=== seg7_scan_ctrl_flat ===
seg7_scan_ctrl_flat, where the registers sit:
Drawn at 4 px/µm. Other sequential cells in the stronger grey, the rest of the logic in the fainter grey.
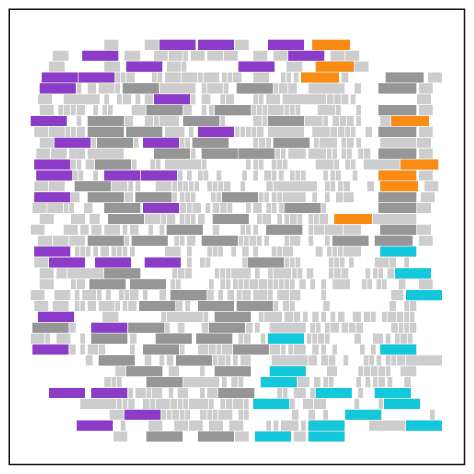
==> src/rtl/seg7_scan_ctrl_pkg.sv <==
// seg7_pkg: shared types and constants for the seven-segment scan controller.
package seg7_pkg;

  typedef enum logic [1:0] {
    IDLE  = 2'd0,
    BLANK = 2'd1,
    SHOW  = 2'd2
  } seg7_state_e;

  localparam logic [4:0] SEG7_BLANK_CODE = 5'h1F;
  localparam int         SEG7_NIBBLE_W   = 4;
  localparam logic [7:0] SEG7_OFF        = 8'hFF;

endpackage

==> src/rtl/seg7_scan_ctrl_if.sv <==
// seg7_scan_ctrl_if: load/value input bundle and display pin outputs of the
// scan controller. The master side drives the hex word, the slave is the
// controller itself.
interface seg7_scan_ctrl_if
  import seg7_pkg::*;
#(
  parameter int NUM_DIGITS = 8
);
  logic                                enable;
  logic                                load;
  logic [SEG7_NIBBLE_W*NUM_DIGITS-1:0] value;
  logic [NUM_DIGITS-1:0]               dp_mask;
  logic [7:0]                          seg_n;
  logic [NUM_DIGITS-1:0]               an_n;
  logic                                load_ack;
  logic                                frame_done;

  modport master (
    output enable, load, value, dp_mask,
    input  seg_n, an_n, load_ack, frame_done
  );

  modport slave (
    input  enable, load, value, dp_mask,
    output seg_n, an_n, load_ack, frame_done
  );
endinterface

==> src/rtl/seg7_scan_ctrl_hex_code.sv <==
// hex_code: 5-bit code to active-low seven-segment pattern {dp, g..a}.
// Codes 0..F give the hex glyph; anything else (notably 5'h1F) is all off.
// The DP bit is always driven off here; the caller supplies its own.
module hex_code
  import seg7_pkg::*;
(
  input  logic [4:0] code,
  output logic [7:0] seg_n
);

  // Glyph lookup, default branch doubles as the blanking code
  always_comb begin
    seg_n = SEG7_OFF;
    case (code)
      5'h00: seg_n = 8'hC0;
      5'h01: seg_n = 8'hF9;
      5'h02: seg_n = 8'hA4;
      5'h03: seg_n = 8'hB0;
      5'h04: seg_n = 8'h99;
      5'h05: seg_n = 8'h92;
      5'h06: seg_n = 8'h82;
      5'h07: seg_n = 8'hF8;
      5'h08: seg_n = 8'h80;
      5'h09: seg_n = 8'h90;
      5'h0A: seg_n = 8'h88;
      5'h0B: seg_n = 8'h83;
      5'h0C: seg_n = 8'hC6;
      5'h0D: seg_n = 8'hA1;
      5'h0E: seg_n = 8'h86;
      5'h0F: seg_n = 8'h8E;
      default: seg_n = SEG7_OFF;
    endcase
  end

endmodule

==> src/rtl/seg7_scan_ctrl.sv <==
// seg7_scan_ctrl: time-multiplexed scan of NUM_DIGITS common-anode digits
// through a single shared hex_code decoder. Each digit slot is REFRESH_DIV
// cycles: BLANK_CYCLES dark, the rest lit. New words are double-buffered and
// only reach the display at a frame wrap (or immediately while idle).
// Optional build macro: SEG7_LZ_BLANK_EN enables leading-zero blanking.
module seg7_scan_ctrl
  import seg7_pkg::*;
#(
  parameter int NUM_DIGITS   = 8,
  parameter int REFRESH_DIV  = 50000,
  parameter int BLANK_CYCLES = 16
)(
  input  logic             clk,
  input  logic             rst_n,
  seg7_scan_ctrl_if.slave  bus
);

  localparam int VAL_W = SEG7_NIBBLE_W * NUM_DIGITS;
  localparam int CNT_W = $clog2(REFRESH_DIV);
  localparam int IDX_W = (NUM_DIGITS > 1) ? $clog2(NUM_DIGITS) : 1;

  localparam logic [CNT_W-1:0] CNT_BLANK_END = CNT_W'(BLANK_CYCLES - 1);
  localparam logic [CNT_W-1:0] CNT_SLOT_END  = CNT_W'(REFRESH_DIV - 1);
  localparam logic [IDX_W-1:0] IDX_LAST      = IDX_W'(NUM_DIGITS - 1);

  seg7_state_e             state, state_nx;
  logic [CNT_W-1:0]        cnt, cnt_nx;
  logic [IDX_W-1:0]        idx, idx_nx;

  logic [VAL_W-1:0]        disp_reg, pend_reg;
  logic [NUM_DIGITS-1:0]   dp_disp, dp_pend;
  logic                    pend_valid;

  logic                    slot_end, frame_wrap, boundary;
  logic [NUM_DIGITS-1:0]   lz_keep;
  logic [SEG7_NIBBLE_W-1:0] nib;
  logic [4:0]              dec_code;
  logic [7:0]              dec_seg_n;
  logic                    dp_n;

  logic [7:0]              seg_n_r;
  logic [NUM_DIGITS-1:0]   an_n_r;
  logic                    load_ack_r, frame_done_r;

  assign slot_end   = (state == SHOW) && (cnt == CNT_SLOT_END);
  assign frame_wrap = slot_end && (idx == IDX_LAST);
  // Idle counts as a permanent boundary so loads there are shown at once
  assign boundary   = (state == IDLE) || frame_wrap;

  // State, slot counter and digit index registers
  always_ff @(posedge clk or negedge rst_n) begin
    if (!rst_n) begin
      state <= IDLE;
      cnt   <= '0;
      idx   <= '0;
    end else begin
      state <= state_nx;
      cnt   <= cnt_nx;
      idx   <= idx_nx;
    end
  end

  // Next-state logic: the slot counter runs 0..REFRESH_DIV-1 across BLANK+SHOW
  always_comb begin
    state_nx = state;
    cnt_nx   = cnt;
    idx_nx   = idx;
    if (!bus.enable) begin
      state_nx = IDLE;
      cnt_nx   = '0;
      idx_nx   = '0;
    end else begin
      case (state)
        IDLE: begin
          state_nx = BLANK;
          cnt_nx   = '0;
          idx_nx   = '0;
        end
        BLANK: begin
          cnt_nx = cnt + CNT_W'(1);
          if (cnt == CNT_BLANK_END) state_nx = SHOW;
        end
        SHOW: begin
          if (slot_end) begin
            state_nx = BLANK;
            cnt_nx   = '0;
            idx_nx   = (idx == IDX_LAST) ? '0 : idx + IDX_W'(1);
          end else begin
            cnt_nx = cnt + CNT_W'(1);
          end
        end
        default: begin
          state_nx = IDLE;
          cnt_nx   = '0;
          idx_nx   = '0;
        end
      endcase
    end
  end

`ifdef SEG7_LZ_BLANK_EN
  logic lz_seen;

  // Keep a digit if it or any higher digit is nonzero; digit 0 always kept
  always_comb begin
    lz_seen = 1'b0;
    lz_keep = '0;
    for (int i = NUM_DIGITS - 1; i >= 0; i--) begin
      lz_seen    = lz_seen | (SEG7_NIBBLE_W'(disp_reg >> (i * SEG7_NIBBLE_W)) != '0);
      lz_keep[i] = lz_seen | (i == 0);
    end
  end
`else
  assign lz_keep = '1;
`endif

  // Decoder input selected for the digit that will be lit after the next edge,
  // so segments and anodes are registered together and never skew
  always_comb begin
    nib      = SEG7_NIBBLE_W'(disp_reg >> (idx_nx * SEG7_NIBBLE_W));
    dec_code = SEG7_BLANK_CODE;
    dp_n     = 1'b1;
    if (state_nx == SHOW) begin
      dec_code = lz_keep[idx_nx] ? {1'b0, nib} : SEG7_BLANK_CODE;
      dp_n     = ~dp_disp[idx_nx];
    end
  end

  hex_code u_hex_code (
    .code  (dec_code),
    .seg_n (dec_seg_n)
  );

  // Double buffer: bypass or transfer at a boundary, otherwise park in pend_reg
  always_ff @(posedge clk or negedge rst_n) begin
    if (!rst_n) begin
      disp_reg   <= '0;
      dp_disp    <= '0;
      pend_reg   <= '0;
      dp_pend    <= '0;
      pend_valid <= 1'b0;
    end else if (boundary) begin
      if (bus.load) begin
        disp_reg   <= bus.value;
        dp_disp    <= bus.dp_mask;
        pend_valid <= 1'b0;
      end else if (pend_valid) begin
        disp_reg   <= pend_reg;
        dp_disp    <= dp_pend;
        pend_valid <= 1'b0;
      end
    end else if (bus.load) begin
      pend_reg   <= bus.value;
      dp_pend    <= bus.dp_mask;
      pend_valid <= 1'b1;
    end
  end

  // Registered display pins and status pulses
  always_ff @(posedge clk or negedge rst_n) begin
    if (!rst_n) begin
      seg_n_r      <= SEG7_OFF;
      an_n_r       <= '1;
      load_ack_r   <= 1'b0;
      frame_done_r <= 1'b0;
    end else begin
      an_n_r       <= (state_nx == SHOW) ? ~(NUM_DIGITS'(1) << idx_nx) : '1;
      // decoder DP is always off, so the AND only lets our own DP through
      seg_n_r      <= {dp_n & dec_seg_n[7], dec_seg_n[6:0]};
      load_ack_r   <= boundary && (bus.load || pend_valid);
      frame_done_r <= frame_wrap;
    end
  end

  assign bus.seg_n      = seg_n_r;
  assign bus.an_n       = an_n_r;
  assign bus.load_ack   = load_ack_r;
  assign bus.frame_done = frame_done_r;

endmodule

==> src/flat_wrapper.sv <==
// flat-port wrapper written by rule: the top's interface ports become plain ports
module seg7_scan_ctrl_flat import seg7_pkg::*;
#(
  parameter int NUM_DIGITS   = 8,
  parameter int REFRESH_DIV  = 50000,
  parameter int BLANK_CYCLES = 16
)
  (clk, rst_n, bus_enable, bus_load, bus_value, bus_dp_mask, bus_seg_n, bus_an_n, bus_load_ack, bus_frame_done);
  seg7_scan_ctrl_if #(.NUM_DIGITS(NUM_DIGITS)) bus_i ();
  input  logic clk;
  input  logic rst_n;
  input wire logic [$bits(bus_i.enable)-1:0] bus_enable;
  input wire logic [$bits(bus_i.load)-1:0] bus_load;
  input wire logic [$bits(bus_i.value)-1:0] bus_value;
  input wire logic [$bits(bus_i.dp_mask)-1:0] bus_dp_mask;
  output wire logic [$bits(bus_i.seg_n)-1:0] bus_seg_n;
  output wire logic [$bits(bus_i.an_n)-1:0] bus_an_n;
  output wire logic [$bits(bus_i.load_ack)-1:0] bus_load_ack;
  output wire logic [$bits(bus_i.frame_done)-1:0] bus_frame_done;
  assign bus_i.enable = bus_enable;
  assign bus_i.load = bus_load;
  assign bus_i.value = bus_value;
  assign bus_i.dp_mask = bus_dp_mask;
  assign bus_seg_n = bus_i.seg_n;
  assign bus_an_n = bus_i.an_n;
  assign bus_load_ack = bus_i.load_ack;
  assign bus_frame_done = bus_i.frame_done;
  seg7_scan_ctrl #(.NUM_DIGITS(NUM_DIGITS), .REFRESH_DIV(REFRESH_DIV), .BLANK_CYCLES(BLANK_CYCLES)) u_core (.clk(clk), .rst_n(rst_n), .bus(bus_i));
endmodule
==> config.mk <==
export PLATFORM = sky130hd
export DESIGN_NAME = seg7_scan_ctrl_flat
export DESIGN_NICKNAME = d
export VERILOG_FILES = /design/src/rtl/seg7_scan_ctrl_pkg.sv /design/src/rtl/seg7_scan_ctrl_if.sv /design/src/rtl/seg7_scan_ctrl_hex_code.sv /design/src/rtl/seg7_scan_ctrl.sv /design/src/flat_wrapper.sv
export SDC_FILE = /design/constraint.sdc
export NUM_CORES = 1
export LEC_CHECK = 0
export ABC_AREA = 1
export CORE_MARGIN = 5
export CORE_UTILIZATION = 55
export CTS_BUF_LIST = sky130_fd_sc_hd__clkbuf_8 sky130_fd_sc_hd__clkbuf_16
export CTS_CLUSTER_SIZE = 12
export DETAILED_ROUTE_END_ITERATION = 10
export PLACE_DENSITY = 0.78
export RECOVER_POWER = 50
export SYNTH_ARGS = -nofsm -noshare
export SYNTH_HDL_FRONTEND = slang
export SYNTH_HIERARCHICAL = 1
export SYNTH_SLANG_ARGS = --single-unit
==> constraint.sdc <==
create_clock -name clk -period 7.65 [get_ports clk]
set_input_delay 1.1475 -clock clk [delete_from_list [all_inputs] [get_ports clk]]
set_output_delay 1.1475 -clock clk [all_outputs]
set_load 0.01 [all_outputs]
==> results.py <==
# Physical implementation metrics
metrics = {
    "cts": {
        "cts_tree": "yes",
        "cts_resized": 0,
    },
    "worst_setup_path": {
        "rr_endpoint": "u_core/bus.seg_n[3]",
        "r2r-start": "u_core/state[0]",
        "critPathLaunchType": "input port",
    },
    "routing": {
        "final_antenna_net_count": 0,
        "wl_met2_um": 6172,
        "dr.pass1.iters": 5,
    },
    "min_path": {
        "hold_end": "u_core/cnt[0]",
    },
    "outcome": {
        "failed_checks": "capacitance limit, slew limit",
        "status": "finished with violations",
    },
    "grt": {
        "grt-ovfl-total": 0,
    },
    "placed_design": {
        "gp_congestion": 0.8568,
    },
    "final_timing": {
        "maxSlewViolCount": 61,
        "skew_ns": 0.009288,
    },
    "flow_run": {
        "cap_violations": 1,
        "log.warning_count": 35,
    },
    "cells_and_area": {
        "n_all_inverters": 74,
        "final_cell_mix": "205 x nand2_1, 104 x dfrtp_1, 69 x inv_1",
    },
    "power_and_ir_drop": {
        "p_comb_frac": 0.115,
    },
}
## Picture notes: 'where the registers sit' of seg7_scan_ctrl_flat
Key: `u_core/bus.an_n` = orange [flops 8]; `u_core/cnt` = cyan [flops 16]; `u_core/pend_reg` = purple [flops 32]

## cell usage after synthesis
master and number:
nor3_1 8, o211ai_1 12, o21ai_1 6, inv_2 6, a21oi_4 1, dfrtp_1 104, buf_2 10, mux2_2 29
a21oi_1 9, nor2_2 5, inv_1 68, a22oi_2 1, buf_6 1, a31oi_1 29, clkbuf_1 12, conb_1 1
o221a_2 1, nand3b_1 1, nor2_1 58, o21ai_0 31, a21boi_1 1, nand4_1 9, nand3_2 2, nand2_1 204
nand2_2 1, xor2_1 4, dfstp_2 16, ha_1 14, nor3b_1 1, nand3_1 35, xnor2_1 1, nor4_1 1
buf_4 6

=== fetch_unit_flat ===
## src/rtl/sisc_pkg.sv

```systemverilog
// Shared SISC definitions: opcodes, instruction field positions and fetch FSM encoding.
package sisc_pkg;

  localparam logic [3:0] NOOP   = 4'd0;
  localparam logic [3:0] LOD    = 4'd1;
  localparam logic [3:0] STR    = 4'd2;
  localparam logic [3:0] BRA    = 4'd4;
  localparam logic [3:0] BRR    = 4'd5;
  localparam logic [3:0] BNE    = 4'd6;
  localparam logic [3:0] ALU_OP = 4'd8;
  localparam logic [3:0] HLT    = 4'd15;

  localparam int OPC_MSB = 31;
  localparam int OPC_LSB = 28;
  localparam int MM_MSB  = 27;
  localparam int MM_LSB  = 24;

  localparam logic [3:0] AM_IMM = 4'd8;

  typedef enum logic [1:0] {
    FS_IDLE = 2'd0,
    FS_WAIT = 2'd1,
    FS_DONE = 2'd2
  } fetch_state_e;

endpackage

```

## src/rtl/fetch_unit_if.sv

```systemverilog
// Instruction-memory read bus between the fetch unit (master) and instruction memory (slave).
interface fetch_unit_if #(
  parameter int AW = 16,
  parameter int DW = 32
);
  logic          imem_req;
  logic [AW-1:0] imem_addr;
  logic [DW-1:0] imem_rdata;
  logic          imem_ack;

  modport master (output imem_req, output imem_addr, input imem_rdata, input imem_ack);
  modport slave  (input imem_req, input imem_addr, output imem_rdata, output imem_ack);
endinterface

```

## src/rtl/sisc_pc_next.sv

```systemverilog
// Next-PC selection: sequential increment, PC-relative branch or absolute branch.
// All arithmetic wraps modulo 2^AW.
module sisc_pc_next #(
  parameter int AW = 16
) (
  input  logic [AW-1:0] pc,
  input  logic [AW-1:0] offset,
  input  logic          pc_sel,
  input  logic          br_sel,
  output logic [AW-1:0] next_pc
);

  // Pick the candidate PC from the controller's select lines.
  always_comb begin
    next_pc = pc + AW'(1);
    if (pc_sel) begin
      next_pc = br_sel ? offset : (pc + offset);
    end
  end

endmodule

```

## src/rtl/fetch_unit.sv

```systemverilog
// SISC fetch unit: owns PC and IR, executes controller PC/IR commands and fetches
// instructions over a req/ack bus.
// Optional macro FETCH_TIMEOUT_EN: abandon a fetch after TIMEOUT cycles without ack,
// load NOOP into IR and raise a sticky fetch_err.
module fetch_unit
  import sisc_pkg::*;
#(
  parameter int AW      = 16,
  parameter int DW      = 32,
  parameter int TIMEOUT = 15
) (
  input  logic          clk,
  input  logic          rst_f,
  input  logic          pc_rst,
  input  logic          pc_write,
  input  logic          pc_sel,
  input  logic          br_sel,
  input  logic          ir_load,
  fetch_unit_if.master  bus,
  output logic [AW-1:0] pc,
  output logic [DW-1:0] ir,
  output logic [3:0]    opcode,
  output logic [3:0]    mm,
  output logic          fetch_busy,
  output logic          fetch_done,
  output logic          fetch_err
);

  fetch_state_e  state_q, state_d;
  logic [AW-1:0] pc_q, pc_d;
  logic [DW-1:0] ir_q, ir_d;
  logic [AW-1:0] addr_q, addr_d;
  logic [AW-1:0] next_pc;

`ifdef FETCH_TIMEOUT_EN
  localparam int CW = $clog2(TIMEOUT + 1);
  logic [CW-1:0] cnt_q, cnt_d;
  logic          err_q, err_d;
`endif

  sisc_pc_next #(.AW(AW)) u_pc_next (
    .pc      (pc_q),
    .offset  (ir_q[AW-1:0]),
    .pc_sel  (pc_sel),
    .br_sel  (br_sel),
    .next_pc (next_pc)
  );

  // State and datapath registers, cleared asynchronously by rst_f.
  always_ff @(posedge clk or negedge rst_f) begin
    if (!rst_f) begin
      state_q <= FS_IDLE;
      pc_q    <= '0;
      ir_q    <= '0;
      addr_q  <= '0;
`ifdef FETCH_TIMEOUT_EN
      cnt_q   <= '0;
      err_q   <= 1'b0;
`endif
    end else begin
      state_q <= state_d;
      pc_q    <= pc_d;
      ir_q    <= ir_d;
      addr_q  <= addr_d;
`ifdef FETCH_TIMEOUT_EN
      cnt_q   <= cnt_d;
      err_q   <= err_d;
`endif
    end
  end

  // Next state and next register values; pc_rst aborts everything and wins over other commands.
  always_comb begin
    state_d = state_q;
    pc_d    = pc_q;
    ir_d    = ir_q;
    addr_d  = addr_q;
`ifdef FETCH_TIMEOUT_EN
    cnt_d   = cnt_q;
    err_d   = err_q;
`endif
    if (pc_rst) begin
      state_d = FS_IDLE;
      pc_d    = '0;
      ir_d    = '0;
`ifdef FETCH_TIMEOUT_EN
      cnt_d   = '0;
      err_d   = 1'b0;
`endif
    end else begin
      if (pc_write) begin
        pc_d = next_pc;
      end
      unique case (state_q)
        FS_IDLE: begin
          if (ir_load) begin
            addr_d  = pc_q;
            state_d = FS_WAIT;
`ifdef FETCH_TIMEOUT_EN
            cnt_d   = '0;
`endif
          end
        end
        FS_WAIT: begin
          if (bus.imem_ack) begin
            ir_d    = bus.imem_rdata;
            state_d = FS_DONE;
          end
`ifdef FETCH_TIMEOUT_EN
          else if (cnt_q == CW'(TIMEOUT - 1)) begin
            ir_d    = '0;
            err_d   = 1'b1;
            state_d = FS_DONE;
          end else begin
            cnt_d = cnt_q + CW'(1);
          end
`endif
        end
        FS_DONE: begin
          state_d = FS_IDLE;
        end
        default: begin
          state_d = FS_IDLE;
        end
      endcase
    end
  end

  // Handshake and status outputs decoded from the current state.
  always_comb begin
    bus.imem_req = (state_q == FS_WAIT);
    fetch_busy   = (state_q != FS_IDLE);
    fetch_done   = (state_q == FS_DONE);
  end

  assign bus.imem_addr = addr_q;
  assign pc            = pc_q;
  assign ir            = ir_q;
  assign opcode        = ir_q[OPC_MSB:OPC_LSB];
  assign mm            = ir_q[MM_MSB:MM_LSB];

`ifdef FETCH_TIMEOUT_EN
  assign fetch_err = err_q;
`else
  assign fetch_err = 1'b0;
`endif

endmodule

```

## src/flat_wrapper.sv

```systemverilog
// flat-port wrapper written by rule: the top's interface ports become plain ports
module fetch_unit_flat import sisc_pkg::*;
#(
  parameter int AW      = 16,
  parameter int DW      = 32,
  parameter int TIMEOUT = 15
)
  (clk, rst_f, pc_rst, pc_write, pc_sel, br_sel, ir_load, pc, ir, opcode, mm, fetch_busy, fetch_done, fetch_err, bus_imem_req, bus_imem_addr, bus_imem_rdata, bus_imem_ack);
  fetch_unit_if #(.AW(AW), .DW(DW)) bus_i ();
  input  logic clk;
  input  logic rst_f;
  input  logic pc_rst;
  input  logic pc_write;
  input  logic pc_sel;
  input  logic br_sel;
  input  logic ir_load;
  output logic [AW-1:0] pc;
  output logic [DW-1:0] ir;
  output logic [3:0] opcode;
  output logic [3:0] mm;
  output logic fetch_busy;
  output logic fetch_done;
  output logic fetch_err;
  output wire logic [$bits(bus_i.imem_req)-1:0] bus_imem_req;
  output wire logic [$bits(bus_i.imem_addr)-1:0] bus_imem_addr;
  input wire logic [$bits(bus_i.imem_rdata)-1:0] bus_imem_rdata;
  input wire logic [$bits(bus_i.imem_ack)-1:0] bus_imem_ack;
  assign bus_imem_req = bus_i.imem_req;
  assign bus_imem_addr = bus_i.imem_addr;
  assign bus_i.imem_rdata = bus_imem_rdata;
  assign bus_i.imem_ack = bus_imem_ack;
  fetch_unit #(.AW(AW), .DW(DW), .TIMEOUT(TIMEOUT)) u_core (.clk(clk), .rst_f(rst_f), .pc_rst(pc_rst), .pc_write(pc_write), .pc_sel(pc_sel), .br_sel(br_sel), .ir_load(ir_load), .bus(bus_i), .pc(pc), .ir(ir), .opcode(opcode), .mm(mm), .fetch_busy(fetch_busy), .fetch_done(fetch_done), .fetch_err(fetch_err));
endmodule
```

## config.mk

```make
export PLATFORM = sky130hd
export DESIGN_NAME = fetch_unit_flat
export DESIGN_NICKNAME = d
export VERILOG_FILES = /design/src/rtl/sisc_pkg.sv /design/src/rtl/fetch_unit_if.sv /design/src/rtl/sisc_pc_next.sv /design/src/rtl/fetch_unit.sv /design/src/flat_wrapper.sv
export SDC_FILE = /design/constraint.sdc
export NUM_CORES = 1
export LEC_CHECK = 0
export ABC_AREA = 1
export CAP_MARGIN = 20
export CORE_MARGIN = 2
export CORE_UTILIZATION = 49
export DETAILED_ROUTE_END_ITERATION = 7
export PLACE_DENSITY = 0.89
export SETUP_SLACK_MARGIN = 0.02
export SLEW_MARGIN = 10
export SYNTH_ARGS = -nofsm -noshare
export SYNTH_HDL_FRONTEND = slang
export SYNTH_SLANG_ARGS = --single-unit
```

## constraint.sdc

```tcl
create_clock -name clk -period 2.1 [get_ports clk]
set_input_delay 0.42 -clock clk [delete_from_list [all_inputs] [get_ports clk]]
set_output_delay 0.42 -clock clk [all_outputs]
set_load 0.005 [all_outputs]
```

fetch_unit_flat, gate-type map:
Drawn at 3 px/µm.
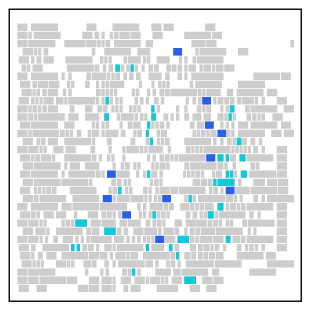
Key: XOR/XNOR gates = blue [cells 11]; NOR gates = cyan [cells 37]

==> results.py <==
# Physical implementation metrics
metrics = {
    "yosys": {
        "top_logic_kind": "simple AND/OR/NAND/NOR gates",
        "mux_share": 0.005329,
        "synth_flops": 66,
    },
    "power_and_ir_drop": {
        "p_comb_frac": 0.242,
        "p_per_area_mw_per_mm2": 577.1,
    },
    "final_timing": {
        "period_used_share": 0.9184,
        "maxSlewViolCount": 0,
    },
    "cts": {
        "cts_made_buffers": 9,
        "cts_tree": "yes",
    },
    "placed_design": {
        "place.port_buffers": 114,
    },
    "outcome": {
        "failed_checks": "DRC",
        "status": "finished with violations",
    },
    "routing": {
        "drc": 1,
    },
    "worst_setup_path": {
        "max_stage_delay_ns": 0.47,
        "path_buffers": 0,
    },
    "flow_run": {
        "cap_violations": 0,
    },
}
==> cell type report <==
cell class	instances	area, µm²
clock buffers	10	137.6
multi-input cells	432	2165
flip-flops and latches	66	1653
fillers	670	2550
clock inverters	5	55.05
inverters	67	251.5
well taps	105	131.4
repair buffers	138	1356
==> state kept, by name, summed over array words and instances (netlist names) <==
name / count
u_core.pc: 16
u_core.state_q: 2
u_core.bus.imem_addr: 16
u_core.ir: 32
==> what timing repair did <==
action,4_1_cts,5_1_grt
endpoints found under the setup margin,0,5
resized,0,3
buffers inserted,0,1
endpoints found under the hold margin,4,0
hold buffers,1,0

=== program_loader_flat ===
program_loader_flat, close-up of the layout:
Region (99, 99) to (124, 124) µm. Cells in grey, sequential cells in the stronger grey; small squares are vias.
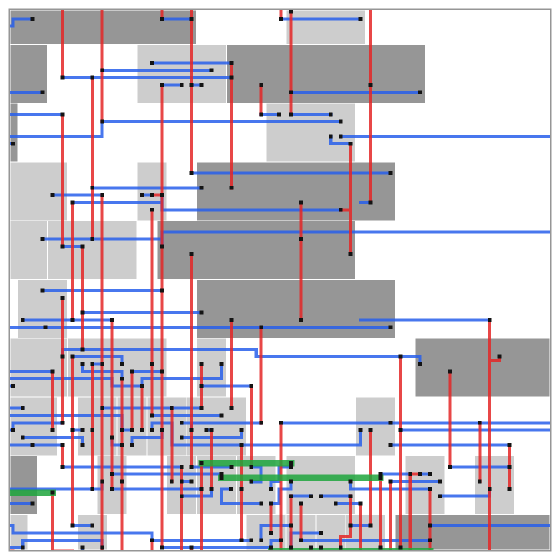
program_loader_flat, signal wires on met1:
Drawn at 2 px/µm.
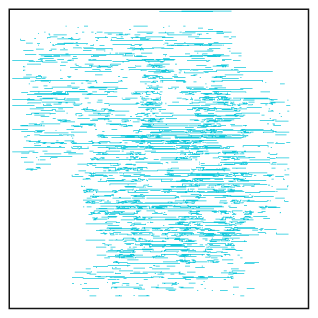
[src/rtl/program_loader_if.sv]
// Loader-side signal bundle: control, byte-stream handshake and memory write port.
// master = loader, slave = stream source / memory / CPU side.
interface program_loader_if;
    logic        start;
    logic        in_valid;
    logic [7:0]  in_byte;
    logic        in_ready;
    logic [31:0] mem_waddr;
    logic [31:0] mem_wdata;
    logic        mem_wen;
    logic        cpu_hold;
    logic        done;
    logic        error;

    modport master (
        input  start, in_valid, in_byte,
        output in_ready, mem_waddr, mem_wdata, mem_wen, cpu_hold, done, error
    );

    modport slave (
        output start, in_valid, in_byte,
        input  in_ready, mem_waddr, mem_wdata, mem_wen, cpu_hold, done, error
    );
endinterface

[src/rtl/program_loader.sv]
// Streams a little-endian program image (header N + N words) into main memory
// and holds the CPU in reset until the whole image has landed.
module program_loader #(
    parameter int DEPTH     = 2048,
    parameter int BASE_ADDR = 0
) (
    input  logic            clk,
    input  logic            rst,
    program_loader_if.master bus
);
    typedef enum logic [2:0] {IDLE, HDR, DATA, WRITE, DONE, ERR} state_t;

    localparam logic [31:0] CAP  = 32'(DEPTH - BASE_ADDR);
    localparam logic [31:0] BASE = 32'(BASE_ADDR);

    state_t      state, state_nx;
    logic [1:0]  byte_cnt;
    logic        hdr_full;
    logic [31:0] count;
    logic [31:0] word_idx;
    logic [23:0] wbuf;
    logic [31:0] waddr_q, wdata_q;
    logic        rdy;
    logic        accept;

    // The cycle after the 4th header byte is the decision cycle; no byte is
    // taken then so a 5th byte cannot be swallowed into the header.
    always_comb begin
        rdy      = 1'b0;
        state_nx = state;
        case (state)
            IDLE, DONE, ERR: if (bus.start) state_nx = HDR;
            HDR: begin
                rdy = !hdr_full;
                if (hdr_full) begin
                    if (count == 32'd0)  state_nx = DONE;
                    else if (count > CAP) state_nx = ERR;
                    else                  state_nx = DATA;
                end
            end
            DATA: begin
                rdy = 1'b1;
                if (bus.in_valid && byte_cnt == 2'd3) state_nx = WRITE;
            end
            WRITE: state_nx = (word_idx + 32'd1 == count) ? DONE : DATA;
            default: state_nx = IDLE;
        endcase
    end

    assign accept = bus.in_valid & rdy;

    always_ff @(posedge clk or posedge rst) begin
        if (rst) begin
            state    <= IDLE;
            byte_cnt <= 2'd0;
            hdr_full <= 1'b0;
            count    <= 32'd0;
            word_idx <= 32'd0;
            wbuf     <= 24'd0;
            waddr_q  <= 32'd0;
            wdata_q  <= 32'd0;
        end else begin
            state <= state_nx;
            case (state)
                IDLE, DONE, ERR: if (bus.start) begin
                    byte_cnt <= 2'd0;
                    hdr_full <= 1'b0;
                    count    <= 32'd0;
                    word_idx <= 32'd0;
                end
                HDR: begin
                    if (hdr_full) hdr_full <= 1'b0;
                    else if (accept) begin
                        // shift in from the top: byte 0 ends up in bits [7:0]
                        count    <= {bus.in_byte, count[31:8]};
                        byte_cnt <= byte_cnt + 2'd1;
                        if (byte_cnt == 2'd3) hdr_full <= 1'b1;
                    end
                end
                DATA: if (accept) begin
                    byte_cnt <= byte_cnt + 2'd1;
                    if (byte_cnt == 2'd3) begin
                        wdata_q <= {bus.in_byte, wbuf};
                        waddr_q <= BASE + word_idx;
                    end else begin
                        wbuf <= {bus.in_byte, wbuf[23:8]};
                    end
                end
                WRITE: word_idx <= word_idx + 32'd1;
                default: ;
            endcase
        end
    end

    assign bus.in_ready  = rdy;
    assign bus.mem_wen   = (state == WRITE);
    assign bus.mem_waddr = waddr_q;
    assign bus.mem_wdata = wdata_q;
    assign bus.cpu_hold  = (state != DONE);
    assign bus.done      = (state == DONE);
    assign bus.error     = (state == ERR);
endmodule
[src/flat_wrapper.sv]
// flat-port wrapper written by rule: the top's interface ports become plain ports
module program_loader_flat 
#(
    parameter int DEPTH     = 2048,
    parameter int BASE_ADDR = 0
)
  (clk, rst, bus_start, bus_in_valid, bus_in_byte, bus_in_ready, bus_mem_waddr, bus_mem_wdata, bus_mem_wen, bus_cpu_hold, bus_done, bus_error);
  program_loader_if bus_i ();
  input  logic clk;
  input  logic rst;
  input wire logic [$bits(bus_i.start)-1:0] bus_start;
  input wire logic [$bits(bus_i.in_valid)-1:0] bus_in_valid;
  input wire logic [$bits(bus_i.in_byte)-1:0] bus_in_byte;
  output wire logic [$bits(bus_i.in_ready)-1:0] bus_in_ready;
  output wire logic [$bits(bus_i.mem_waddr)-1:0] bus_mem_waddr;
  output wire logic [$bits(bus_i.mem_wdata)-1:0] bus_mem_wdata;
  output wire logic [$bits(bus_i.mem_wen)-1:0] bus_mem_wen;
  output wire logic [$bits(bus_i.cpu_hold)-1:0] bus_cpu_hold;
  output wire logic [$bits(bus_i.done)-1:0] bus_done;
  output wire logic [$bits(bus_i.error)-1:0] bus_error;
  assign bus_i.start = bus_start;
  assign bus_i.in_valid = bus_in_valid;
  assign bus_i.in_byte = bus_in_byte;
  assign bus_in_ready = bus_i.in_ready;
  assign bus_mem_waddr = bus_i.mem_waddr;
  assign bus_mem_wdata = bus_i.mem_wdata;
  assign bus_mem_wen = bus_i.mem_wen;
  assign bus_cpu_hold = bus_i.cpu_hold;
  assign bus_done = bus_i.done;
  assign bus_error = bus_i.error;
  program_loader #(.DEPTH(DEPTH), .BASE_ADDR(BASE_ADDR)) u_core (.clk(clk), .rst(rst), .bus(bus_i));
endmodule
[config.mk]
export PLATFORM = sky130hd
export DESIGN_NAME = program_loader_flat
export DESIGN_NICKNAME = d
export VERILOG_FILES = /design/src/rtl/program_loader_if.sv /design/src/rtl/program_loader.sv /design/src/flat_wrapper.sv
export SDC_FILE = /design/constraint.sdc
export NUM_CORES = 1
export LEC_CHECK = 0
export CAP_MARGIN = 20
export CORE_MARGIN = 5
export CORE_UTILIZATION = 40
export DETAILED_ROUTE_END_ITERATION = 6
export PLACE_DENSITY = 0.61
export SKIP_LAST_GASP = 1
export SLEW_MARGIN = 10
export SYNTH_ARGS = -nofsm -noshare
export SYNTH_HDL_FRONTEND = slang
export SYNTH_SLANG_ARGS = --single-unit
[constraint.sdc]
create_clock -name clk -period 5.1 [get_ports clk]
set_input_delay 1.02 -clock clk [delete_from_list [all_inputs] [get_ports clk]]
set_output_delay 1.02 -clock clk [all_outputs]
set_load 0.01 [all_outputs]
==> results.py <==
# Physical implementation metrics
metrics = {
    "outcome": {
        "status": "completed",
    },
    "worst_setup_path": {
        "cp-endpoint": "bus_mem_wen",
        "path_delay_family": "buffers and inverters",
        "max_stage_delay_ns": 0.68,
    },
    "grt": {
        "antenna_found_initial": 0,
        "use_met1": 0.2391,
        "track_usage": 0.1724,
    },
    "die": {
        "fp_util": 0.4100,
        "core_mm2": 0.01883,
    },
    "cts": {
        "hold_buffers": 0,
        "clock_latency_ns": 0.44,
    },
    "cells_and_area": {
        "fin_area_mm2": 0.009316,
        "sh_comb_area": 0.3793,
        "n_all_buffers": 86,
        "lay_top_count": "dfrtp_1",
        "final_cell_mix": "158 x dfrtp_1, 107 x nand2_1, 83 x o21ai_0, 83 x mux2_2, 80 x clkdlybuf4s50_1",
    },
    "yosys": {
        "ys_sh_adder": 0.003241,
        "synth_nets": 764,
        "yosys_area_mm2": 0.007721,
        "ys_cells": 750,
        "mux_share": 0.1249,
    },
    "routing": {
        "dr.pass1.iters": 5,
    },
    "final_timing": {
        "slew_headroom": 0.3716,
    },
    "power_and_ir_drop": {
        "p_total_uw": 4009,
    },
}
Notes on 'close-up of the layout' of program_loader_flat above:
Key: met3 = green; met1 = blue; met2 = red
34 logic cells have their middle in the window. Most frequent: dfrtp_1 (7), o21ai_0 (6), nor2_1 (5). Netlist names of flops here include `u_core.word_idx` (4), `u_core.bus.mem_waddr` (2). Sequential cells in the window: 7.

Notes on 'signal wires on met1' of program_loader_flat above:
The longest straight run is 42.3 µm. 743 nets have wire on it.

where the power goes:
part | internal (µW) | switching, µW | leakage (µW)
Sequential | 1450 | 387 | 0.00215
Clock | 674 | 606 | 0.000290
Combinational | 409 | 483 | 0.00163
Total | 2530 | 1480 | 0.00407
state kept, by name, indices dropped and copies added, names as in the netlist:
register / cells
u_core.state: 3
u_core.byte_cnt: 2
u_core.count: 32
u_core.hdr_full: 1
u_core.wbuf: 24
u_core.word_idx: 32
u_core.bus.mem_wdata: 32
u_core.bus.mem_waddr: 32

=== spi_pkg_reader ===
spi_pkg_reader, signal wires on met1:
Drawn at 2 px/µm.
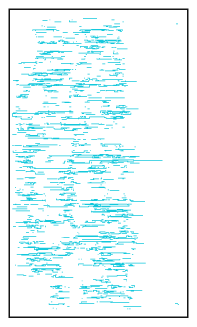
spi_pkg_reader, routing congestion map:
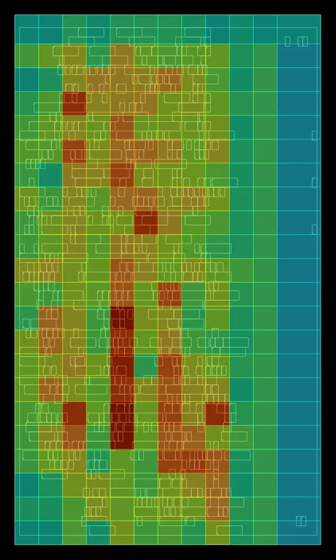
### src/rtl/spi_pkg_reader_pkg.sv
// Shared definitions for the SPI package reader: FSM state encoding,
// SPI mode constants, internal counter widths and the checksum helper.
package spi_pkg_reader_pkg;

    // One-hot reader states
    typedef enum logic [4:0] {
        IDLE  = 5'b00001,
        SETUP = 5'b00010,
        SHIFT = 5'b00100,
        HOLD  = 5'b01000,
        REARM = 5'b10000
    } state_t;

    // SPI mode 0: sck idles low, data sampled on the leading (rising) edge
    localparam logic CPOL = 1'b0;
    localparam logic CPHA = 1'b0;

    // sck level right after the sampling edge
    localparam logic SAMPLE_LVL = ~(CPOL ^ CPHA);

    // Internal counter widths
    localparam int HALF_W = 8;   // sck half-period counter
    localparam int DLY_W  = 16;  // cs_n setup / hold delay counter
    localparam int BIT_W  = 3;   // bit-within-byte counter

    // Modulo-256 checksum step
    function automatic logic [7:0] sum8_add(input logic [7:0] acc, input logic [7:0] data);
        return acc + data;
    endfunction

endpackage

### src/rtl/spi_pkg_reader_sync_2ff.sv
// Parameterised-width two-flop synchroniser for asynchronous inputs.
module sync_2ff #(
    parameter int W = 1
) (
    input  logic         sys_clk,
    input  logic         sys_rst,
    input  logic [W-1:0] d,
    output logic [W-1:0] q
);

    logic [W-1:0] meta_r;
    logic [W-1:0] sync_r;

    // Two-stage resynchronisation into the sys_clk domain
    always_ff @(posedge sys_clk) begin
        if (sys_rst) begin
            meta_r <= {W{1'b0}};
            sync_r <= {W{1'b0}};
        end else begin
            meta_r <= d;
            sync_r <= meta_r;
        end
    end

    assign q = sync_r;

endmodule

### src/rtl/spi_pkg_reader.sv
// SPI master (mode 0) that drains one fixed-size package from the DAQ slave
// each time the interrupt is raised, streaming the received bytes out.
// Optional feature macro: PKT_SUM_EN (8-bit modulo package checksum on pkt_sum).
module spi_pkg_reader #(
    parameter int SCK_DIV   = 4,
    parameter int PKT_BYTES = 600,
    parameter int CS_SETUP  = 100,
    parameter int CS_HOLD   = 100,
    parameter int CNT_W     = 16
) (
    input  logic             sys_clk,
    input  logic             sys_rst,
    input  logic             en,
    input  logic             intr_in,
    input  logic             miso,
    output logic             cs_n,
    output logic             sck,
    output logic [7:0]       rx_data,
    output logic             rx_valid,
    output logic             pkt_done,
    output logic             busy,
    output logic [CNT_W-1:0] pkt_cnt,
    output logic [7:0]       pkt_sum
);

    import spi_pkg_reader_pkg::*;

    state_t             state_r;
    state_t             state_nx_s;
    logic               intr_s;
    logic               miso_s;
    logic [DLY_W-1:0]   delay_r;
    logic [HALF_W-1:0]  half_r;
    logic [BIT_W-1:0]   bit_r;
    logic [CNT_W-1:0]   byte_r;
    logic [7:0]         shift_r;
    logic               byte_done_r;
    logic [7:0]         rx_data_r;
    logic               rx_valid_r;
    logic               pkt_done_r;
    logic               busy_r;
    logic               cs_n_r;
    logic               sck_r;
    logic [CNT_W-1:0]   pkt_cnt_r;

    logic half_end_s;
    logic rise_s;
    logic fall_s;
    logic last_byte_s;
    logic setup_done_s;
    logic hold_done_s;
    logic setup_entry_s;
    logic hold_entry_s;

    sync_2ff #(.W(1)) u_sync_intr (
        .sys_clk (sys_clk),
        .sys_rst (sys_rst),
        .d       (intr_in),
        .q       (intr_s)
    );

    sync_2ff #(.W(1)) u_sync_miso (
        .sys_clk (sys_clk),
        .sys_rst (sys_rst),
        .d       (miso),
        .q       (miso_s)
    );

    assign half_end_s    = (half_r == HALF_W'(SCK_DIV - 1));
    assign rise_s        = (state_r == SHIFT) && half_end_s && (sck_r != SAMPLE_LVL);
    assign fall_s        = (state_r == SHIFT) && half_end_s && (sck_r == SAMPLE_LVL);
    // byte_r counts a byte one cycle after its 8th rise, so it already equals
    // PKT_BYTES by the falling edge that closes the final byte
    assign last_byte_s   = (byte_r == CNT_W'(PKT_BYTES));
    assign setup_done_s  = (delay_r == DLY_W'(CS_SETUP - 1));
    assign hold_done_s   = (delay_r == DLY_W'(CS_HOLD - 1));
    assign setup_entry_s = (state_r == IDLE) && (state_nx_s == SETUP);
    assign hold_entry_s  = (state_r == SHIFT) && (state_nx_s == HOLD);

    // Next-state logic for the package read sequence
    always_comb begin
        state_nx_s = state_r;
        case (state_r)
            IDLE: begin
                if (intr_s && en) state_nx_s = SETUP;
                else              state_nx_s = IDLE;
            end
            SETUP: begin
                if (setup_done_s) state_nx_s = SHIFT;
                else              state_nx_s = SETUP;
            end
            SHIFT: begin
                if (fall_s && last_byte_s) state_nx_s = HOLD;
                else                       state_nx_s = SHIFT;
            end
            HOLD: begin
                if (hold_done_s) state_nx_s = REARM;
                else             state_nx_s = HOLD;
            end
            REARM: begin
                // slave keeps intr high for a while after cs_n rises; wait it out
                if (!intr_s) state_nx_s = IDLE;
                else         state_nx_s = REARM;
            end
            default: state_nx_s = IDLE;
        endcase
    end

    // State register, delay counter, sck generator, shift register and output strobes
    always_ff @(posedge sys_clk) begin
        if (sys_rst) begin
            state_r     <= IDLE;
            delay_r     <= {DLY_W{1'b0}};
            half_r      <= {HALF_W{1'b0}};
            bit_r       <= {BIT_W{1'b0}};
            byte_r      <= {CNT_W{1'b0}};
            shift_r     <= 8'd0;
            byte_done_r <= 1'b0;
            rx_data_r   <= 8'd0;
            rx_valid_r  <= 1'b0;
            pkt_done_r  <= 1'b0;
            busy_r      <= 1'b0;
            cs_n_r      <= 1'b1;
            sck_r       <= CPOL;
            pkt_cnt_r   <= {CNT_W{1'b0}};
        end else begin
            state_r <= state_nx_s;

            if (state_nx_s != state_r) begin
                delay_r <= {DLY_W{1'b0}};
            end else if ((state_r == SETUP) || (state_r == HOLD)) begin
                delay_r <= delay_r + DLY_W'(1);
            end

            // sck toggles only while staying in SHIFT, so no edge escapes with cs_n high
            if ((state_r == SHIFT) && (state_nx_s == SHIFT)) begin
                if (half_end_s) begin
                    half_r <= {HALF_W{1'b0}};
                    sck_r  <= ~sck_r;
                end else begin
                    half_r <= half_r + HALF_W'(1);
                end
            end else begin
                half_r <= {HALF_W{1'b0}};
                sck_r  <= CPOL;
            end

            if (setup_entry_s) begin
                bit_r  <= {BIT_W{1'b0}};
                byte_r <= {CNT_W{1'b0}};
            end else begin
                if (rise_s) begin
                    shift_r <= {shift_r[6:0], miso_s};
                    bit_r   <= bit_r + BIT_W'(1);
                end
                if (byte_done_r) begin
                    byte_r <= byte_r + CNT_W'(1);
                end
            end

            byte_done_r <= rise_s && (bit_r == BIT_W'(7));
            rx_valid_r  <= byte_done_r;
            if (byte_done_r) begin
                rx_data_r <= shift_r;
            end

            pkt_done_r <= hold_entry_s;
            if (hold_entry_s) begin
                pkt_cnt_r <= pkt_cnt_r + CNT_W'(1);
            end

            cs_n_r <= !((state_nx_s == SETUP) || (state_nx_s == SHIFT));
            busy_r <= (state_nx_s != IDLE);
        end
    end

`ifdef PKT_SUM_EN
    logic [7:0] sum_r;

    // Running checksum of the current package; holds its final value until the next SETUP
    always_ff @(posedge sys_clk) begin
        if (sys_rst) begin
            sum_r <= 8'd0;
        end else if (setup_entry_s) begin
            sum_r <= 8'd0;
        end else if (byte_done_r) begin
            sum_r <= sum8_add(sum_r, shift_r);
        end
    end

    assign pkt_sum = sum_r;
`else
    assign pkt_sum = 8'd0;
`endif

    assign cs_n     = cs_n_r;
    assign sck      = sck_r;
    assign rx_data  = rx_data_r;
    assign rx_valid = rx_valid_r;
    assign pkt_done = pkt_done_r;
    assign busy     = busy_r;
    assign pkt_cnt  = pkt_cnt_r;

endmodule

### config.mk
export PLATFORM = sky130hd
export DESIGN_NAME = spi_pkg_reader
export DESIGN_NICKNAME = d
export VERILOG_FILES = /design/src/rtl/spi_pkg_reader_pkg.sv /design/src/rtl/spi_pkg_reader_sync_2ff.sv /design/src/rtl/spi_pkg_reader.sv
export SDC_FILE = /design/constraint.sdc
export NUM_CORES = 1
export LEC_CHECK = 0
export ABC_AREA = 1
export ABC_CLOCK_PERIOD_IN_PS = 3900
export CORE_ASPECT_RATIO = 1.75
export CORE_UTILIZATION = 32
export CTS_CLUSTER_DIAMETER = 200
export DETAILED_ROUTE_END_ITERATION = 10
export DONT_BUFFER_PORTS = 1
export PLACE_DENSITY = 0.53
export SLEW_MARGIN = 20
export SYNTH_ARGS = -nofsm -noshare
export SYNTH_HDL_FRONTEND = slang
export SYNTH_SLANG_ARGS = --single-unit
### constraint.sdc
create_clock -name sys_clk -period 3.9 [get_ports sys_clk]
set_input_delay 0.975 -clock sys_clk [delete_from_list [all_inputs] [get_ports sys_clk]]
set_output_delay 0.975 -clock sys_clk [all_outputs]
set_load 0.05 [all_outputs]
==> results.py <==
# Physical implementation metrics
metrics = {
    "die": {
        "ios": 42,
        "fp_util": 0.3313,
        "rows": 54,
        "core_mm2": 0.01263,
    },
    "final_timing": {
        "skew_ns": 0.009478,
        "finalSetupTns_ns": 0,
        "layout_setup_ws_ns": 1.710,
        "worstMarginPinSlew_ns": 0.6465,
    },
    "outcome": {
        "status": "completed",
    },
    "yosys": {
        "top_cell": "nor2_1",
    },
    "power_and_ir_drop": {
        "p_leak_uw": 0.001708,
    },
    "cts": {
        "clk_pin_slew_ns": 0.06,
        "cts_sinks": 90,
    },
    "grt": {
        "grt_pass1_wl_um": 15240,
    },
    "worst_setup_path": {
        "r2r-start": "half_r[0]",
        "crit_required_ns": 4.12,
        "cpMostUsedCell": "nor2_1",
    },
    "cells_and_area": {
        "final_layout_size_suffix_gt1_frac": 0.07863,
        "fin_area_mm2": 0.004631,
    },
    "routing": {
        "wl_met2_um": 4792,
        "drt-total-wl_um": 8800,
        "vias_per_cell": 4.633,
    },
    "placed_design": {
        "place_inst": 737,
    },
}
About 'signal wires on met1' of spi_pkg_reader:
558 nets have wire on it. The layer carries 3520 µm of wire. The longest straight run is 20.2 µm. The wires run mostly horizontal. The layer holds 40% of the routed length.

About 'routing congestion map' of spi_pkg_reader:
final core utilization: 0.3665
met1 layer usage reported by global route: 0.1529
met3 Use GR: 0.02646
post-DR wirelength/cell: 11.69 µm

## flip-flops by register name, summed over array words and instances (netlist names), 3 cells and up
name and cells:
pkt_cnt 16, state_r 5, byte_r 16, rx_data 8, bit_r 3, delay_r 16
shift_r 8, half_r 8
## layout make-up
class	count	area share
tap	168	0.04539
clock inverter	6	0.01972
sequential	90	0.3891
timing repair buffer	2	0.003242
clock buffer	10	0.04945
multi-input combinational	407	0.4364
inverter	70	0.05674
## report_power, final
group	internal, µW	switching [µW]
clock	563	362
sequential	922	4.03
combinational	7.87	40.4

=== datapath_controller ===
datapath_controller, gate-type map:
Drawn at 4 px/µm.
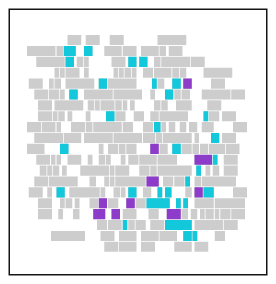
datapath_controller, routing congestion map:
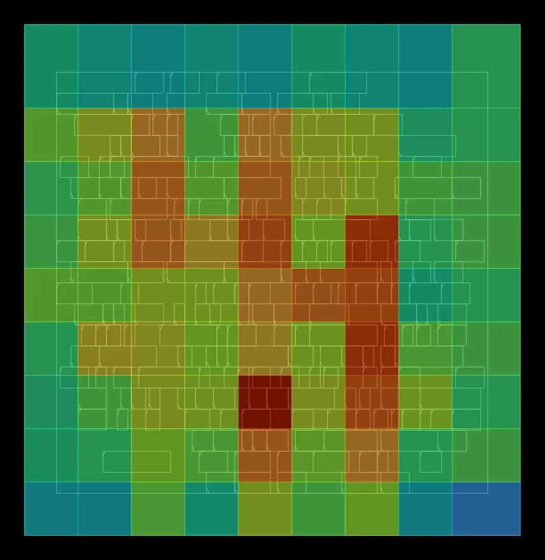
<file path="src/rtl/datapath_ctrl_pkg.sv">
// Shared types and constants for the datapath sequencer: state encoding,
// opcodes, ALU function codes, IR field positions and the control word.
package datapath_ctrl_pkg;

  typedef enum logic [2:0] {
    IDLE   = 3'd0,
    FETCH  = 3'd1,
    DECODE = 3'd2,
    EXEC   = 3'd3,
    MEM    = 3'd4,
    HALT   = 3'd5
  } state_t;

  localparam logic [3:0] OP_LD   = 4'hC;
  localparam logic [3:0] OP_ST   = 4'hD;
  localparam logic [3:0] OP_BZ   = 4'hE;
  localparam logic [3:0] OP_HALT = 4'hF;

  // ALU function codes for straight transfers of the A or B operand
  localparam logic [3:0] FS_PASS_A = 4'h0;
  localparam logic [3:0] FS_PASS_B = 4'hC;

  // IR layout: op | DR | SA | SB
  localparam int IR_OP_LSB = 12;
  localparam int IR_DR_LSB = 8;
  localparam int IR_SA_LSB = 4;
  localparam int IR_SB_LSB = 0;

  function automatic logic [3:0] ir_op(input logic [15:0] ir);
    return ir[IR_OP_LSB +: 4];
  endfunction

  function automatic logic [3:0] ir_dr(input logic [15:0] ir);
    return ir[IR_DR_LSB +: 4];
  endfunction

  function automatic logic [3:0] ir_sa(input logic [15:0] ir);
    return ir[IR_SA_LSB +: 4];
  endfunction

  function automatic logic [3:0] ir_sb(input logic [15:0] ir);
    return ir[IR_SB_LSB +: 4];
  endfunction

  // Control word produced by the decoder for the current cycle.
  // ir_load marks a completed fetch; br_take marks a taken BZ.
  typedef struct packed {
    logic [3:0] dr;
    logic [3:0] sa;
    logic [3:0] sb;
    logic [3:0] fs;
    logic       mb;
    logic       mm;
    logic       md;
    logic       rw;
    logic       mem_rd;
    logic       mem_wr;
    logic       halted;
    logic       ir_load;
    logic       br_take;
  } ctrl_t;

endpackage

</file>
<file path="src/rtl/ctrl_decode.sv">
// Combinational control-word decoder: (state, IR, Z, mem_ready) -> ctrl_t.
module ctrl_decode
  import datapath_ctrl_pkg::*;
(
  input  state_t      i_state,
  input  logic [15:0] i_ir,
  input  logic        i_z,
  input  logic        i_mem_ready,
  output ctrl_t       o_ctrl
);

  logic [3:0] w_op;
  assign w_op = ir_op(i_ir);

  // Moore-style decode; only the LD write strobe and fetch/branch flags see inputs
  always_comb begin
    o_ctrl    = '0;
    o_ctrl.mm = 1'b1;
    if (i_state != IDLE && i_state != FETCH) begin
      o_ctrl.dr = ir_dr(i_ir);
      o_ctrl.sa = ir_sa(i_ir);
      o_ctrl.sb = ir_sb(i_ir);
    end
    case (i_state)
      FETCH: begin
        o_ctrl.mem_rd  = 1'b1;
        o_ctrl.ir_load = i_mem_ready;
      end
      EXEC: begin
        if (!w_op[3]) begin
          o_ctrl.fs = w_op;
          o_ctrl.rw = 1'b1;
        end else if (w_op[3:2] == 2'b10) begin
          // immediate: B operand becomes {8'b0, SA, SB}
          o_ctrl.fs = {2'b00, w_op[1:0]};
          o_ctrl.mb = 1'b1;
          o_ctrl.rw = 1'b1;
        end else if (w_op == OP_BZ) begin
          o_ctrl.fs      = FS_PASS_A;
          o_ctrl.br_take = i_z;
        end
      end
      MEM: begin
        o_ctrl.mm = 1'b0;
        if (w_op == OP_LD) begin
          o_ctrl.mem_rd = 1'b1;
          o_ctrl.md     = i_mem_ready;
          o_ctrl.rw     = i_mem_ready;
        end else begin
          o_ctrl.mem_wr = 1'b1;
          o_ctrl.fs     = FS_PASS_B;
        end
      end
      HALT:    o_ctrl.halted = 1'b1;
      default: ;
    endcase
  end

endmodule

</file>
<file path="src/rtl/datapath_controller.sv">
// Multi-cycle sequencer: owns PC, IR and the FSM; control word comes from ctrl_decode.
module datapath_controller
  import datapath_ctrl_pkg::*;
#(
  parameter int              PC_W     = 6,
  parameter logic [PC_W-1:0] RESET_PC = '0
) (
  input  logic            clk_main,
  input  logic            reset,
  input  logic            start,
  input  logic [15:0]     instr_in,
  input  logic            Z,
  input  logic            mem_ready,
  output logic [PC_W-1:0] PC,
  output logic [3:0]      DR,
  output logic [3:0]      SA,
  output logic [3:0]      SB,
  output logic [3:0]      FS,
  output logic            MB,
  output logic            MM,
  output logic            MD,
  output logic            RW,
  output logic            mem_rd,
  output logic            mem_wr,
  output logic            halted,
  output logic [2:0]      state_dbg
);

  state_t          r_state, w_next;
  logic [PC_W-1:0] r_pc;
  logic [15:0]     r_ir;
  logic [3:0]      w_op;
  logic [3:0]      w_sb;
  logic [PC_W-1:0] w_br_tgt;
  ctrl_t           w_ctrl;

  assign w_op     = ir_op(r_ir);
  assign w_sb     = ir_sb(r_ir);
  assign w_br_tgt = PC_W'({ir_dr(r_ir), w_sb[1:0]});

  ctrl_decode u_dec (
    .i_state     (r_state),
    .i_ir        (r_ir),
    .i_z         (Z),
    .i_mem_ready (mem_ready),
    .o_ctrl      (w_ctrl)
  );

  // State register
  always_ff @(posedge clk_main) begin
    if (reset) r_state <= IDLE;
    else       r_state <= w_next;
  end

  // Next-state logic
  always_comb begin
    w_next = r_state;
    case (r_state)
      IDLE:   if (start) w_next = FETCH;
      FETCH:  if (mem_ready) w_next = DECODE;
      DECODE: begin
        if (w_op == OP_LD || w_op == OP_ST) w_next = MEM;
        else if (w_op == OP_HALT)           w_next = HALT;
        else                                w_next = EXEC;
      end
      EXEC:    w_next = FETCH;
      MEM:     if (mem_ready) w_next = FETCH;
      HALT:    w_next = HALT;
      default: w_next = IDLE;
    endcase
  end

  // PC: increment on fetch completion, overridden by a taken branch
  always_ff @(posedge clk_main) begin
    if (reset)               r_pc <= RESET_PC;
    else if (w_ctrl.br_take) r_pc <= w_br_tgt;
    else if (w_ctrl.ir_load) r_pc <= r_pc + PC_W'(1);
  end

  // IR captures memory data when a fetch completes
  always_ff @(posedge clk_main) begin
    if (reset)               r_ir <= 16'h0;
    else if (w_ctrl.ir_load) r_ir <= instr_in;
  end

  // Output mapping from the decoded control word
  always_comb begin
    PC        = r_pc;
    DR        = w_ctrl.dr;
    SA        = w_ctrl.sa;
    SB        = w_ctrl.sb;
    FS        = w_ctrl.fs;
    MB        = w_ctrl.mb;
    MM        = w_ctrl.mm;
    MD        = w_ctrl.md;
    RW        = w_ctrl.rw;
    mem_rd    = w_ctrl.mem_rd;
    mem_wr    = w_ctrl.mem_wr;
    halted    = w_ctrl.halted;
    state_dbg = r_state;
  end

endmodule

</file>
<file path="config.mk">
export PLATFORM = sky130hd
export DESIGN_NAME = datapath_controller
export DESIGN_NICKNAME = d
export VERILOG_FILES = /design/src/rtl/datapath_ctrl_pkg.sv /design/src/rtl/ctrl_decode.sv /design/src/rtl/datapath_controller.sv
export SDC_FILE = /design/constraint.sdc
export NUM_CORES = 1
export LEC_CHECK = 0
export CORE_AREA = 4 4 60 62
export DETAILED_ROUTE_END_ITERATION = 16
export DIE_AREA = 0 0 64 66
export PLACE_DENSITY_LB_ADDON = 0.25
export SLEW_MARGIN = 20
export SYNTH_ARGS = -nofsm -noshare
export SYNTH_HDL_FRONTEND = slang
export SYNTH_SLANG_ARGS = --single-unit
</file>
<file path="constraint.sdc">
create_clock -name clk_main -period 2.2 [get_ports clk_main]
set_input_delay 0.44 -clock clk_main [delete_from_list [all_inputs] [get_ports clk_main]]
set_output_delay 0.44 -clock clk_main [all_outputs]
set_load 0.005 [all_outputs]
</file>
==> results.py <==
# Physical implementation metrics
metrics = {
    "outcome": {
        "status": "completed",
    },
    "worst_setup_path": {
        "critical_path_arrival_ns": 1.69,
        "cp-end-kind": "output port",
        "startpoint": "state_dbg[2]",
    },
    "cts": {
        "cts_max_path_buffers": 2,
        "clock_latency_ns": 0.30,
    },
    "routing": {
        "dr.pass1.iters": 4,
        "final_antenna_net_count": 0,
    },
    "final_timing": {
        "skew_ns": 0.002528,
        "maxSlewViolCount": 0,
        "finalSetupTns_ns": 0,
        "final-setup-viol-count": 0,
        "whs_ns": 0.4667,
        "period_needed_ns": 2.127,
    },
    "grt": {
        "grt_pass1_vias": 1309,
        "antenna_found_initial": 0,
    },
    "cells_and_area": {
        "largest_reg_flops": 16,
        "top_register": "r_ir",
        "nets": 252,
    },
    "placed_design": {
        "dpl_cell_area_mm2": 0.001849,
        "place.port_buffers": 52,
    },
    "power_and_ir_drop": {
        "p_seq_frac": 0.585,
        "powerComb_uw": 149,
    },
    "min_path": {
        "worstHoldPathType": "reg2reg",
    },
    "yosys": {
        "synth_seq_share": 0.3633,
        "ys_sh_adder": 0.009083,
        "ff_type": "dfxtp_1",
    },
}
## Picture notes: 'gate-type map' of datapath_controller
Key: NOR gates = cyan [cells 31]; AND and OR gates = purple [cells 10]

## Picture notes: 'routing congestion map' of datapath_controller
grt peak-use layer: met2
All-Layer GR Usage: 0.1672
final core utilization: 0.6657
met1 layer usage reported by global route: 0.2017
post-DR wirelength/cell: 13.32 µm

cell usage in the layout, fill, tap and decap left out, drive strengths merged, types with 2 or more instances in the layout:
cell type,instances
clkdlybuf4s50,42
nand2,36
dfxtp,25
a21oi,24
nor2b,16
buf,16
nor2,10
dlymetal6s2s,10
nand3,7
and3,4
o21ai,4
clkbuf,4
a31oi,3
nand2b,3
inv,3
nor3,3
nand4,2
and3b,2
nor3b,2
routing by layer:
layer,global-route usage,up-vias,share of wire
li1,-,688,-
met1,0.2017,635,0.43
met2,0.3058,40,0.49
met3,0.03912,6,0.055
met4,0.02426,0,0.018
met5,0,-,0

=== tia_hphase_sequencer ===
==> config.mk <==
export PLATFORM = sky130hd
export DESIGN_NAME = tia_hphase_sequencer
export DESIGN_NICKNAME = d
export VERILOG_FILES = /design/src/rtl/tia_hphase_pkg.sv /design/src/rtl/tia_hphase_lfsr.sv /design/src/rtl/tia_hphase_sequencer.sv
export SDC_FILE = /design/constraint.sdc
export NUM_CORES = 1
export LEC_CHECK = 0
export CAP_MARGIN = 20
export CORE_AREA = 2 2 39 41
export DETAILED_ROUTE_END_ITERATION = 7
export DIE_AREA = 0 0 41 43
export HOLD_SLACK_MARGIN = 0.03
export SLEW_MARGIN = 20
export SYNTH_ARGS = -nofsm -noshare
export SYNTH_HDL_FRONTEND = slang
export SYNTH_SLANG_ARGS = --single-unit
==> constraint.sdc <==
create_clock -name clk -period 2.05 [get_ports clk]
set_input_delay 0.41 -clock clk [delete_from_list [all_inputs] [get_ports clk]]
set_output_delay 0.41 -clock clk [all_outputs]
set_load 0.01 [all_outputs]
==> src/rtl/tia_hphase_pkg.sv <==
// Shared types, LFSR helpers and decode constants for the TIA horizontal phase sequencer.
package tia_hphase_pkg;

  localparam int unsigned LFSR_W = 6;

  // Phase encoding: phi1 strobe, gap, phi2 strobe, gap/park slot.
  typedef enum logic [1:0] {
    PhPhi1 = 2'd0,
    PhGap1 = 2'd1,
    PhPhi2 = 2'd2,
    PhPark = 2'd3
  } phase_e;

  function automatic logic [LFSR_W-1:0] lfsr_step(input logic [LFSR_W-1:0] s);
    return {s[LFSR_W-2:0], ~(s[LFSR_W-1] ^ s[LFSR_W-2])};
  endfunction

  function automatic logic [LFSR_W-1:0] lfsr_state(input int unsigned n);
    logic [LFSR_W-1:0] s;
    s = '0;
    for (int unsigned i = 0; i < n; i++) begin
      s = lfsr_step(s);
    end
    return s;
  endfunction

  localparam logic [LFSR_W-1:0] HSYNC_START = lfsr_state(4);
  localparam logic [LFSR_W-1:0] HSYNC_END   = lfsr_state(8);
  localparam logic [LFSR_W-1:0] HBLANK_END  = lfsr_state(16);

endpackage

==> src/rtl/tia_hphase_lfsr.sv <==
// 6-bit XNOR polynomial counter with synchronous clear, advance and wrap-to-zero.
module tia_hphase_lfsr
  import tia_hphase_pkg::*;
(
  input  logic              clk,
  input  logic              reset_n,
  input  logic              advance,
  input  logic              clear,
  input  logic              wrap,
  output logic [LFSR_W-1:0] state
);

  logic [LFSR_W-1:0] state_d;

  always_comb begin
    state_d = state;
    if (clear) begin
      state_d = '0;
    end else if (advance) begin
      state_d = wrap ? '0 : lfsr_step(state);
    end
  end

  always_ff @(posedge clk or negedge reset_n) begin
    if (!reset_n) begin
      state <= '0;
    end else begin
      state <= state_d;
    end
  end

endmodule

==> src/rtl/tia_hphase_sequencer.sv <==
// Two-phase strobe generator, horizontal LFSR counter, resync handshake and halt parking.
// Optional TIA_HPHASE_DECODE_EN adds registered hsync/hblank decodes of hcount.
module tia_hphase_sequencer
  import tia_hphase_pkg::*;
#(
  parameter int unsigned PERIOD = 57
) (
  input  logic              clk,
  input  logic              reset_n,
  input  logic              halt,
  input  logic              rsync_req,
  output logic              rsync_ack,
  output logic              phi1,
  output logic              phi2,
  output logic [LFSR_W-1:0] hcount,
  output logic              wrap
`ifdef TIA_HPHASE_DECODE_EN
  ,
  output logic              hsync,
  output logic              hblank
`endif
);

  localparam logic [LFSR_W-1:0] WRAP_STATE = lfsr_state(PERIOD - 1);

  phase_e ph_q, ph_d;
  logic   advance, clear, wrap_hit, ack_d, rsync_take;

  // Sampling is blocked while ack is high so a parked requester gets one clock to drop req.
  assign rsync_take = rsync_req && !rsync_ack;

  always_comb begin
    ph_d    = ph_q;
    advance = 1'b0;
    clear   = 1'b0;
    ack_d   = 1'b0;
    unique case (ph_q)
      PhPhi1: ph_d = PhGap1;
      PhGap1: ph_d = PhPhi2;
      PhPhi2: begin
        ph_d    = PhPark;
        advance = 1'b1;
      end
      PhPark: begin
        if (rsync_take) begin
          clear = 1'b1;
          ack_d = 1'b1;
          ph_d  = halt ? PhPark : PhPhi1;
        end else if (!halt) begin
          ph_d = PhPhi1;
        end
      end
      default: ph_d = PhPark;
    endcase
    wrap_hit = advance && (hcount == WRAP_STATE);
  end

  always_ff @(posedge clk or negedge reset_n) begin
    if (!reset_n) begin
      ph_q      <= PhPark;
      phi1      <= 1'b0;
      phi2      <= 1'b0;
      rsync_ack <= 1'b0;
      wrap      <= 1'b0;
    end else begin
      ph_q      <= ph_d;
      phi1      <= (ph_d == PhPhi1);
      phi2      <= (ph_d == PhPhi2);
      rsync_ack <= ack_d;
      wrap      <= wrap_hit;
    end
  end

  tia_hphase_lfsr u_lfsr (
    .clk     (clk),
    .reset_n (reset_n),
    .advance (advance),
    .clear   (clear),
    .wrap    (wrap_hit),
    .state   (hcount)
  );

`ifdef TIA_HPHASE_DECODE_EN
  logic [LFSR_W-1:0] hcount_next;

  assign hcount_next = (clear || wrap_hit) ? '0 : lfsr_step(hcount);

  always_ff @(posedge clk or negedge reset_n) begin
    if (!reset_n) begin
      hsync  <= 1'b0;
      hblank <= 1'b0;
    end else if (clear || advance) begin
      if (hcount_next == HSYNC_START) begin
        hsync <= 1'b1;
      end else if (hcount_next == HSYNC_END) begin
        hsync <= 1'b0;
      end
      if (hcount_next == '0) begin
        hblank <= 1'b1;
      end else if (hcount_next == HBLANK_END) begin
        hblank <= 1'b0;
      end
    end
  end
`endif

endmodule

tia_hphase_sequencer, where the registers sit:
Drawn at 12 px/µm. Other sequential cells in the stronger grey, the rest of the logic in the fainter grey.
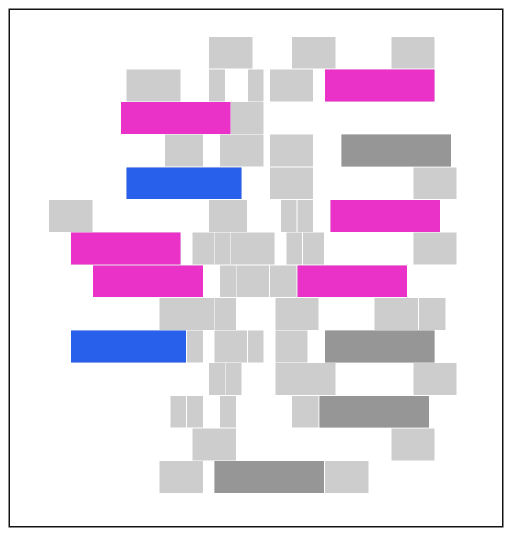
Key: `ph_q` = blue [flops 2]; `u_lfsr.state` = magenta [flops 6]
Another 4 sequential cells are not coloured.

==> results.py <==
# Physical implementation metrics
metrics = {
    "outcome": {
        "status": "completed",
    },
    "yosys": {
        "syn_area_per_cell_um2": 11.65,
    },
    "worst_setup_path": {
        "max_stage_delay_ns": 0.55,
        "cp-endpoint": "hcount[3]",
        "rr_endpoint": "u_lfsr.state[5]",
    },
    "routing": {
        "wl_met2_um": 435,
        "avgRoutedWirePerCell_um": 12.61,
        "met1Wirelength_um": 427,
    },
    "final_timing": {
        "maxSlewViolCount": 0,
        "period_needed_ns": 1.634,
    },
    "placed_design": {
        "hpwl_um": 702.8,
    },
    "cells_and_area": {
        "fill_cells": 143,
        "flop_area_um2": 302.8,
    },
    "grt": {
        "use_met1": 0.1745,
    },
    "power_and_ir_drop": {
        "p_per_area_mw_per_mm2": 1519,
    },
    "min_path": {
        "worstHoldPathType": "in2async",
    },
}
==> sequential cells by signal, summed over array words and instances, names as in the netlist <==
signal        count
u_lfsr.state      6
ph_q              2
phi1              1
phi2              1
rsync_ack         1
wrap              1
==> stage by stage <==
step / instance area, µm² / instances / worst slack [ns]
5_1_grt: 675.6 / 75 / 0.3670
3_5_place_dp: 639.4 / 71 / 0.5349
4_1_cts: 675.6 / 75 / 0.4076
3_3_place_gp: 639.4 / 71 / 0.5316
2_1_floorplan: 489.2 / 42 / 0.7302
6_report: 675.6 / 75 / 0.4163

=== serial_word_comparator ===
**src/rtl/serial_word_comparator.sv**
```systemverilog
// serial_word_comparator
//   Accumulates a full-word magnitude verdict from per-digit compare flags.
//   Each handshake delivers one 2-bit digit pair. The verdict is held under a
//   valid/ready handshake until downstream consumes it.
//   Optional build macro SERIAL_WORD_COMPARATOR_LSB_FIRST_EN: digits arrive
//   LSB-first and the last non-equal digit decides. When the macro is
//   undefined, digits arrive MSB-first and the first non-equal digit decides.
module serial_word_comparator #(
    parameter int unsigned NUM_DIGITS = 4
) (
    input  logic clk,
    input  logic rst,
    input  logic digit_valid_in,
    output logic digit_ready,
    input  logic is_greater_in,
    input  logic is_equal_in,
    input  logic is_less_in,
    output logic result_valid,
    input  logic result_ready_in,
    output logic word_greater,
    output logic word_equal,
    output logic word_less,
    output logic word_error
);

    localparam int unsigned      CNT_W      = (NUM_DIGITS > 1) ? $clog2(NUM_DIGITS) : 1;
    localparam logic [CNT_W-1:0] LAST_DIGIT = CNT_W'(NUM_DIGITS - 1);

    localparam logic [0:0] ACCUM = 1'b0;
    localparam logic [0:0] DONE  = 1'b1;

    localparam logic [1:0] DEC_EQ = 2'b00;
    localparam logic [1:0] DEC_GT = 2'b01;
    localparam logic [1:0] DEC_LT = 2'b10;

    logic [0:0]       state;
    logic [CNT_W-1:0] digit_cnt;
    logic [1:0]       decision;
    logic [1:0]       decision_next;
    logic             error_flag;
    logic             error_next;
    logic [2:0]       flags;
    logic             flags_legal;
    logic             digit_gt;
    logic             digit_lt;
    logic             accept;
    logic             consume;
    logic             last_digit;

    // Handshake outputs come straight from the registered state.
    assign digit_ready  = (state == ACCUM);
    assign result_valid = (state == DONE);

    assign accept     = digit_valid_in && digit_ready;
    assign consume    = result_valid && result_ready_in;
    assign last_digit = (digit_cnt == LAST_DIGIT);

    // A digit is only meaningful when exactly one flag is raised.
    assign flags       = {is_greater_in, is_equal_in, is_less_in};
    assign flags_legal = (flags == 3'b100) || (flags == 3'b010) || (flags == 3'b001);
    assign digit_gt    = flags_legal && is_greater_in;
    assign digit_lt    = flags_legal && is_less_in;

    // Decision the accumulator takes if the current digit is accepted.
    always_comb begin
        decision_next = decision;
        error_next    = error_flag | ~flags_legal;
`ifdef SERIAL_WORD_COMPARATOR_LSB_FIRST_EN
        // LSB-first: later digits are more significant, so any non-equal digit overwrites.
        if (digit_gt) begin
            decision_next = DEC_GT;
        end else if (digit_lt) begin
            decision_next = DEC_LT;
        end
`else
        // MSB-first: the first non-equal digit locks the decision.
        if (decision == DEC_EQ) begin
            if (digit_gt) begin
                decision_next = DEC_GT;
            end else if (digit_lt) begin
                decision_next = DEC_LT;
            end
        end
`endif
    end

    // FSM and digit counter: ACCUM collects NUM_DIGITS digits, DONE waits for consume.
    always_ff @(posedge clk or posedge rst) begin
        if (rst) begin
            state     <= ACCUM;
            digit_cnt <= '0;
        end else begin
            case (state)
                ACCUM: begin
                    if (accept) begin
                        if (last_digit) begin
                            digit_cnt <= '0;
                            state     <= DONE;
                        end else begin
                            digit_cnt <= digit_cnt + 1'b1;
                        end
                    end
                end
                DONE: begin
                    if (consume) begin
                        state <= ACCUM;
                    end
                end
                default: begin
                    state     <= ACCUM;
                    digit_cnt <= '0;
                end
            endcase
        end
    end

    // Accumulator: decision plus sticky error, cleared at the start of each word.
    always_ff @(posedge clk or posedge rst) begin
        if (rst) begin
            decision   <= DEC_EQ;
            error_flag <= 1'b0;
        end else if (consume) begin
            decision   <= DEC_EQ;
            error_flag <= 1'b0;
        end else if (accept) begin
            decision   <= decision_next;
            error_flag <= error_next;
        end
    end

    // Verdict registers: loaded with the post-update decision on the final digit.
    always_ff @(posedge clk or posedge rst) begin
        if (rst) begin
            word_greater <= 1'b0;
            word_equal   <= 1'b0;
            word_less    <= 1'b0;
            word_error   <= 1'b0;
        end else if (accept && last_digit) begin
            word_greater <= (decision_next == DEC_GT);
            word_equal   <= (decision_next == DEC_EQ);
            word_less    <= (decision_next == DEC_LT);
            word_error   <= error_next;
        end else if (consume) begin
            word_greater <= 1'b0;
            word_equal   <= 1'b0;
            word_less    <= 1'b0;
            word_error   <= 1'b0;
        end
    end

endmodule

```
**config.mk**
```make
export PLATFORM = sky130hd
export DESIGN_NAME = serial_word_comparator
export DESIGN_NICKNAME = d
export VERILOG_FILES = /design/src/rtl/serial_word_comparator.sv
export SDC_FILE = /design/constraint.sdc
export NUM_CORES = 1
export LEC_CHECK = 0
export CAP_MARGIN = 30
export CORE_AREA = 5 5 42 44
export CTS_CLUSTER_SIZE = 28
export DETAILED_ROUTE_END_ITERATION = 12
export DIE_AREA = 0 0 47 49
export GPL_TIMING_DRIVEN = 0
export SYNTH_ARGS = -nofsm -noshare
export SYNTH_HDL_FRONTEND = slang
export SYNTH_SLANG_ARGS = --single-unit
```
**constraint.sdc**
```tcl
create_clock -name clk -period 4 [get_ports clk]
set_clock_uncertainty 0.2 [all_clocks]
set_input_delay 0.8 -clock clk [delete_from_list [all_inputs] [get_ports clk]]
set_output_delay 0.8 -clock clk [all_outputs]
set_load 0.02 [all_outputs]
```
serial_word_comparator, gate-type map:
Drawn at 6 px/µm.
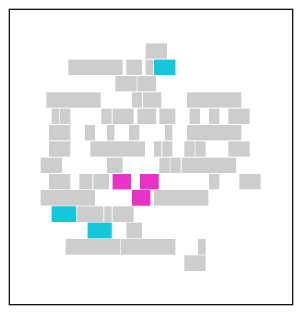
Key: AND-OR and OR-AND gates = magenta [cells 3]; multiplexers = cyan [cells 3]

==> results.py <==
# Physical implementation metrics
metrics = {
    "power_and_ir_drop": {
        "swShare": 0.3694,
        "p_clk_frac": 0.152,
        "p_total_uw": 461.9,
    },
    "worst_setup_path": {
        "max_stage_delay_ns": 0.60,
        "path_buffers": 2,
        "path_delay_family": "buffers and inverters",
        "critPathLaunchType": "flop",
    },
    "final_timing": {
        "whs_ns": 0.3007,
        "worstMarginPinSlew_ns": 0.4698,
        "maxSlewViolCount": 0,
        "finalSetupTns_ns": 0,
    },
    "routing": {
        "highest_layer": "met4",
        "drt-total-wl_um": 938,
        "avgRoutedWirePerCell_um": 12.68,
    },
    "cells_and_area": {
        "flop_area_um2": 250.2,
        "clock_area_frac": 0.03614,
        "combGateArea_um2": 195.2,
        "logic_gates": 29,
    },
    "grt": {
        "grt_max_degree": 11,
    },
    "yosys": {
        "yosys_warnings": 0,
        "synth_nets": 51,
        "top_cells_by_area": "dfrtp_1 54%, a21oi_1 6.5%, mux2_2 4.9%",
    },
    "cts": {
        "cts_sinks": 10,
        "cts_max_path_buffers": 2,
        "cts_resized": 0,
    },
    "placed_design": {
        "pre_cts_ws_ns": 1.635,
    },
    "die": {
        "fp_util": 0.3286,
    },
    "outcome": {
        "status": "completed",
    },
}
serial_word_comparator, signal wires on met1:
Drawn at 6 px/µm.
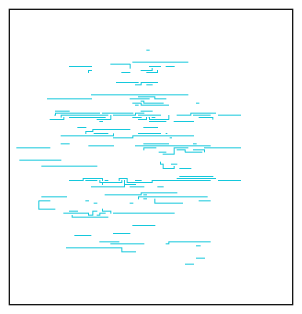
The wires run mostly horizontal. The layer holds 47% of the routed length. The layer carries 438 µm of wire. The longest straight run is 16.1 µm. 57 nets have wire on it.

## state kept, by name, summed over array words and instances, names as in the netlist
register,count
error_flag,1
result_valid,1
decision,2
word_greater,1
digit_cnt,2
word_error,1
word_less,1
word_equal,1
## synthesized netlist by cell type
library cell and n:
xor2_1 1, inv_1 4, a22o_1 2, nor4b_1 2, nor2b_1 1, nor2_1 2
ha_1 1, o21ai_0 3, a21oi_1 6, o21ai_1 1, o31a_1 1, dfrtp_1 10
nand3_1 3, or4_1 1, mux2i_1 1, nand3b_1 1, nand2_1 1, mux2_2 2

=== im_rr_arbiter_flat ===
im_rr_arbiter_flat, routing congestion map:
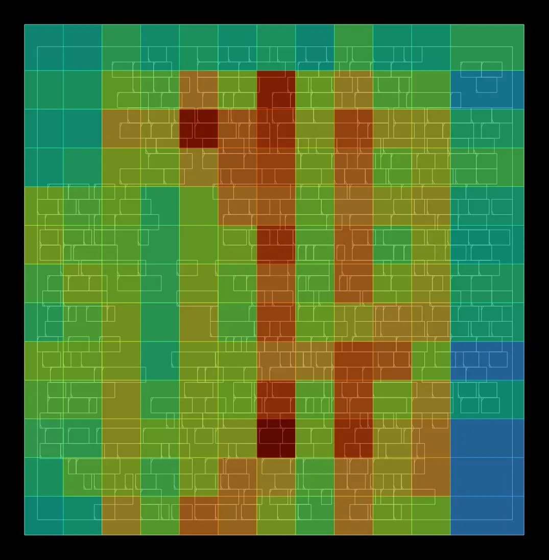
im_rr_arbiter_flat, close-up of the layout:
Region (54, 56) to (79, 81) µm. Cells in grey, sequential cells in the stronger grey; small squares are vias.
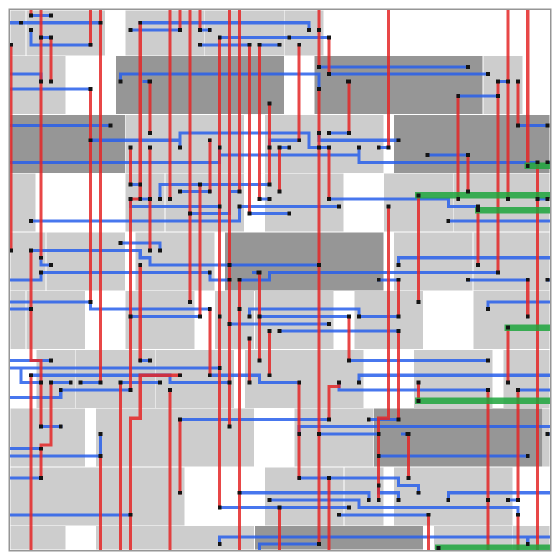
im_rr_arbiter_flat, signal wires on met1:
Drawn at 3 px/µm.
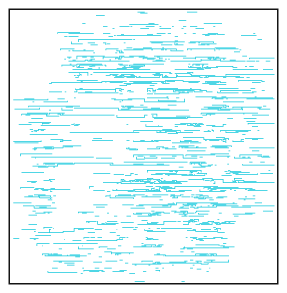
## src/rtl/im_rr_arbiter_if.sv

```systemverilog
// Bundle between the instruction-memory arbiter and its surroundings (cores + RAM).
//   en, req, addr_in : per-core enable, level fetch request, packed fetch addresses
//   gnt, rvalid      : one-hot grant of the fetch in flight, one-cycle completion pulse
//   rdata            : fetched instruction, shared by all cores
//   mem_addr, mem_rd : read address/strobe to the instruction RAM
//   mem_rdata        : RAM read data
//   busy             : arbiter is not idle
// slave  : the arbiter side.
// master : the cores + RAM side.
interface im_rr_arbiter_if #(
  parameter int unsigned N_REQ = 4,
  parameter int unsigned AW    = 16,
  parameter int unsigned DW    = 16
) ();

  logic [N_REQ-1:0]    en;
  logic [N_REQ-1:0]    req;
  logic [N_REQ*AW-1:0] addr_in;
  logic [N_REQ-1:0]    gnt;
  logic [N_REQ-1:0]    rvalid;
  logic [DW-1:0]       rdata;
  logic [AW-1:0]       mem_addr;
  logic                mem_rd;
  logic [DW-1:0]       mem_rdata;
  logic                busy;

  modport slave (
    input  en, req, addr_in, mem_rdata,
    output gnt, rvalid, rdata, mem_addr, mem_rd, busy
  );

  modport master (
    output en, req, addr_in, mem_rdata,
    input  gnt, rvalid, rdata, mem_addr, mem_rd, busy
  );

endinterface

```

## src/rtl/im_rr_arbiter.sv

```systemverilog
// Round-robin arbiter sharing one instruction RAM between N_REQ cores.
// One fetch at a time: IDLE picks a winner, ISSUE strobes the RAM, WAIT covers the
// remaining read latency, DONE captures the data; rvalid pulses in the following IDLE.
// Ports:
//   clk : clock, rising edge
//   rst : synchronous active-high reset
//   bus : im_rr_arbiter_if.slave (request/grant/data and RAM signals)
// All outputs are registered.
module im_rr_arbiter #(
  parameter int unsigned N_REQ  = 4,
  parameter int unsigned AW     = 16,
  parameter int unsigned DW     = 16,
  parameter int unsigned RD_LAT = 1
) (
  input  logic           clk,
  input  logic           rst,
  im_rr_arbiter_if.slave bus
);

  localparam int unsigned PW = (N_REQ > 1) ? $clog2(N_REQ) : 1;
  localparam int unsigned CW = 3;

  typedef enum logic [1:0] {StIdle, StIssue, StWait, StDone} state_e;

  state_e           state_q;
  logic [N_REQ-1:0] gnt_q;
  logic [N_REQ-1:0] rvalid_q;
  logic [DW-1:0]    rdata_q;
  logic [AW-1:0]    mem_addr_q;
  logic             mem_rd_q;
  logic             busy_q;
  logic [PW-1:0]    ptr_q;
  logic [PW-1:0]    win_q;
  logic [CW-1:0]    cnt_q;

  logic [N_REQ-1:0] eligible;
  logic             found;
  logic [PW-1:0]    win_idx;
  int unsigned      idx;

  // A core whose rvalid is high this cycle may still show a stale req; mask it out.
  assign eligible = bus.req & bus.en & ~rvalid_q;

  // First eligible index scanning upward from ptr+1 with wrap-around.
  always_comb begin
    found   = 1'b0;
    win_idx = '0;
    idx     = 0;
    for (int unsigned k = 1; k <= N_REQ; k++) begin
      idx = (32'(ptr_q) + k) % N_REQ;
      if (!found && eligible[PW'(idx)]) begin
        found   = 1'b1;
        win_idx = PW'(idx);
      end
    end
  end

  always_ff @(posedge clk) begin
    if (rst) begin
      state_q    <= StIdle;
      gnt_q      <= '0;
      rvalid_q   <= '0;
      rdata_q    <= '0;
      mem_addr_q <= '0;
      mem_rd_q   <= 1'b0;
      busy_q     <= 1'b0;
      cnt_q      <= '0;
      ptr_q      <= PW'(N_REQ - 1);
      win_q      <= '0;
    end else begin
      rvalid_q <= '0;
      mem_rd_q <= 1'b0;
      unique case (state_q)
        StIdle: begin
          if (found) begin
            state_q    <= StIssue;
            win_q      <= win_idx;
            gnt_q      <= N_REQ'(1) << win_idx;
            mem_addr_q <= bus.addr_in[win_idx*AW +: AW];
            mem_rd_q   <= 1'b1;
            busy_q     <= 1'b1;
            cnt_q      <= CW'(RD_LAT - 1);
          end
        end
        StIssue: begin
          state_q <= (RD_LAT > 1) ? StWait : StDone;
        end
        StWait: begin
          if (cnt_q <= CW'(1)) begin
            state_q <= StDone;
            cnt_q   <= '0;
          end else begin
            cnt_q <= cnt_q - CW'(1);
          end
        end
        StDone: begin
          state_q    <= StIdle;
          rdata_q    <= bus.mem_rdata;
          rvalid_q   <= gnt_q;
          ptr_q      <= win_q;
          gnt_q      <= '0;
          mem_addr_q <= '0;
          busy_q     <= 1'b0;
        end
        default: state_q <= StIdle;
      endcase
    end
  end

  assign bus.gnt      = gnt_q;
  assign bus.rvalid   = rvalid_q;
  assign bus.rdata    = rdata_q;
  assign bus.mem_addr = mem_addr_q;
  assign bus.mem_rd   = mem_rd_q;
  assign bus.busy     = busy_q;

endmodule

```

## src/flat_wrapper.sv

```systemverilog
// flat-port wrapper written by rule: the top's interface ports become plain ports
module im_rr_arbiter_flat 
#(
  parameter int unsigned N_REQ  = 4,
  parameter int unsigned AW     = 16,
  parameter int unsigned DW     = 16,
  parameter int unsigned RD_LAT = 1
)
  (clk, rst, bus_en, bus_req, bus_addr_in, bus_mem_rdata, bus_gnt, bus_rvalid, bus_rdata, bus_mem_addr, bus_mem_rd, bus_busy);
  im_rr_arbiter_if #(.N_REQ(N_REQ), .AW(AW), .DW(DW)) bus_i ();
  input  logic clk;
  input  logic rst;
  input wire logic [$bits(bus_i.en)-1:0] bus_en;
  input wire logic [$bits(bus_i.req)-1:0] bus_req;
  input wire logic [$bits(bus_i.addr_in)-1:0] bus_addr_in;
  input wire logic [$bits(bus_i.mem_rdata)-1:0] bus_mem_rdata;
  output wire logic [$bits(bus_i.gnt)-1:0] bus_gnt;
  output wire logic [$bits(bus_i.rvalid)-1:0] bus_rvalid;
  output wire logic [$bits(bus_i.rdata)-1:0] bus_rdata;
  output wire logic [$bits(bus_i.mem_addr)-1:0] bus_mem_addr;
  output wire logic [$bits(bus_i.mem_rd)-1:0] bus_mem_rd;
  output wire logic [$bits(bus_i.busy)-1:0] bus_busy;
  assign bus_i.en = bus_en;
  assign bus_i.req = bus_req;
  assign bus_i.addr_in = bus_addr_in;
  assign bus_i.mem_rdata = bus_mem_rdata;
  assign bus_gnt = bus_i.gnt;
  assign bus_rvalid = bus_i.rvalid;
  assign bus_rdata = bus_i.rdata;
  assign bus_mem_addr = bus_i.mem_addr;
  assign bus_mem_rd = bus_i.mem_rd;
  assign bus_busy = bus_i.busy;
  im_rr_arbiter #(.N_REQ(N_REQ), .AW(AW), .DW(DW), .RD_LAT(RD_LAT)) u_core (.clk(clk), .rst(rst), .bus(bus_i));
endmodule
```

## config.mk

```make
export PLATFORM = sky130hd
export DESIGN_NAME = im_rr_arbiter_flat
export DESIGN_NICKNAME = d
export VERILOG_FILES = /design/src/rtl/im_rr_arbiter_if.sv /design/src/rtl/im_rr_arbiter.sv /design/src/flat_wrapper.sv
export SDC_FILE = /design/constraint.sdc
export NUM_CORES = 1
export LEC_CHECK = 0
export CORE_AREA = 2 2 87 89
export DETAILED_ROUTE_END_ITERATION = 10
export DIE_AREA = 0 0 89 91
export PLACE_DENSITY = 0.74
export SETUP_SLACK_MARGIN = 0.5
export SLEW_MARGIN = 20
export SYNTH_ARGS = -nofsm -noshare
export SYNTH_HDL_FRONTEND = slang
export SYNTH_SLANG_ARGS = --single-unit
```

## constraint.sdc

```tcl
create_clock -name clk -period 1.82 [get_ports clk]
set_input_delay 0.364 -clock clk [delete_from_list [all_inputs] [get_ports clk]]
set_output_delay 0.364 -clock clk [all_outputs]
set_load 0.005 [all_outputs]
```

==> results.py <==
# Physical implementation metrics
metrics = {
    "yosys": {
        "edf_count": 0,
        "yosys.area.top_type_share": 0.4213,
        "synth_flops": 51,
    },
    "cts": {
        "cts-htree-levels": 2,
        "clk_pin_slew_ns": 0.11,
    },
    "routing": {
        "dr.pass1.iters": 4,
    },
    "final_timing": {
        "rsz0062_at_grt": "yes",
        "final-setup-viol-count": 5,
        "period_used_share": 1.010,
        "period_needed_ns": 1.838,
        "layout_setup_ws_ns": -0.01819,
    },
    "worst_setup_path": {
        "crit_required_ns": 2.01,
        "reg2reg_depth": 7,
    },
    "flow_run": {
        "cap_violations": 0,
    },
    "power_and_ir_drop": {
        "p_comb_frac": 0.363,
        "p_sw_uw": 994.7,
        "swShare": 0.3118,
    },
    "outcome": {
        "failed_checks": "setup timing",
        "status": "finished with violations",
    },
    "cells_and_area": {
        "fill_cells": 588,
    },
}
Notes on 'routing congestion map' of im_rr_arbiter_flat above:
post-DR wirelength/cell: 16.41 µm
All-Layer GR Usage: 0.1829
grt peak-use layer: met2
met1 layer usage reported by global route: 0.2298
met3 Use GR: 0.03364

Notes on 'close-up of the layout' of im_rr_arbiter_flat above:
Key: met1 = blue; met2 = red; met3 = green
Netlist names of flops here include `u_core.bus.mem_addr` (6). 41 logic cells have their middle in the window. Sequential cells in the window: 6. Most frequent: clkdlybuf4s50_1 (10), mux2i_1 (6), nand3_1 (6).

Notes on 'signal wires on met1' of im_rr_arbiter_flat above:
The layer carries 3310 µm of wire. The wires run mostly horizontal. The layer holds 40% of the routed length.

[timing repair]
action,4_1_cts,5_1_grt
setup endpoints to repair,91,54
setup buffers,10,2
pin swaps,8,23
gates cloned,3,1
gates resized,93,49
[cell type report]
class                   count  share of cell area
clock buffers               5             0.01511
clock inverters             3            0.006044
inverters                   7            0.005769
multi-input cells         170              0.3382
flip-flops and latches     51              0.2332
well taps                  99             0.02720
repair buffers            164              0.3745

=== sar_sequencer ===
sar_sequencer, close-up of the layout:
Region (42, 42) to (67, 67) µm. Cells in grey, sequential cells in the stronger grey; small squares are vias.
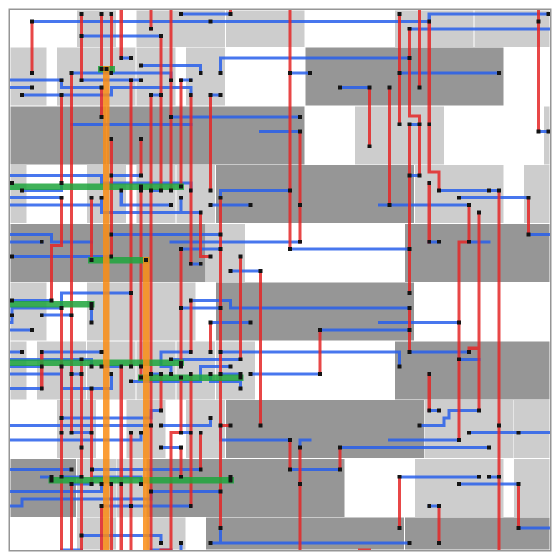
sar_sequencer, routing congestion map:
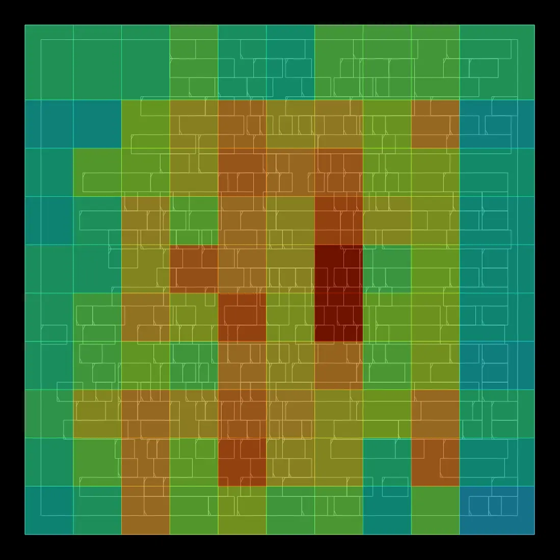
`src/rtl/sar_sequencer.sv`:
```
// SAR conversion sequencer: drives init/comp/update strobes, captures decisions MSB-first,
// returns the word on a valid/ready port. Optional macro SAR_OVERRUN_EN adds a sticky overrun flag.
module sar_sequencer #(
   parameter int Nbits    = 16,
   parameter int COMP_DLY = 2,
   parameter int PULSE_W  = 1
) (
   input  logic             clk,
   input  logic             rst_n,
   input  logic             start,
   input  logic             abort,
   input  logic             mode,
   input  logic             comp,
   input  logic             result_ready,
   output logic             seq_init,
   output logic             seq_update,
   output logic             seq_comp,
   output logic             sar_mode,
   output logic             busy,
   output logic [Nbits-1:0] result,
   output logic             result_valid
`ifdef SAR_OVERRUN_EN
   ,
   output logic             overrun
`endif
);

   typedef enum logic [2:0] {S_IDLE, S_INIT, S_COMP, S_UPD, S_GAP, S_DONE} state_e;

   localparam int KW   = (Nbits > 1) ? $clog2(Nbits) : 1;
   localparam int CMAX = (COMP_DLY > PULSE_W + 1) ? COMP_DLY : PULSE_W + 1;
   localparam int CW   = $clog2(CMAX + 1);
   localparam logic [CW-1:0] INIT_LAST = CW'(PULSE_W);
   localparam logic [CW-1:0] COMP_LAST = CW'(COMP_DLY - 1);
   localparam logic [CW-1:0] UPD_LAST  = CW'(PULSE_W - 1);
   localparam logic [KW-1:0] K_TOP     = KW'(Nbits - 1);

   state_e           state_q, state_d;
   logic [CW-1:0]    cnt_q, cnt_d;
   logic [KW-1:0]    k_q, k_d;
   logic [Nbits-1:0] sh_q, sh_d;
   logic             mode_q, mode_d;
   logic             init_q, init_d, upd_q, upd_d, cmp_q, cmp_d, busy_q, busy_d;
   logic [Nbits-1:0] res_q, res_d;
   logic             vld_q, vld_d;
`ifdef SAR_OVERRUN_EN
   logic             ovr_q, ovr_d;
`endif

   always_ff @(posedge clk or negedge rst_n) begin
      if (!rst_n) begin
         state_q <= S_IDLE;
         cnt_q   <= '0;
         k_q     <= K_TOP;
         sh_q    <= '0;
         mode_q  <= 1'b0;
         init_q  <= 1'b0;
         upd_q   <= 1'b0;
         cmp_q   <= 1'b0;
         busy_q  <= 1'b0;
         res_q   <= '0;
         vld_q   <= 1'b0;
`ifdef SAR_OVERRUN_EN
         ovr_q   <= 1'b0;
`endif
      end else begin
         state_q <= state_d;
         cnt_q   <= cnt_d;
         k_q     <= k_d;
         sh_q    <= sh_d;
         mode_q  <= mode_d;
         init_q  <= init_d;
         upd_q   <= upd_d;
         cmp_q   <= cmp_d;
         busy_q  <= busy_d;
         res_q   <= res_d;
         vld_q   <= vld_d;
`ifdef SAR_OVERRUN_EN
         ovr_q   <= ovr_d;
`endif
      end
   end

   // Sequencing plus the capture datapath; abort pre-empts everything outside IDLE.
   always_comb begin
      state_d = state_q;
      cnt_d   = cnt_q;
      k_d     = k_q;
      sh_d    = sh_q;
      mode_d  = mode_q;
      if (abort) begin
         if (state_q != S_IDLE) begin
            state_d = S_IDLE;
            cnt_d   = '0;
            k_d     = K_TOP;
         end
      end else begin
         unique case (state_q)
            S_IDLE: if (start) begin
               state_d = S_INIT;
               cnt_d   = '0;
               mode_d  = mode;
               k_d     = mode ? K_TOP : '0;
               sh_d    = '0;
            end
            S_INIT: if (cnt_q == INIT_LAST) begin
               state_d = S_COMP;
               cnt_d   = '0;
            end else cnt_d = cnt_q + CW'(1);
            S_COMP: if (cnt_q == COMP_LAST) begin
               state_d   = S_UPD;
               cnt_d     = '0;
               sh_d[k_q] = comp;
            end else cnt_d = cnt_q + CW'(1);
            S_UPD: if (cnt_q == UPD_LAST) begin
               state_d = S_GAP;
               cnt_d   = '0;
            end else cnt_d = cnt_q + CW'(1);
            S_GAP: if (k_q == '0) state_d = S_DONE;
                   else begin
                      k_d     = k_q - KW'(1);
                      state_d = S_COMP;
                   end
            S_DONE: begin
               state_d = S_IDLE;
               k_d     = K_TOP;
            end
            default: state_d = S_IDLE;
         endcase
      end
   end

   // Strobes decode the next state so they come straight off flops, aligned with state_q.
   always_comb begin
      init_d = (state_d == S_INIT) && (cnt_d < INIT_LAST);
      cmp_d  = (state_d == S_COMP);
      upd_d  = (state_d == S_UPD);
      busy_d = (state_d inside {S_INIT, S_COMP, S_UPD, S_GAP});
      res_d  = res_q;
      vld_d  = vld_q;
`ifdef SAR_OVERRUN_EN
      ovr_d  = ovr_q;
`endif
      if (vld_q && result_ready) vld_d = 1'b0;
      if (state_q == S_DONE && !abort) begin
`ifdef SAR_OVERRUN_EN
         if (vld_q && !result_ready) ovr_d = 1'b1;
         else begin
            res_d = sh_q;
            vld_d = 1'b1;
         end
`else
         res_d = sh_q;
         vld_d = 1'b1;
`endif
      end
`ifdef SAR_OVERRUN_EN
      if (state_q == S_IDLE && start && !abort) ovr_d = 1'b0;
`endif
   end

   assign seq_init     = init_q;
   assign seq_update   = upd_q;
   assign seq_comp     = cmp_q;
   assign sar_mode     = mode_q;
   assign busy         = busy_q;
   assign result       = res_q;
   assign result_valid = vld_q;
`ifdef SAR_OVERRUN_EN
   assign overrun      = ovr_q;
`endif

endmodule

```
`config.mk`:
```
export PLATFORM = sky130hd
export DESIGN_NAME = sar_sequencer
export DESIGN_NICKNAME = d
export VERILOG_FILES = /design/src/rtl/sar_sequencer.sv
export SDC_FILE = /design/constraint.sdc
export NUM_CORES = 1
export LEC_CHECK = 0
export CAP_MARGIN = 10
export CORE_MARGIN = 2
export CORE_UTILIZATION = 50
export CTS_CLUSTER_SIZE = 20
export DETAILED_ROUTE_END_ITERATION = 8
export HOLD_SLACK_MARGIN = 0.02
export PLACE_DENSITY = 0.73
export SYNTH_ARGS = -nofsm -noshare
export SYNTH_HDL_FRONTEND = slang
export SYNTH_SLANG_ARGS = --single-unit
```
`constraint.sdc`:
```
create_clock -name clk -period 2.2 [get_ports clk]
set_clock_uncertainty 0.15 [all_clocks]
set_input_delay 0.33 -clock clk [delete_from_list [all_inputs] [get_ports clk]]
set_output_delay 0.33 -clock clk [all_outputs]
set_load 0.02 [all_outputs]
```
==> results.py <==
# Physical implementation metrics
metrics = {
    "outcome": {
        "status": "completed",
    },
    "yosys": {
        "syn_inst": 220,
        "synthTopCellsByCount": "43 x dfrtp_1, 31 x o21ai_0, 20 x mux2_2",
        "top_logic_kind": "AND-OR/OR-AND gates",
        "syn_area_mm2": 0.002367,
    },
    "cells_and_area": {
        "lay_top_count": "dfrtp_1",
        "areaGrowthSynthToFinish_pct": 21.56,
    },
    "placed_design": {
        "place_inst": 301,
        "pre_cts_ws_ns": -0.07931,
        "gp_congestion": 0.8548,
    },
    "worst_setup_path": {
        "path_delay_family": "flip-flops",
        "max_stage_delay_ns": 0.62,
    },
    "die": {
        "fp_util": 0.5114,
    },
    "cts": {
        "cts_made_buffers": 5,
    },
    "power_and_ir_drop": {
        "p_seq_frac": 0.466,
        "internal_power_uw": 1542,
        "p_sw_uw": 728.8,
    },
    "final_timing": {
        "timing.fmax_ghz": 0.4977,
    },
}
About 'close-up of the layout' of sar_sequencer:
Key: met1 = blue; met2 = red; met3 = green; met4 = orange
Netlist names of flops here include `sh_q` (7), `result` (4). Sequential cells in the window: 11. Most frequent: o21ai_0 (11), dfrtp_1 (11). 41 logic cells have their middle in the window.

About 'routing congestion map' of sar_sequencer:
post-DR wirelength/cell: 15.25 µm
grt peak-use layer: met2
final core utilization: 0.6216
met1 layer usage reported by global route: 0.2621

power groups by stage:
| stage | registers [µW] | clock network (µW) | logic, µW |
|---|---|---|---|
| finish | 1060 | 626 | 586 |
| global route | 1070 | 675 | 648 |
| CTS | 1060 | 647 | 581 |
| detailed placement | 1070 | 0 | 574 |
| global placement | 1070 | 0 | 566 |
| floorplan | 1040 | 0 | 415 |
worst paths after layout:
check	end	slack [ns]
max	seq_comp	0.19
max reg2reg	seq_comp	0.19
min	result_valid	0.33
max in group asynchronous	k_q[3]	1.02
min reg2reg	result_valid	0.33
min in group asynchronous	result[14]	0.49

=== fifo_monitor_mc ===
fifo_monitor_mc, where the registers sit:
Drawn at 6 px/µm. Other sequential cells in the stronger grey, the rest of the logic in the fainter grey.
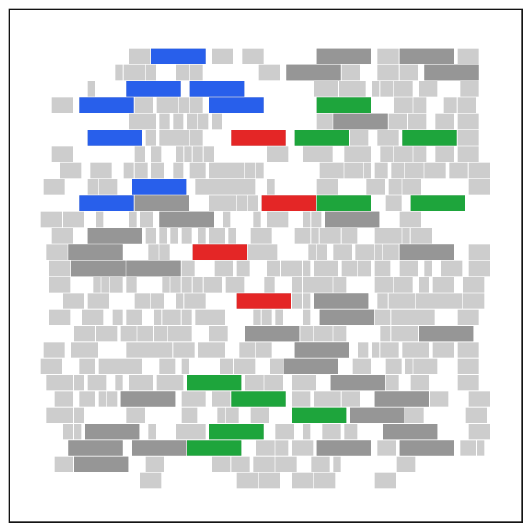
fifo_monitor_mc, close-up of the layout:
Region (51, 51) to (76, 76) µm. Cells in grey, sequential cells in the stronger grey; small squares are vias.
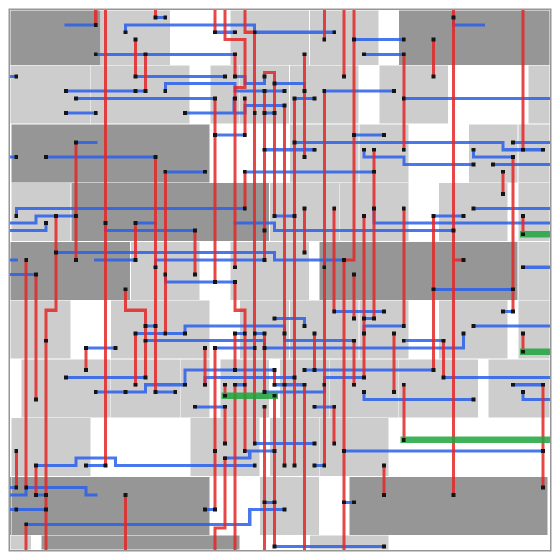
fifo_monitor_mc, gate-type map:
Drawn at 3 px/µm.
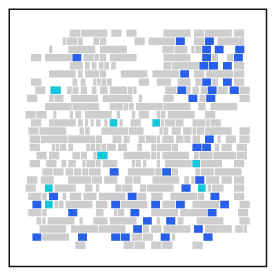
<file path="config.mk">
export PLATFORM = sky130hd
export DESIGN_NAME = fifo_monitor_mc
export DESIGN_NICKNAME = d
export VERILOG_FILES = /design/src/rtl/fifo_mon_pkg.sv /design/src/rtl/fifo_mon_ch.sv /design/src/rtl/fifo_monitor_mc.sv
export SDC_FILE = /design/constraint.sdc
export NUM_CORES = 1
export LEC_CHECK = 0
export CAP_MARGIN = 20
export CORE_MARGIN = 5
export CORE_UTILIZATION = 51
export CTS_CLUSTER_SIZE = 14
export DETAILED_ROUTE_END_ITERATION = 10
export PLACE_DENSITY = 0.81
export REMOVE_ABC_BUFFERS = 1
export SKIP_LAST_GASP = 1
export SYNTH_ARGS = -nofsm -noshare
export SYNTH_HDL_FRONTEND = slang
export SYNTH_SLANG_ARGS = --single-unit
</file>
<file path="constraint.sdc">
create_clock -name clk -period 3.2 [get_ports clk]
set_clock_uncertainty 0.15 [all_clocks]
set_input_delay 0.8 -clock clk [delete_from_list [all_inputs] [get_ports clk]]
set_output_delay 0.8 -clock clk [all_outputs]
set_load 0.01 [all_outputs]
</file>
<file path="src/rtl/fifo_mon_pkg.sv">
// Shared definitions for the FIFO protocol monitor: error-bit positions and the
// per-channel error vector type.
package fifo_mon_pkg;
  localparam int ERR_OVF  = 0;
  localparam int ERR_UDF  = 1;
  localparam int ERR_FLAG = 2;
  localparam int ERR_PTR  = 3;
  localparam int NUM_ERR  = 4;

  typedef logic [NUM_ERR-1:0] fifo_err_t;
endpackage

</file>
<file path="src/rtl/fifo_mon_ch.sv">
// One monitored channel: shadow pointers and occupancy built from accepted
// handshakes, plus combinational detection of the four error classes.
module fifo_mon_ch
  import fifo_mon_pkg::*;
#(
  parameter int DEPTH     = 16,
  parameter int ADDR_SIZE = 4
) (
  input  logic               clk,
  input  logic               rst,
  input  logic               wen,
  input  logic               ren,
  input  logic               full,
  input  logic               empty,
  input  logic [ADDR_SIZE:0] wr_ptr,
  input  logic [ADDR_SIZE:0] rd_ptr,
  output logic [ADDR_SIZE:0] occ,
  output fifo_err_t          err
);

  localparam logic [ADDR_SIZE:0] DEPTH_V = (ADDR_SIZE+1)'(DEPTH);

  logic [ADDR_SIZE:0] exp_wptr;
  logic [ADDR_SIZE:0] exp_rptr;
  logic               wr_acc;
  logic               rd_acc;

  assign wr_acc = wen && !full;
  assign rd_acc = ren && !empty;

  always_comb begin
    err           = '0;
    err[ERR_OVF]  = wen && full;
    err[ERR_UDF]  = ren && empty;
    err[ERR_FLAG] = (empty != (occ == '0)) || (full != (occ == DEPTH_V));
    err[ERR_PTR]  = (wr_ptr != exp_wptr) || (rd_ptr != exp_rptr);
  end

  // Pointers are one bit wider than the address, so natural overflow gives
  // the mod 2*DEPTH wrap. The shadow is never resynchronised to the DUT.
  always_ff @(posedge clk or posedge rst) begin
    if (rst) begin
      exp_wptr <= '0;
      exp_rptr <= '0;
      occ      <= '0;
    end else begin
      if (wr_acc) exp_wptr <= exp_wptr + 1'b1;
      if (rd_acc) exp_rptr <= exp_rptr + 1'b1;
      if (wr_acc && !rd_acc)
        occ <= occ + 1'b1;
      else if (rd_acc && !wr_acc)
        occ <= occ - 1'b1;
    end
  end

endmodule

</file>
<file path="src/rtl/fifo_monitor_mc.sv">
// Multi-channel FIFO protocol monitor: per-channel shadow checkers feeding sticky
// status, a saturating error-cycle counter and first-error capture.
module fifo_monitor_mc
  import fifo_mon_pkg::*;
#(
  parameter int NUM_CH    = 2,
  parameter int DEPTH     = 16,
  parameter int ADDR_SIZE = 4,
  parameter int ERR_CNT_W = 8,
  localparam int CH_W     = (NUM_CH > 1) ? $clog2(NUM_CH) : 1
) (
  input  logic                            clk,
  input  logic                            rst,
  input  logic                            clr,
  input  logic [NUM_CH-1:0]               wen,
  input  logic [NUM_CH-1:0]               ren,
  input  logic [NUM_CH-1:0]               full,
  input  logic [NUM_CH-1:0]               empty,
  input  logic [NUM_CH*(ADDR_SIZE+1)-1:0] wr_ptr,
  input  logic [NUM_CH*(ADDR_SIZE+1)-1:0] rd_ptr,
  output logic [NUM_CH*(ADDR_SIZE+1)-1:0] occ,
  output logic [NUM_CH*NUM_ERR-1:0]       err_sticky,
  output logic                            err_any,
  output logic [ERR_CNT_W-1:0]            err_cnt,
  output logic                            first_err_valid,
  output logic [CH_W-1:0]                 first_err_ch,
  output fifo_err_t                       first_err_type
);

  localparam int PW = ADDR_SIZE + 1;

  fifo_err_t                  ch_err [NUM_CH];
  logic [NUM_CH*NUM_ERR-1:0]  err_flat;
  logic                       new_err;
  logic [CH_W-1:0]            pick_ch;
  fifo_err_t                  pick_vec;

  for (genvar c = 0; c < NUM_CH; c++) begin : g_ch
    fifo_mon_ch #(
      .DEPTH     (DEPTH),
      .ADDR_SIZE (ADDR_SIZE)
    ) u_ch (
      .clk    (clk),
      .rst    (rst),
      .wen    (wen[c]),
      .ren    (ren[c]),
      .full   (full[c]),
      .empty  (empty[c]),
      .wr_ptr (wr_ptr[c*PW +: PW]),
      .rd_ptr (rd_ptr[c*PW +: PW]),
      .occ    (occ[c*PW +: PW]),
      .err    (ch_err[c])
    );
    assign err_flat[c*NUM_ERR +: NUM_ERR] = ch_err[c];
  end

  assign new_err = |err_flat;
  assign err_any = |err_sticky;

  // Scan downward so the lowest-index erroring channel is the one left selected.
  always_comb begin
    pick_ch  = '0;
    pick_vec = '0;
    for (int c = NUM_CH-1; c >= 0; c--) begin
      if (|ch_err[c]) begin
        pick_ch  = CH_W'(c);
        pick_vec = ch_err[c];
      end
    end
  end

  always_ff @(posedge clk or posedge rst) begin
    if (rst) begin
      err_sticky      <= '0;
      err_cnt         <= '0;
      first_err_valid <= 1'b0;
      first_err_ch    <= '0;
      first_err_type  <= '0;
    end else if (clr) begin
      err_sticky      <= '0;
      err_cnt         <= '0;
      first_err_valid <= 1'b0;
      first_err_ch    <= '0;
      first_err_type  <= '0;
    end else begin
      err_sticky <= err_sticky | err_flat;
      if (new_err && (err_cnt != {ERR_CNT_W{1'b1}}))
        err_cnt <= err_cnt + 1'b1;
      if (!first_err_valid && new_err) begin
        first_err_valid <= 1'b1;
        first_err_ch    <= pick_ch;
        first_err_type  <= pick_vec;
      end
    end
  end

endmodule

</file>
==> results.py <==
# Physical implementation metrics
metrics = {
    "yosys": {
        "yosys_area_mm2": 0.002887,
        "ys_sh_adder": 0.07022,
        "synth-simple-area-share": 0.1664,
    },
    "die": {
        "die_h_um": 85.23,
        "core_mm2": 0.005507,
    },
    "worst_setup_path": {
        "crit_cells": 11,
        "cp-end-kind": "flop",
        "critical_path_arrival_ns": 2.94,
    },
    "routing": {
        "drc": 0,
        "drt_iter0_drc": 103,
        "avgRoutedWirePerCell_um": 15.03,
        "wl_met2_um": 2923,
        "drt-total-wl_um": 6313,
    },
    "min_path": {
        "hold_end": "g_ch[0].u_ch.exp_rptr[4]",
        "worstHoldPathType": "reg2reg",
    },
    "cts": {
        "cts_sinks": 52,
        "post_cts.repair.setup_buffers": 0,
    },
    "cells_and_area": {
        "final_layout_size_suffix_gt1_frac": 0.1063,
        "final_util": 0.6844,
        "clock_buffers": 8,
    },
    "placed_design": {
        "gp_congestion": 0.7595,
    },
    "outcome": {
        "status": "completed",
    },
    "final_timing": {
        "rsz0062_at_grt": "no",
    },
}
## Picture notes: 'where the registers sit' of fifo_monitor_mc
Key: `err_cnt` = blue [flops 8]; `g_ch.u_ch.exp_wptr` = green [flops 10]; `first_err_type` = red [flops 4, where centre]

## Picture notes: 'close-up of the layout' of fifo_monitor_mc
Key: met3 = green; met1 = blue; met2 = red
Sequential cells in the window: 7. Netlist names of flops here include `g_ch.u_ch.exp_wptr` (5), `g_ch.u_ch.exp_rptr` (2). Most frequent: xor2_1 (8), xnor2_1 (8), dfrtp_1 (7). 44 logic cells have their middle in the window.

## Picture notes: 'gate-type map' of fifo_monitor_mc
Key: AND-OR and OR-AND gates = cyan [cells 8]; XOR/XNOR gates = blue [cells 47]

==> synth_stat cells, drive strengths merged, types with 3 or more instances <==
master	instances
a21o	4
a21oi	18
clkbuf	8
dfrtp	52
ha	13
inv	9
mux2	8
mux2i	3
nand2	14
nand3	8
nand4	10
nor2	18
nor2b	6
nor4	9
o21ai	14
or3	6
xnor2	22
xor2	25
==> cells in the final DEF (no fill, tap or decap), types with 10 or more instances in the layout <==
master / instances
nand4_1: 10
nand2_1: 14
dfrtp_1: 52
ha_1: 13
a21oi_1: 18
xor2_1: 25
clkdlybuf4s50_1: 63
nor2_1: 18
buf_4: 15
o21ai_0: 14
xnor2_1: 22

=== i_writeback ===
## config.mk

```make
export PLATFORM = sky130hd
export DESIGN_NAME = i_writeback
export DESIGN_NICKNAME = d
export VERILOG_FILES = /design/src/rtl/i_writeback_pkg.sv /design/src/rtl/i_writeback_mux.sv /design/src/rtl/i_writeback.sv
export SDC_FILE = /design/constraint.sdc
export NUM_CORES = 1
export LEC_CHECK = 0
export CAP_MARGIN = 10
export CORE_MARGIN = 2
export CORE_UTILIZATION = 41
export DETAILED_ROUTE_END_ITERATION = 6
export GPL_TIMING_DRIVEN = 0
export PLACE_DENSITY = 0.77
export SLEW_MARGIN = 10
export SYNTH_ARGS = -nofsm -noshare
export SYNTH_HDL_FRONTEND = slang
export SYNTH_SLANG_ARGS = --single-unit
```

## constraint.sdc

```tcl
create_clock -name clk -period 1.4 [get_ports clk]
set_input_delay 0.14 -clock clk [delete_from_list [all_inputs] [get_ports clk]]
set_output_delay 0.14 -clock clk [all_outputs]
set_load 0.03 [all_outputs]
```

## src/rtl/i_writeback_pkg.sv

```systemverilog
// Shared pipeline definitions for the writeback stage.
// Provides the data, register-address and counter widths used by every stage,
// the MEM/WB pipeline-register layout, and a helper that qualifies the
// register-file write enable.
package i_writeback_pkg;

  localparam int DATA_W = 32;
  localparam int REG_W  = 5;
  localparam int CNT_W  = 16;

  // Contents of the MEM/WB pipeline register.
  typedef struct packed {
    logic              valid;
    logic              regwrite;
    logic              memtoreg;
    logic [DATA_W-1:0] read_data;
    logic [DATA_W-1:0] alu_result;
    logic [REG_W-1:0]  rd;
  } mem_wb_t;

  localparam mem_wb_t MEM_WB_BUBBLE = {$bits(mem_wb_t){1'b0}};

  // A real instruction that writes a register other than r0.
  function automatic logic wb_write_en(input mem_wb_t s);
    return s.valid & s.regwrite & (s.rd != {REG_W{1'b0}});
  endfunction

endpackage

```

## src/rtl/i_writeback_mux.sv

```systemverilog
// wb_mux: 32-bit 2:1 write-data selector for the writeback stage.
// Ports:
//   sel     - 1 selects in1 (load data), 0 selects in0 (ALU result)
//   in0/in1 - candidate write-data values
//   out     - selected write data
module wb_mux
  import i_writeback_pkg::*;
(
  input  logic              sel,
  input  logic [DATA_W-1:0] in0,
  input  logic [DATA_W-1:0] in1,
  output logic [DATA_W-1:0] out
);

  assign out = sel ? in1 : in0;

endmodule

```

## src/rtl/i_writeback.sv

```systemverilog
// i_writeback: MEM/WB pipeline register and writeback stage.
// Ports:
//   clk, rst_n                    - stage clock, synchronous active-low reset
//   MEM_WB_regwrite, MEM_WB_memtoreg, read_data, mem_alu_result,
//   mem_write_reg, mem_valid      - memory-stage results to be captured
//   stall, flush                  - hold / bubble-load the MEM/WB register
//   MEM_WB_rd, MEM_WB_regwrite_out,
//   WB_mux5_writedata             - register-file write port, feeds decode
//   wb_valid                      - writeback slot holds a real instruction
//   prev_rd, prev_data, prev_valid - last retired register write (forwarding)
//   retire_count                  - wrapping retired-instruction counter
module i_writeback
  import i_writeback_pkg::*;
(
  input  logic              clk,
  input  logic              rst_n,
  input  logic              MEM_WB_regwrite,
  input  logic              MEM_WB_memtoreg,
  input  logic [DATA_W-1:0] read_data,
  input  logic [DATA_W-1:0] mem_alu_result,
  input  logic [REG_W-1:0]  mem_write_reg,
  input  logic              mem_valid,
  input  logic              stall,
  input  logic              flush,
  output logic [REG_W-1:0]  MEM_WB_rd,
  output logic              MEM_WB_regwrite_out,
  output logic [DATA_W-1:0] WB_mux5_writedata,
  output logic              wb_valid,
  output logic [REG_W-1:0]  prev_rd,
  output logic [DATA_W-1:0] prev_data,
  output logic              prev_valid,
  output logic [CNT_W-1:0]  retire_count
);

  mem_wb_t           mem_wb_r;
  mem_wb_t           capture_s;
  logic              retire_s;
  logic [REG_W-1:0]  prev_rd_r;
  logic [DATA_W-1:0] prev_data_r;
  logic              prev_valid_r;
  logic [CNT_W-1:0]  retire_cnt_r;

  // Build the value captured on an unstalled edge; an empty slot becomes a bubble.
  always_comb begin
    capture_s = MEM_WB_BUBBLE;
    if (mem_valid) begin
      capture_s.valid      = 1'b1;
      capture_s.regwrite   = MEM_WB_regwrite;
      capture_s.memtoreg   = MEM_WB_memtoreg;
      capture_s.read_data  = read_data;
      capture_s.alu_result = mem_alu_result;
      capture_s.rd         = mem_write_reg;
    end else begin
      capture_s = MEM_WB_BUBBLE;
    end
  end

  // MEM/WB register: reset, then flush, then stall, then capture.
  always_ff @(posedge clk) begin
    if (!rst_n) begin
      mem_wb_r <= MEM_WB_BUBBLE;
    end else if (flush) begin
      mem_wb_r <= MEM_WB_BUBBLE;
    end else if (stall) begin
      mem_wb_r <= mem_wb_r;
    end else begin
      mem_wb_r <= capture_s;
    end
  end

  wb_mux u_wb_mux (
    .sel (mem_wb_r.memtoreg),
    .in0 (mem_wb_r.alu_result),
    .in1 (mem_wb_r.read_data),
    .out (WB_mux5_writedata)
  );

  assign wb_valid            = mem_wb_r.valid;
  assign MEM_WB_regwrite_out = wb_write_en(mem_wb_r);
  assign MEM_WB_rd           = mem_wb_r.valid ? mem_wb_r.rd : {REG_W{1'b0}};

  // The slot leaves the stage on any unstalled edge, flush included, so a held
  // instruction is counted once, on the edge its stall drops.
  assign retire_s = mem_wb_r.valid & ~stall;

  // Forwarding record of the most recent retired register write.
  always_ff @(posedge clk) begin
    if (!rst_n) begin
      prev_rd_r    <= {REG_W{1'b0}};
      prev_data_r  <= {DATA_W{1'b0}};
      prev_valid_r <= 1'b0;
    end else if (retire_s && MEM_WB_regwrite_out) begin
      prev_rd_r    <= MEM_WB_rd;
      prev_data_r  <= WB_mux5_writedata;
      prev_valid_r <= 1'b1;
    end else begin
      prev_rd_r    <= prev_rd_r;
      prev_data_r  <= prev_data_r;
      prev_valid_r <= prev_valid_r;
    end
  end

  // Retired-instruction counter; wraps naturally at its width.
  always_ff @(posedge clk) begin
    if (!rst_n) begin
      retire_cnt_r <= {CNT_W{1'b0}};
    end else if (retire_s) begin
      retire_cnt_r <= retire_cnt_r + {{(CNT_W-1){1'b0}}, 1'b1};
    end else begin
      retire_cnt_r <= retire_cnt_r;
    end
  end

  assign prev_rd      = prev_rd_r;
  assign prev_data    = prev_data_r;
  assign prev_valid   = prev_valid_r;
  assign retire_count = retire_cnt_r;

endmodule

```

i_writeback, signal wires on met1:
Drawn at 2 px/µm.
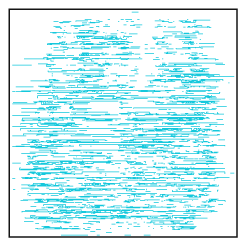
The layer carries 7110 µm of wire. 740 nets have wire on it. The layer holds 44% of the routed length. The wires run mostly horizontal.

==> results.py <==
# Physical implementation metrics
metrics = {
    "cts": {
        "cts_sinks": 126,
    },
    "grt": {
        "grt_max_degree": 17,
        "use_met1": 0.3164,
        "antenna_found_initial": 0,
    },
    "yosys": {
        "xor_share": 0.01975,
        "yosys.area.top_type_share": 0.5172,
        "ys_cells": 541,
        "syn_area_per_cell_um2": 9.015,
    },
    "worst_setup_path": {
        "reg2reg_depth": 5,
    },
    "routing": {
        "drc": 10,
    },
    "power_and_ir_drop": {
        "p_per_area_mw_per_mm2": 1136,
    },
    "final_timing": {
        "timing.fmax_ghz": 0.5982,
        "final-setup-viol-count": 42,
        "period_used_share": 1.194,
        "layout_setup_ws_ns": -0.2716,
    },
    "outcome": {
        "status": "finished with violations",
        "failed_checks": "DRC, setup timing",
    },
    "cells_and_area": {
        "final_cell_mix": "105 x dfxtp_1, 85 x nor2_1, 74 x clkdlybuf4s50_1",
        "flop_area_mm2": 0.002574,
    },
}
-- cell type report --
| class | count | share of cell area |
|---|---|---|
| plain buffers | 46 | 0.04260 |
| clock inverters | 9 | 0.01675 |
| clock buffers | 23 | 0.06238 |
| flip-flops and latches | 126 | 0.3282 |
| repair buffers | 187 | 0.2194 |
| well taps | 143 | 0.02281 |
| multi-input cells | 365 | 0.3065 |
| inverters | 3 | 0.001436 |
-- worst min-delay path, cell delays in order --
cell	delay (ns)
clkbuf_1	0.18
nand2b_1	0.12
mux2i_1	0.06

=== mc_control ===
mc_control, routing congestion map:
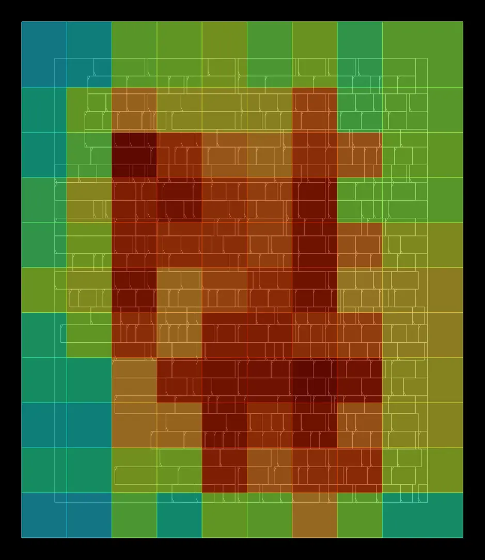
mc_control, close-up of the layout:
Region (38, 47) to (63, 72) µm. Cells in grey, sequential cells in the stronger grey; small squares are vias.
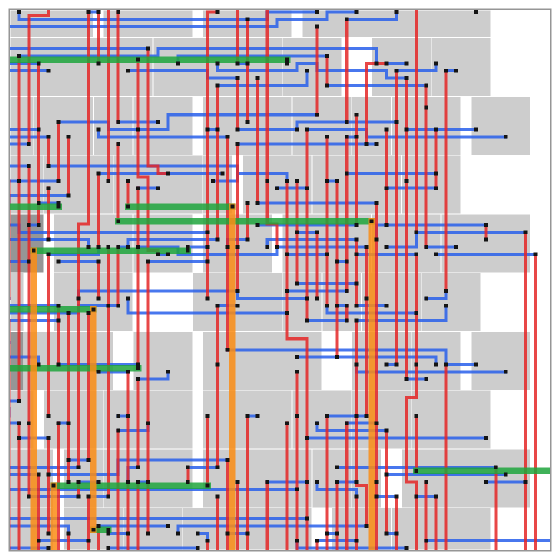
--- config.mk ---
export PLATFORM = sky130hd
export DESIGN_NAME = mc_control
export DESIGN_NICKNAME = d
export VERILOG_FILES = /design/src/rtl/mc_control.sv
export SDC_FILE = /design/constraint.sdc
export NUM_CORES = 1
export LEC_CHECK = 0
export CORE_ASPECT_RATIO = 1.2
export CORE_MARGIN = 5
export CORE_UTILIZATION = 40
export CTS_BUF_LIST = sky130_fd_sc_hd__clkbuf_8
export CTS_CLUSTER_SIZE = 25
export DETAILED_ROUTE_END_ITERATION = 10
export MAX_ROUTING_LAYER = met4
export PLACE_DENSITY = 0.76
export SETUP_SLACK_MARGIN = 0.1
export SYNTH_ARGS = -nofsm -noshare
export SYNTH_HDL_FRONTEND = slang
export SYNTH_SLANG_ARGS = --single-unit
--- constraint.sdc ---
create_clock -name clk -period 1.8 [get_ports clk]
set_input_delay 0.27 -clock clk [delete_from_list [all_inputs] [get_ports clk]]
set_output_delay 0.27 -clock clk [all_outputs]
set_load 0.01 [all_outputs]
--- src/rtl/mc_control.sv ---
`default_nettype none
// ============================================================================
// Module   : mc_control
// Brief    : Multi-cycle RV32I sequencing FSM with memory-timeout and
//            illegal-opcode trap handling.
// Revision : 1.0 - initial release
// ============================================================================
module mc_control #(
  parameter int TIMEOUT_CYCLES = 255
) (
  input  logic       clk,
  input  logic       rst,
  input  logic [6:0] opcode,
  input  logic [2:0] funct3,
  input  logic       branch_taken,
  input  logic       mem_ready,
  output logic       mem_req,
  output logic       mem_we,
  output logic       iord,
  output logic       ir_write,
  output logic       mdr_write,
  output logic       pc_write,
  output logic [1:0] pc_sel,
  output logic       reg_write,
  output logic [1:0] wb_sel,
  output logic [1:0] alu_src_a,
  output logic [1:0] alu_src_b,
  output logic [1:0] alu_op,
  output logic       instr_done,
  output logic       halt,
  output logic [1:0] trap_cause,
  output logic [3:0] state
);

  localparam logic [3:0] S_RESET   = 4'd0;
  localparam logic [3:0] S_FETCH   = 4'd1;
  localparam logic [3:0] S_DECODE  = 4'd2;
  localparam logic [3:0] S_EXEC    = 4'd3;
  localparam logic [3:0] S_ALUWB   = 4'd4;
  localparam logic [3:0] S_MEMADDR = 4'd5;
  localparam logic [3:0] S_MEMRD   = 4'd6;
  localparam logic [3:0] S_LOADWB  = 4'd7;
  localparam logic [3:0] S_MEMWR   = 4'd8;
  localparam logic [3:0] S_BRANCH  = 4'd9;
  localparam logic [3:0] S_JUMP    = 4'd10;
  localparam logic [3:0] S_TRAP    = 4'd11;

  localparam logic [6:0] c_op_load   = 7'b0000011;
  localparam logic [6:0] c_op_store  = 7'b0100011;
  localparam logic [6:0] c_op_op     = 7'b0110011;
  localparam logic [6:0] c_op_imm    = 7'b0010011;
  localparam logic [6:0] c_op_lui    = 7'b0110111;
  localparam logic [6:0] c_op_auipc  = 7'b0010111;
  localparam logic [6:0] c_op_branch = 7'b1100011;
  localparam logic [6:0] c_op_jal    = 7'b1101111;
  localparam logic [6:0] c_op_jalr   = 7'b1100111;

  localparam logic [1:0] c_cause_illegal = 2'd1;
  localparam logic [1:0] c_cause_timeout = 2'd2;
  localparam logic [9:0] c_timeout       = 10'(TIMEOUT_CYCLES);

  logic [3:0] r_state;
  logic [9:0] r_cnt;
  logic [1:0] r_cause;
  logic [3:0] w_next;
  logic [1:0] w_next_cause;
  logic [9:0] w_cnt_inc;
  logic       w_waiting;
  logic       w_timeout;

  assign w_cnt_inc = r_cnt + 10'd1;
  assign w_waiting = ((r_state == S_FETCH) || (r_state == S_MEMRD) || (r_state == S_MEMWR))
                     && !mem_ready;
  // The wait cycle being spent right now counts toward the limit.
  assign w_timeout = w_waiting && (w_cnt_inc == c_timeout);

  always_comb begin
    w_next       = r_state;
    w_next_cause = r_cause;
    case (r_state)
      S_RESET: w_next = S_FETCH;
      S_FETCH, S_MEMRD, S_MEMWR: begin
        if (mem_ready) begin
          if (r_state == S_FETCH)      w_next = S_DECODE;
          else if (r_state == S_MEMRD) w_next = S_LOADWB;
          else                         w_next = S_FETCH;
        end else if (w_timeout) begin
          w_next       = S_TRAP;
          w_next_cause = c_cause_timeout;
        end
      end
      S_DECODE: begin
        case (opcode)
          c_op_load, c_op_store:                    w_next = S_MEMADDR;
          c_op_op, c_op_imm, c_op_lui, c_op_auipc:  w_next = S_EXEC;
          c_op_branch:                              w_next = S_BRANCH;
          c_op_jal:                                 w_next = S_JUMP;
          default: begin
            if ((opcode == c_op_jalr) && (funct3 == 3'b000)) begin
              w_next = S_JUMP;
            end else begin
              w_next       = S_TRAP;
              w_next_cause = c_cause_illegal;
            end
          end
        endcase
      end
      S_EXEC:    w_next = S_ALUWB;
      S_MEMADDR: w_next = (opcode == c_op_store) ? S_MEMWR : S_MEMRD;
      S_ALUWB, S_LOADWB, S_BRANCH, S_JUMP: w_next = S_FETCH;
      S_TRAP:    w_next = S_TRAP;
      default:   w_next = S_RESET;
    endcase
  end

  always_ff @(posedge clk or negedge rst) begin
    if (!rst) begin
      r_state <= S_RESET;
      r_cnt   <= 10'd0;
      r_cause <= 2'd0;
    end else begin
      r_state <= w_next;
      r_cause <= w_next_cause;
      if (w_next != r_state) r_cnt <= 10'd0;
      else if (w_waiting)    r_cnt <= w_cnt_inc;
    end
  end

  always_comb begin
    mem_req    = 1'b0;
    mem_we     = 1'b0;
    iord       = 1'b0;
    ir_write   = 1'b0;
    mdr_write  = 1'b0;
    pc_write   = 1'b0;
    pc_sel     = 2'd0;
    reg_write  = 1'b0;
    wb_sel     = 2'd0;
    alu_src_a  = 2'd0;
    alu_src_b  = 2'd0;
    alu_op     = 2'd0;
    instr_done = 1'b0;
    halt       = 1'b0;
    case (r_state)
      S_FETCH: begin
        mem_req  = 1'b1;
        ir_write = mem_ready;
        pc_write = mem_ready;
      end
      S_EXEC: begin
        case (opcode)
          c_op_op:    alu_op = 2'd1;
          c_op_imm:   begin alu_src_b = 2'd1; alu_op = 2'd1; end
          c_op_lui:   begin alu_src_a = 2'd2; alu_src_b = 2'd1; end
          c_op_auipc: begin alu_src_a = 2'd1; alu_src_b = 2'd1; end
          default:    ;
        endcase
      end
      S_ALUWB: begin
        reg_write  = 1'b1;
        instr_done = 1'b1;
      end
      S_MEMADDR: alu_src_b = 2'd1;
      S_MEMRD: begin
        mem_req   = 1'b1;
        iord      = 1'b1;
        mdr_write = mem_ready;
      end
      S_LOADWB: begin
        reg_write  = 1'b1;
        wb_sel     = 2'd1;
        instr_done = 1'b1;
      end
      S_MEMWR: begin
        mem_req    = 1'b1;
        iord       = 1'b1;
        mem_we     = 1'b1;
        instr_done = mem_ready;
      end
      S_BRANCH: begin
        alu_op     = 2'd2;
        instr_done = 1'b1;
        pc_write   = branch_taken;
        pc_sel     = branch_taken ? 2'd1 : 2'd0;
      end
      S_JUMP: begin
        reg_write  = 1'b1;
        wb_sel     = 2'd2;
        pc_write   = 1'b1;
        instr_done = 1'b1;
        pc_sel     = (opcode == c_op_jal) ? 2'd1 : 2'd2;
      end
      S_TRAP:  halt = 1'b1;
      default: ;
    endcase
  end

  assign trap_cause = r_cause;
  assign state      = r_state;

endmodule
`default_nettype wire

==> results.py <==
# Physical implementation metrics
metrics = {
    "die": {
        "nWellTaps": 54,
        "ios": 39,
    },
    "power_and_ir_drop": {
        "p_seq_frac": 0.114,
        "internal_power_uw": 2586,
        "p_per_area_mw_per_mm2": 1432,
    },
    "routing": {
        "drt-total-wl_um": 8000,
        "vias": 2247,
        "wl_met3_um": 531,
    },
    "cells_and_area": {
        "seq_area_frac": 0.1267,
        "lay_top_count": "buf_4",
        "finalNonFillerCells": 381,
        "combGateArea_mm2": 0.001394,
        "n_all_inverters": 8,
    },
    "final_timing": {
        "skew_ns": 0.001227,
        "final-setup-viol-count": 32,
        "maxSlewViolCount": 0,
        "layout_setup_ws_ns": -0.3792,
    },
    "placed_design": {
        "hpwl_um": 3679,
        "place_inst": 332,
    },
    "worst_setup_path": {
        "path_buffers": 2,
        "critical_path_arrival_ns": 2.36,
        "crit_cells": 8,
        "path_delay_family": "simple AND/OR/NAND/NOR gates",
        "cp-end-kind": "flop",
    },
    "yosys": {
        "yosys_warnings": 0,
        "ff_type": "dfrtp_1",
    },
    "grt": {
        "grt_pass1_wl_um": 9232,
    },
    "outcome": {
        "status": "finished with violations",
        "failed_checks": "setup timing",
    },
    "cts": {
        "clk_pin_slew_ns": 0.06,
    },
}
About 'routing congestion map' of mc_control:
grt peak-use layer: met2
final core utilization: 0.8252
All-Layer GR Usage: 0.2294

About 'close-up of the layout' of mc_control:
Key: met4 = orange; met3 = green; met1 = blue; met2 = red
56 logic cells have their middle in the window. Sequential cells in the window: 0. Most frequent: buf_4 (19), buf_6 (7), a21oi_1 (3).

[registers in the layout (all words and copies together) (netlist names)]
| register | count |
|---|---|
| state | 4 |
| trap_cause | 2 |
| r_cnt | 10 |
[cell families (layout without fill, tap and decap cells)]
group / Yosys count / count (layout) / synth area share
muxes: 1 / 1 / 0.007086
buffers and inverters: 22 / 152 / 0.07716
AOI/OAI and AO/OA: 46 / 46 / 0.2189
adders and majority gates: 2 / 2 / 0.01575
DFF: 16 / 16 / 0.2520
other: 1 / 1 / 0.002360
and+or+nand+nor: 99 / 99 / 0.3716
xor gates and xnor gates: 10 / 10 / 0.05512


==> layout pictures side by side <==
Signal wires on met1.
picture 1
Drawn at 4 px/µm.
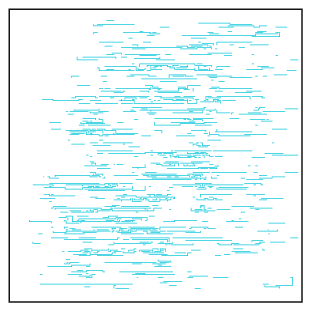
picture 2
Drawn at 3 px/µm.
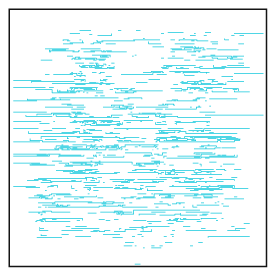
picture 3
Drawn at 2 px/µm.
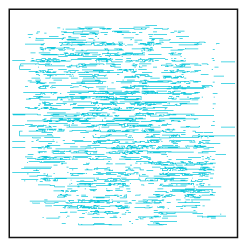
picture 4
Drawn at 3 px/µm.
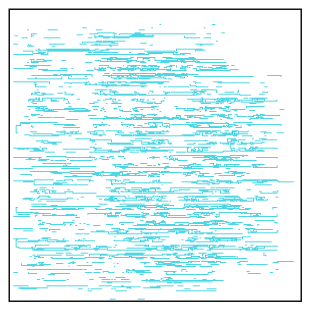
picture 5
Drawn at 4 px/µm.
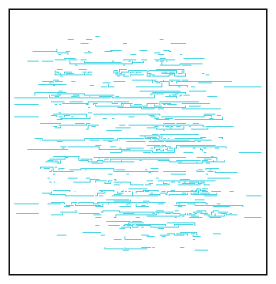
picture 6
Drawn at 3 px/µm.
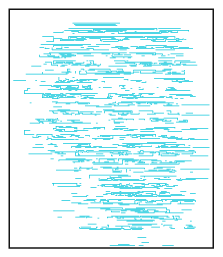
mc_control: picture 6
sar_sequencer: picture 1
seg7_scan_ctrl_flat: picture 3
fetch_unit_flat: picture 4
fifo_monitor_mc: picture 2
datapath_controller: picture 5
Of these, smallest die: picture 5
Of these, largest die: picture 3

Key to picture 1:
The layer holds 46% of the routed length. The layer carries 2170 µm of wire. 241 nets have wire on it. The wires run mostly horizontal. The longest straight run is 23.0 µm.


==> layout pictures side by side <==
Routing congestion map.
(a)
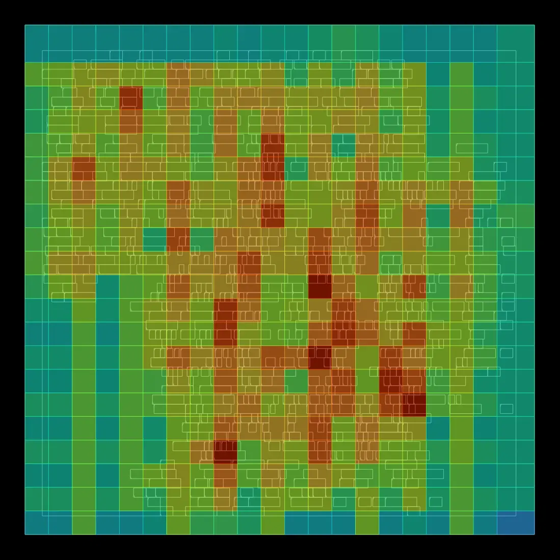
(b)
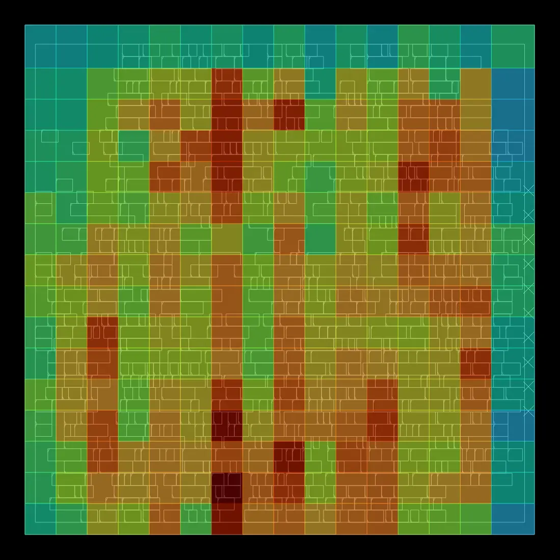
(c)
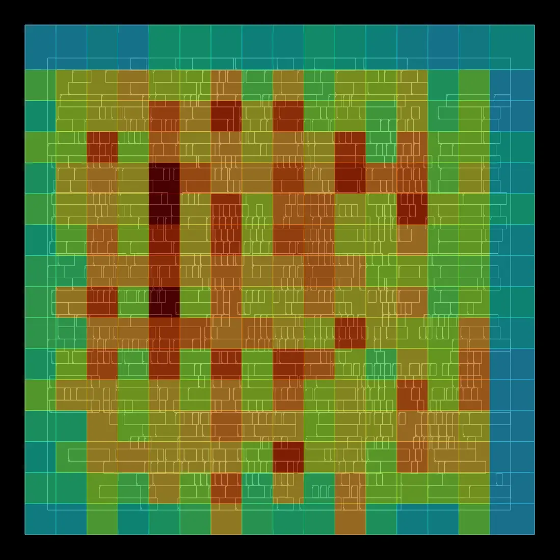
(d)
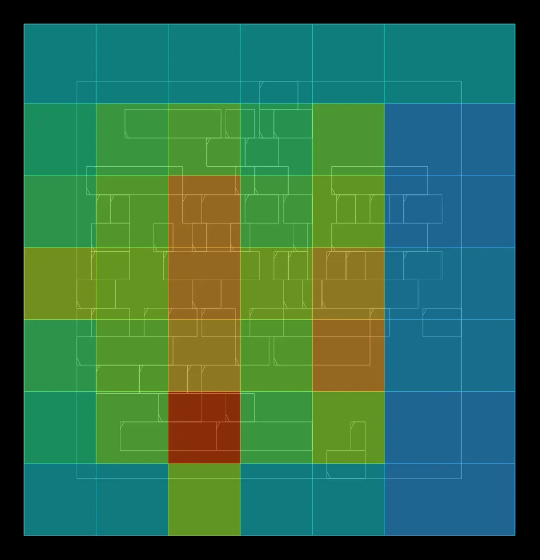
(e)
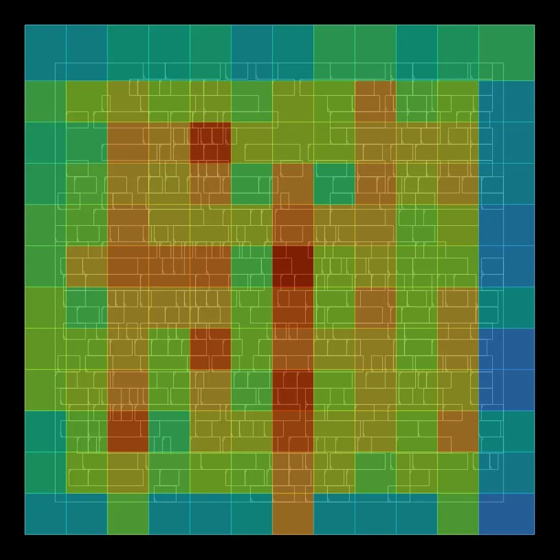
(f)
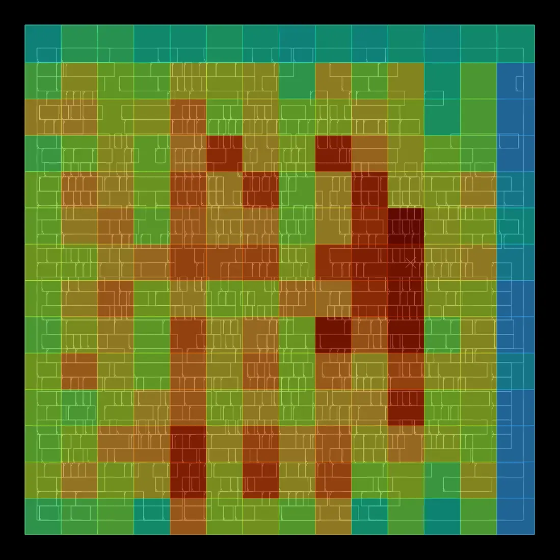
- (d) = serial_word_comparator
- (e) = fifo_monitor_mc
- (f) = fetch_unit_flat
- (c) = seg7_scan_ctrl_flat
- (b) = i_writeback
- (a) = program_loader_flat

Power figures rest on the tool's default switching activity, not on a simulated workload.
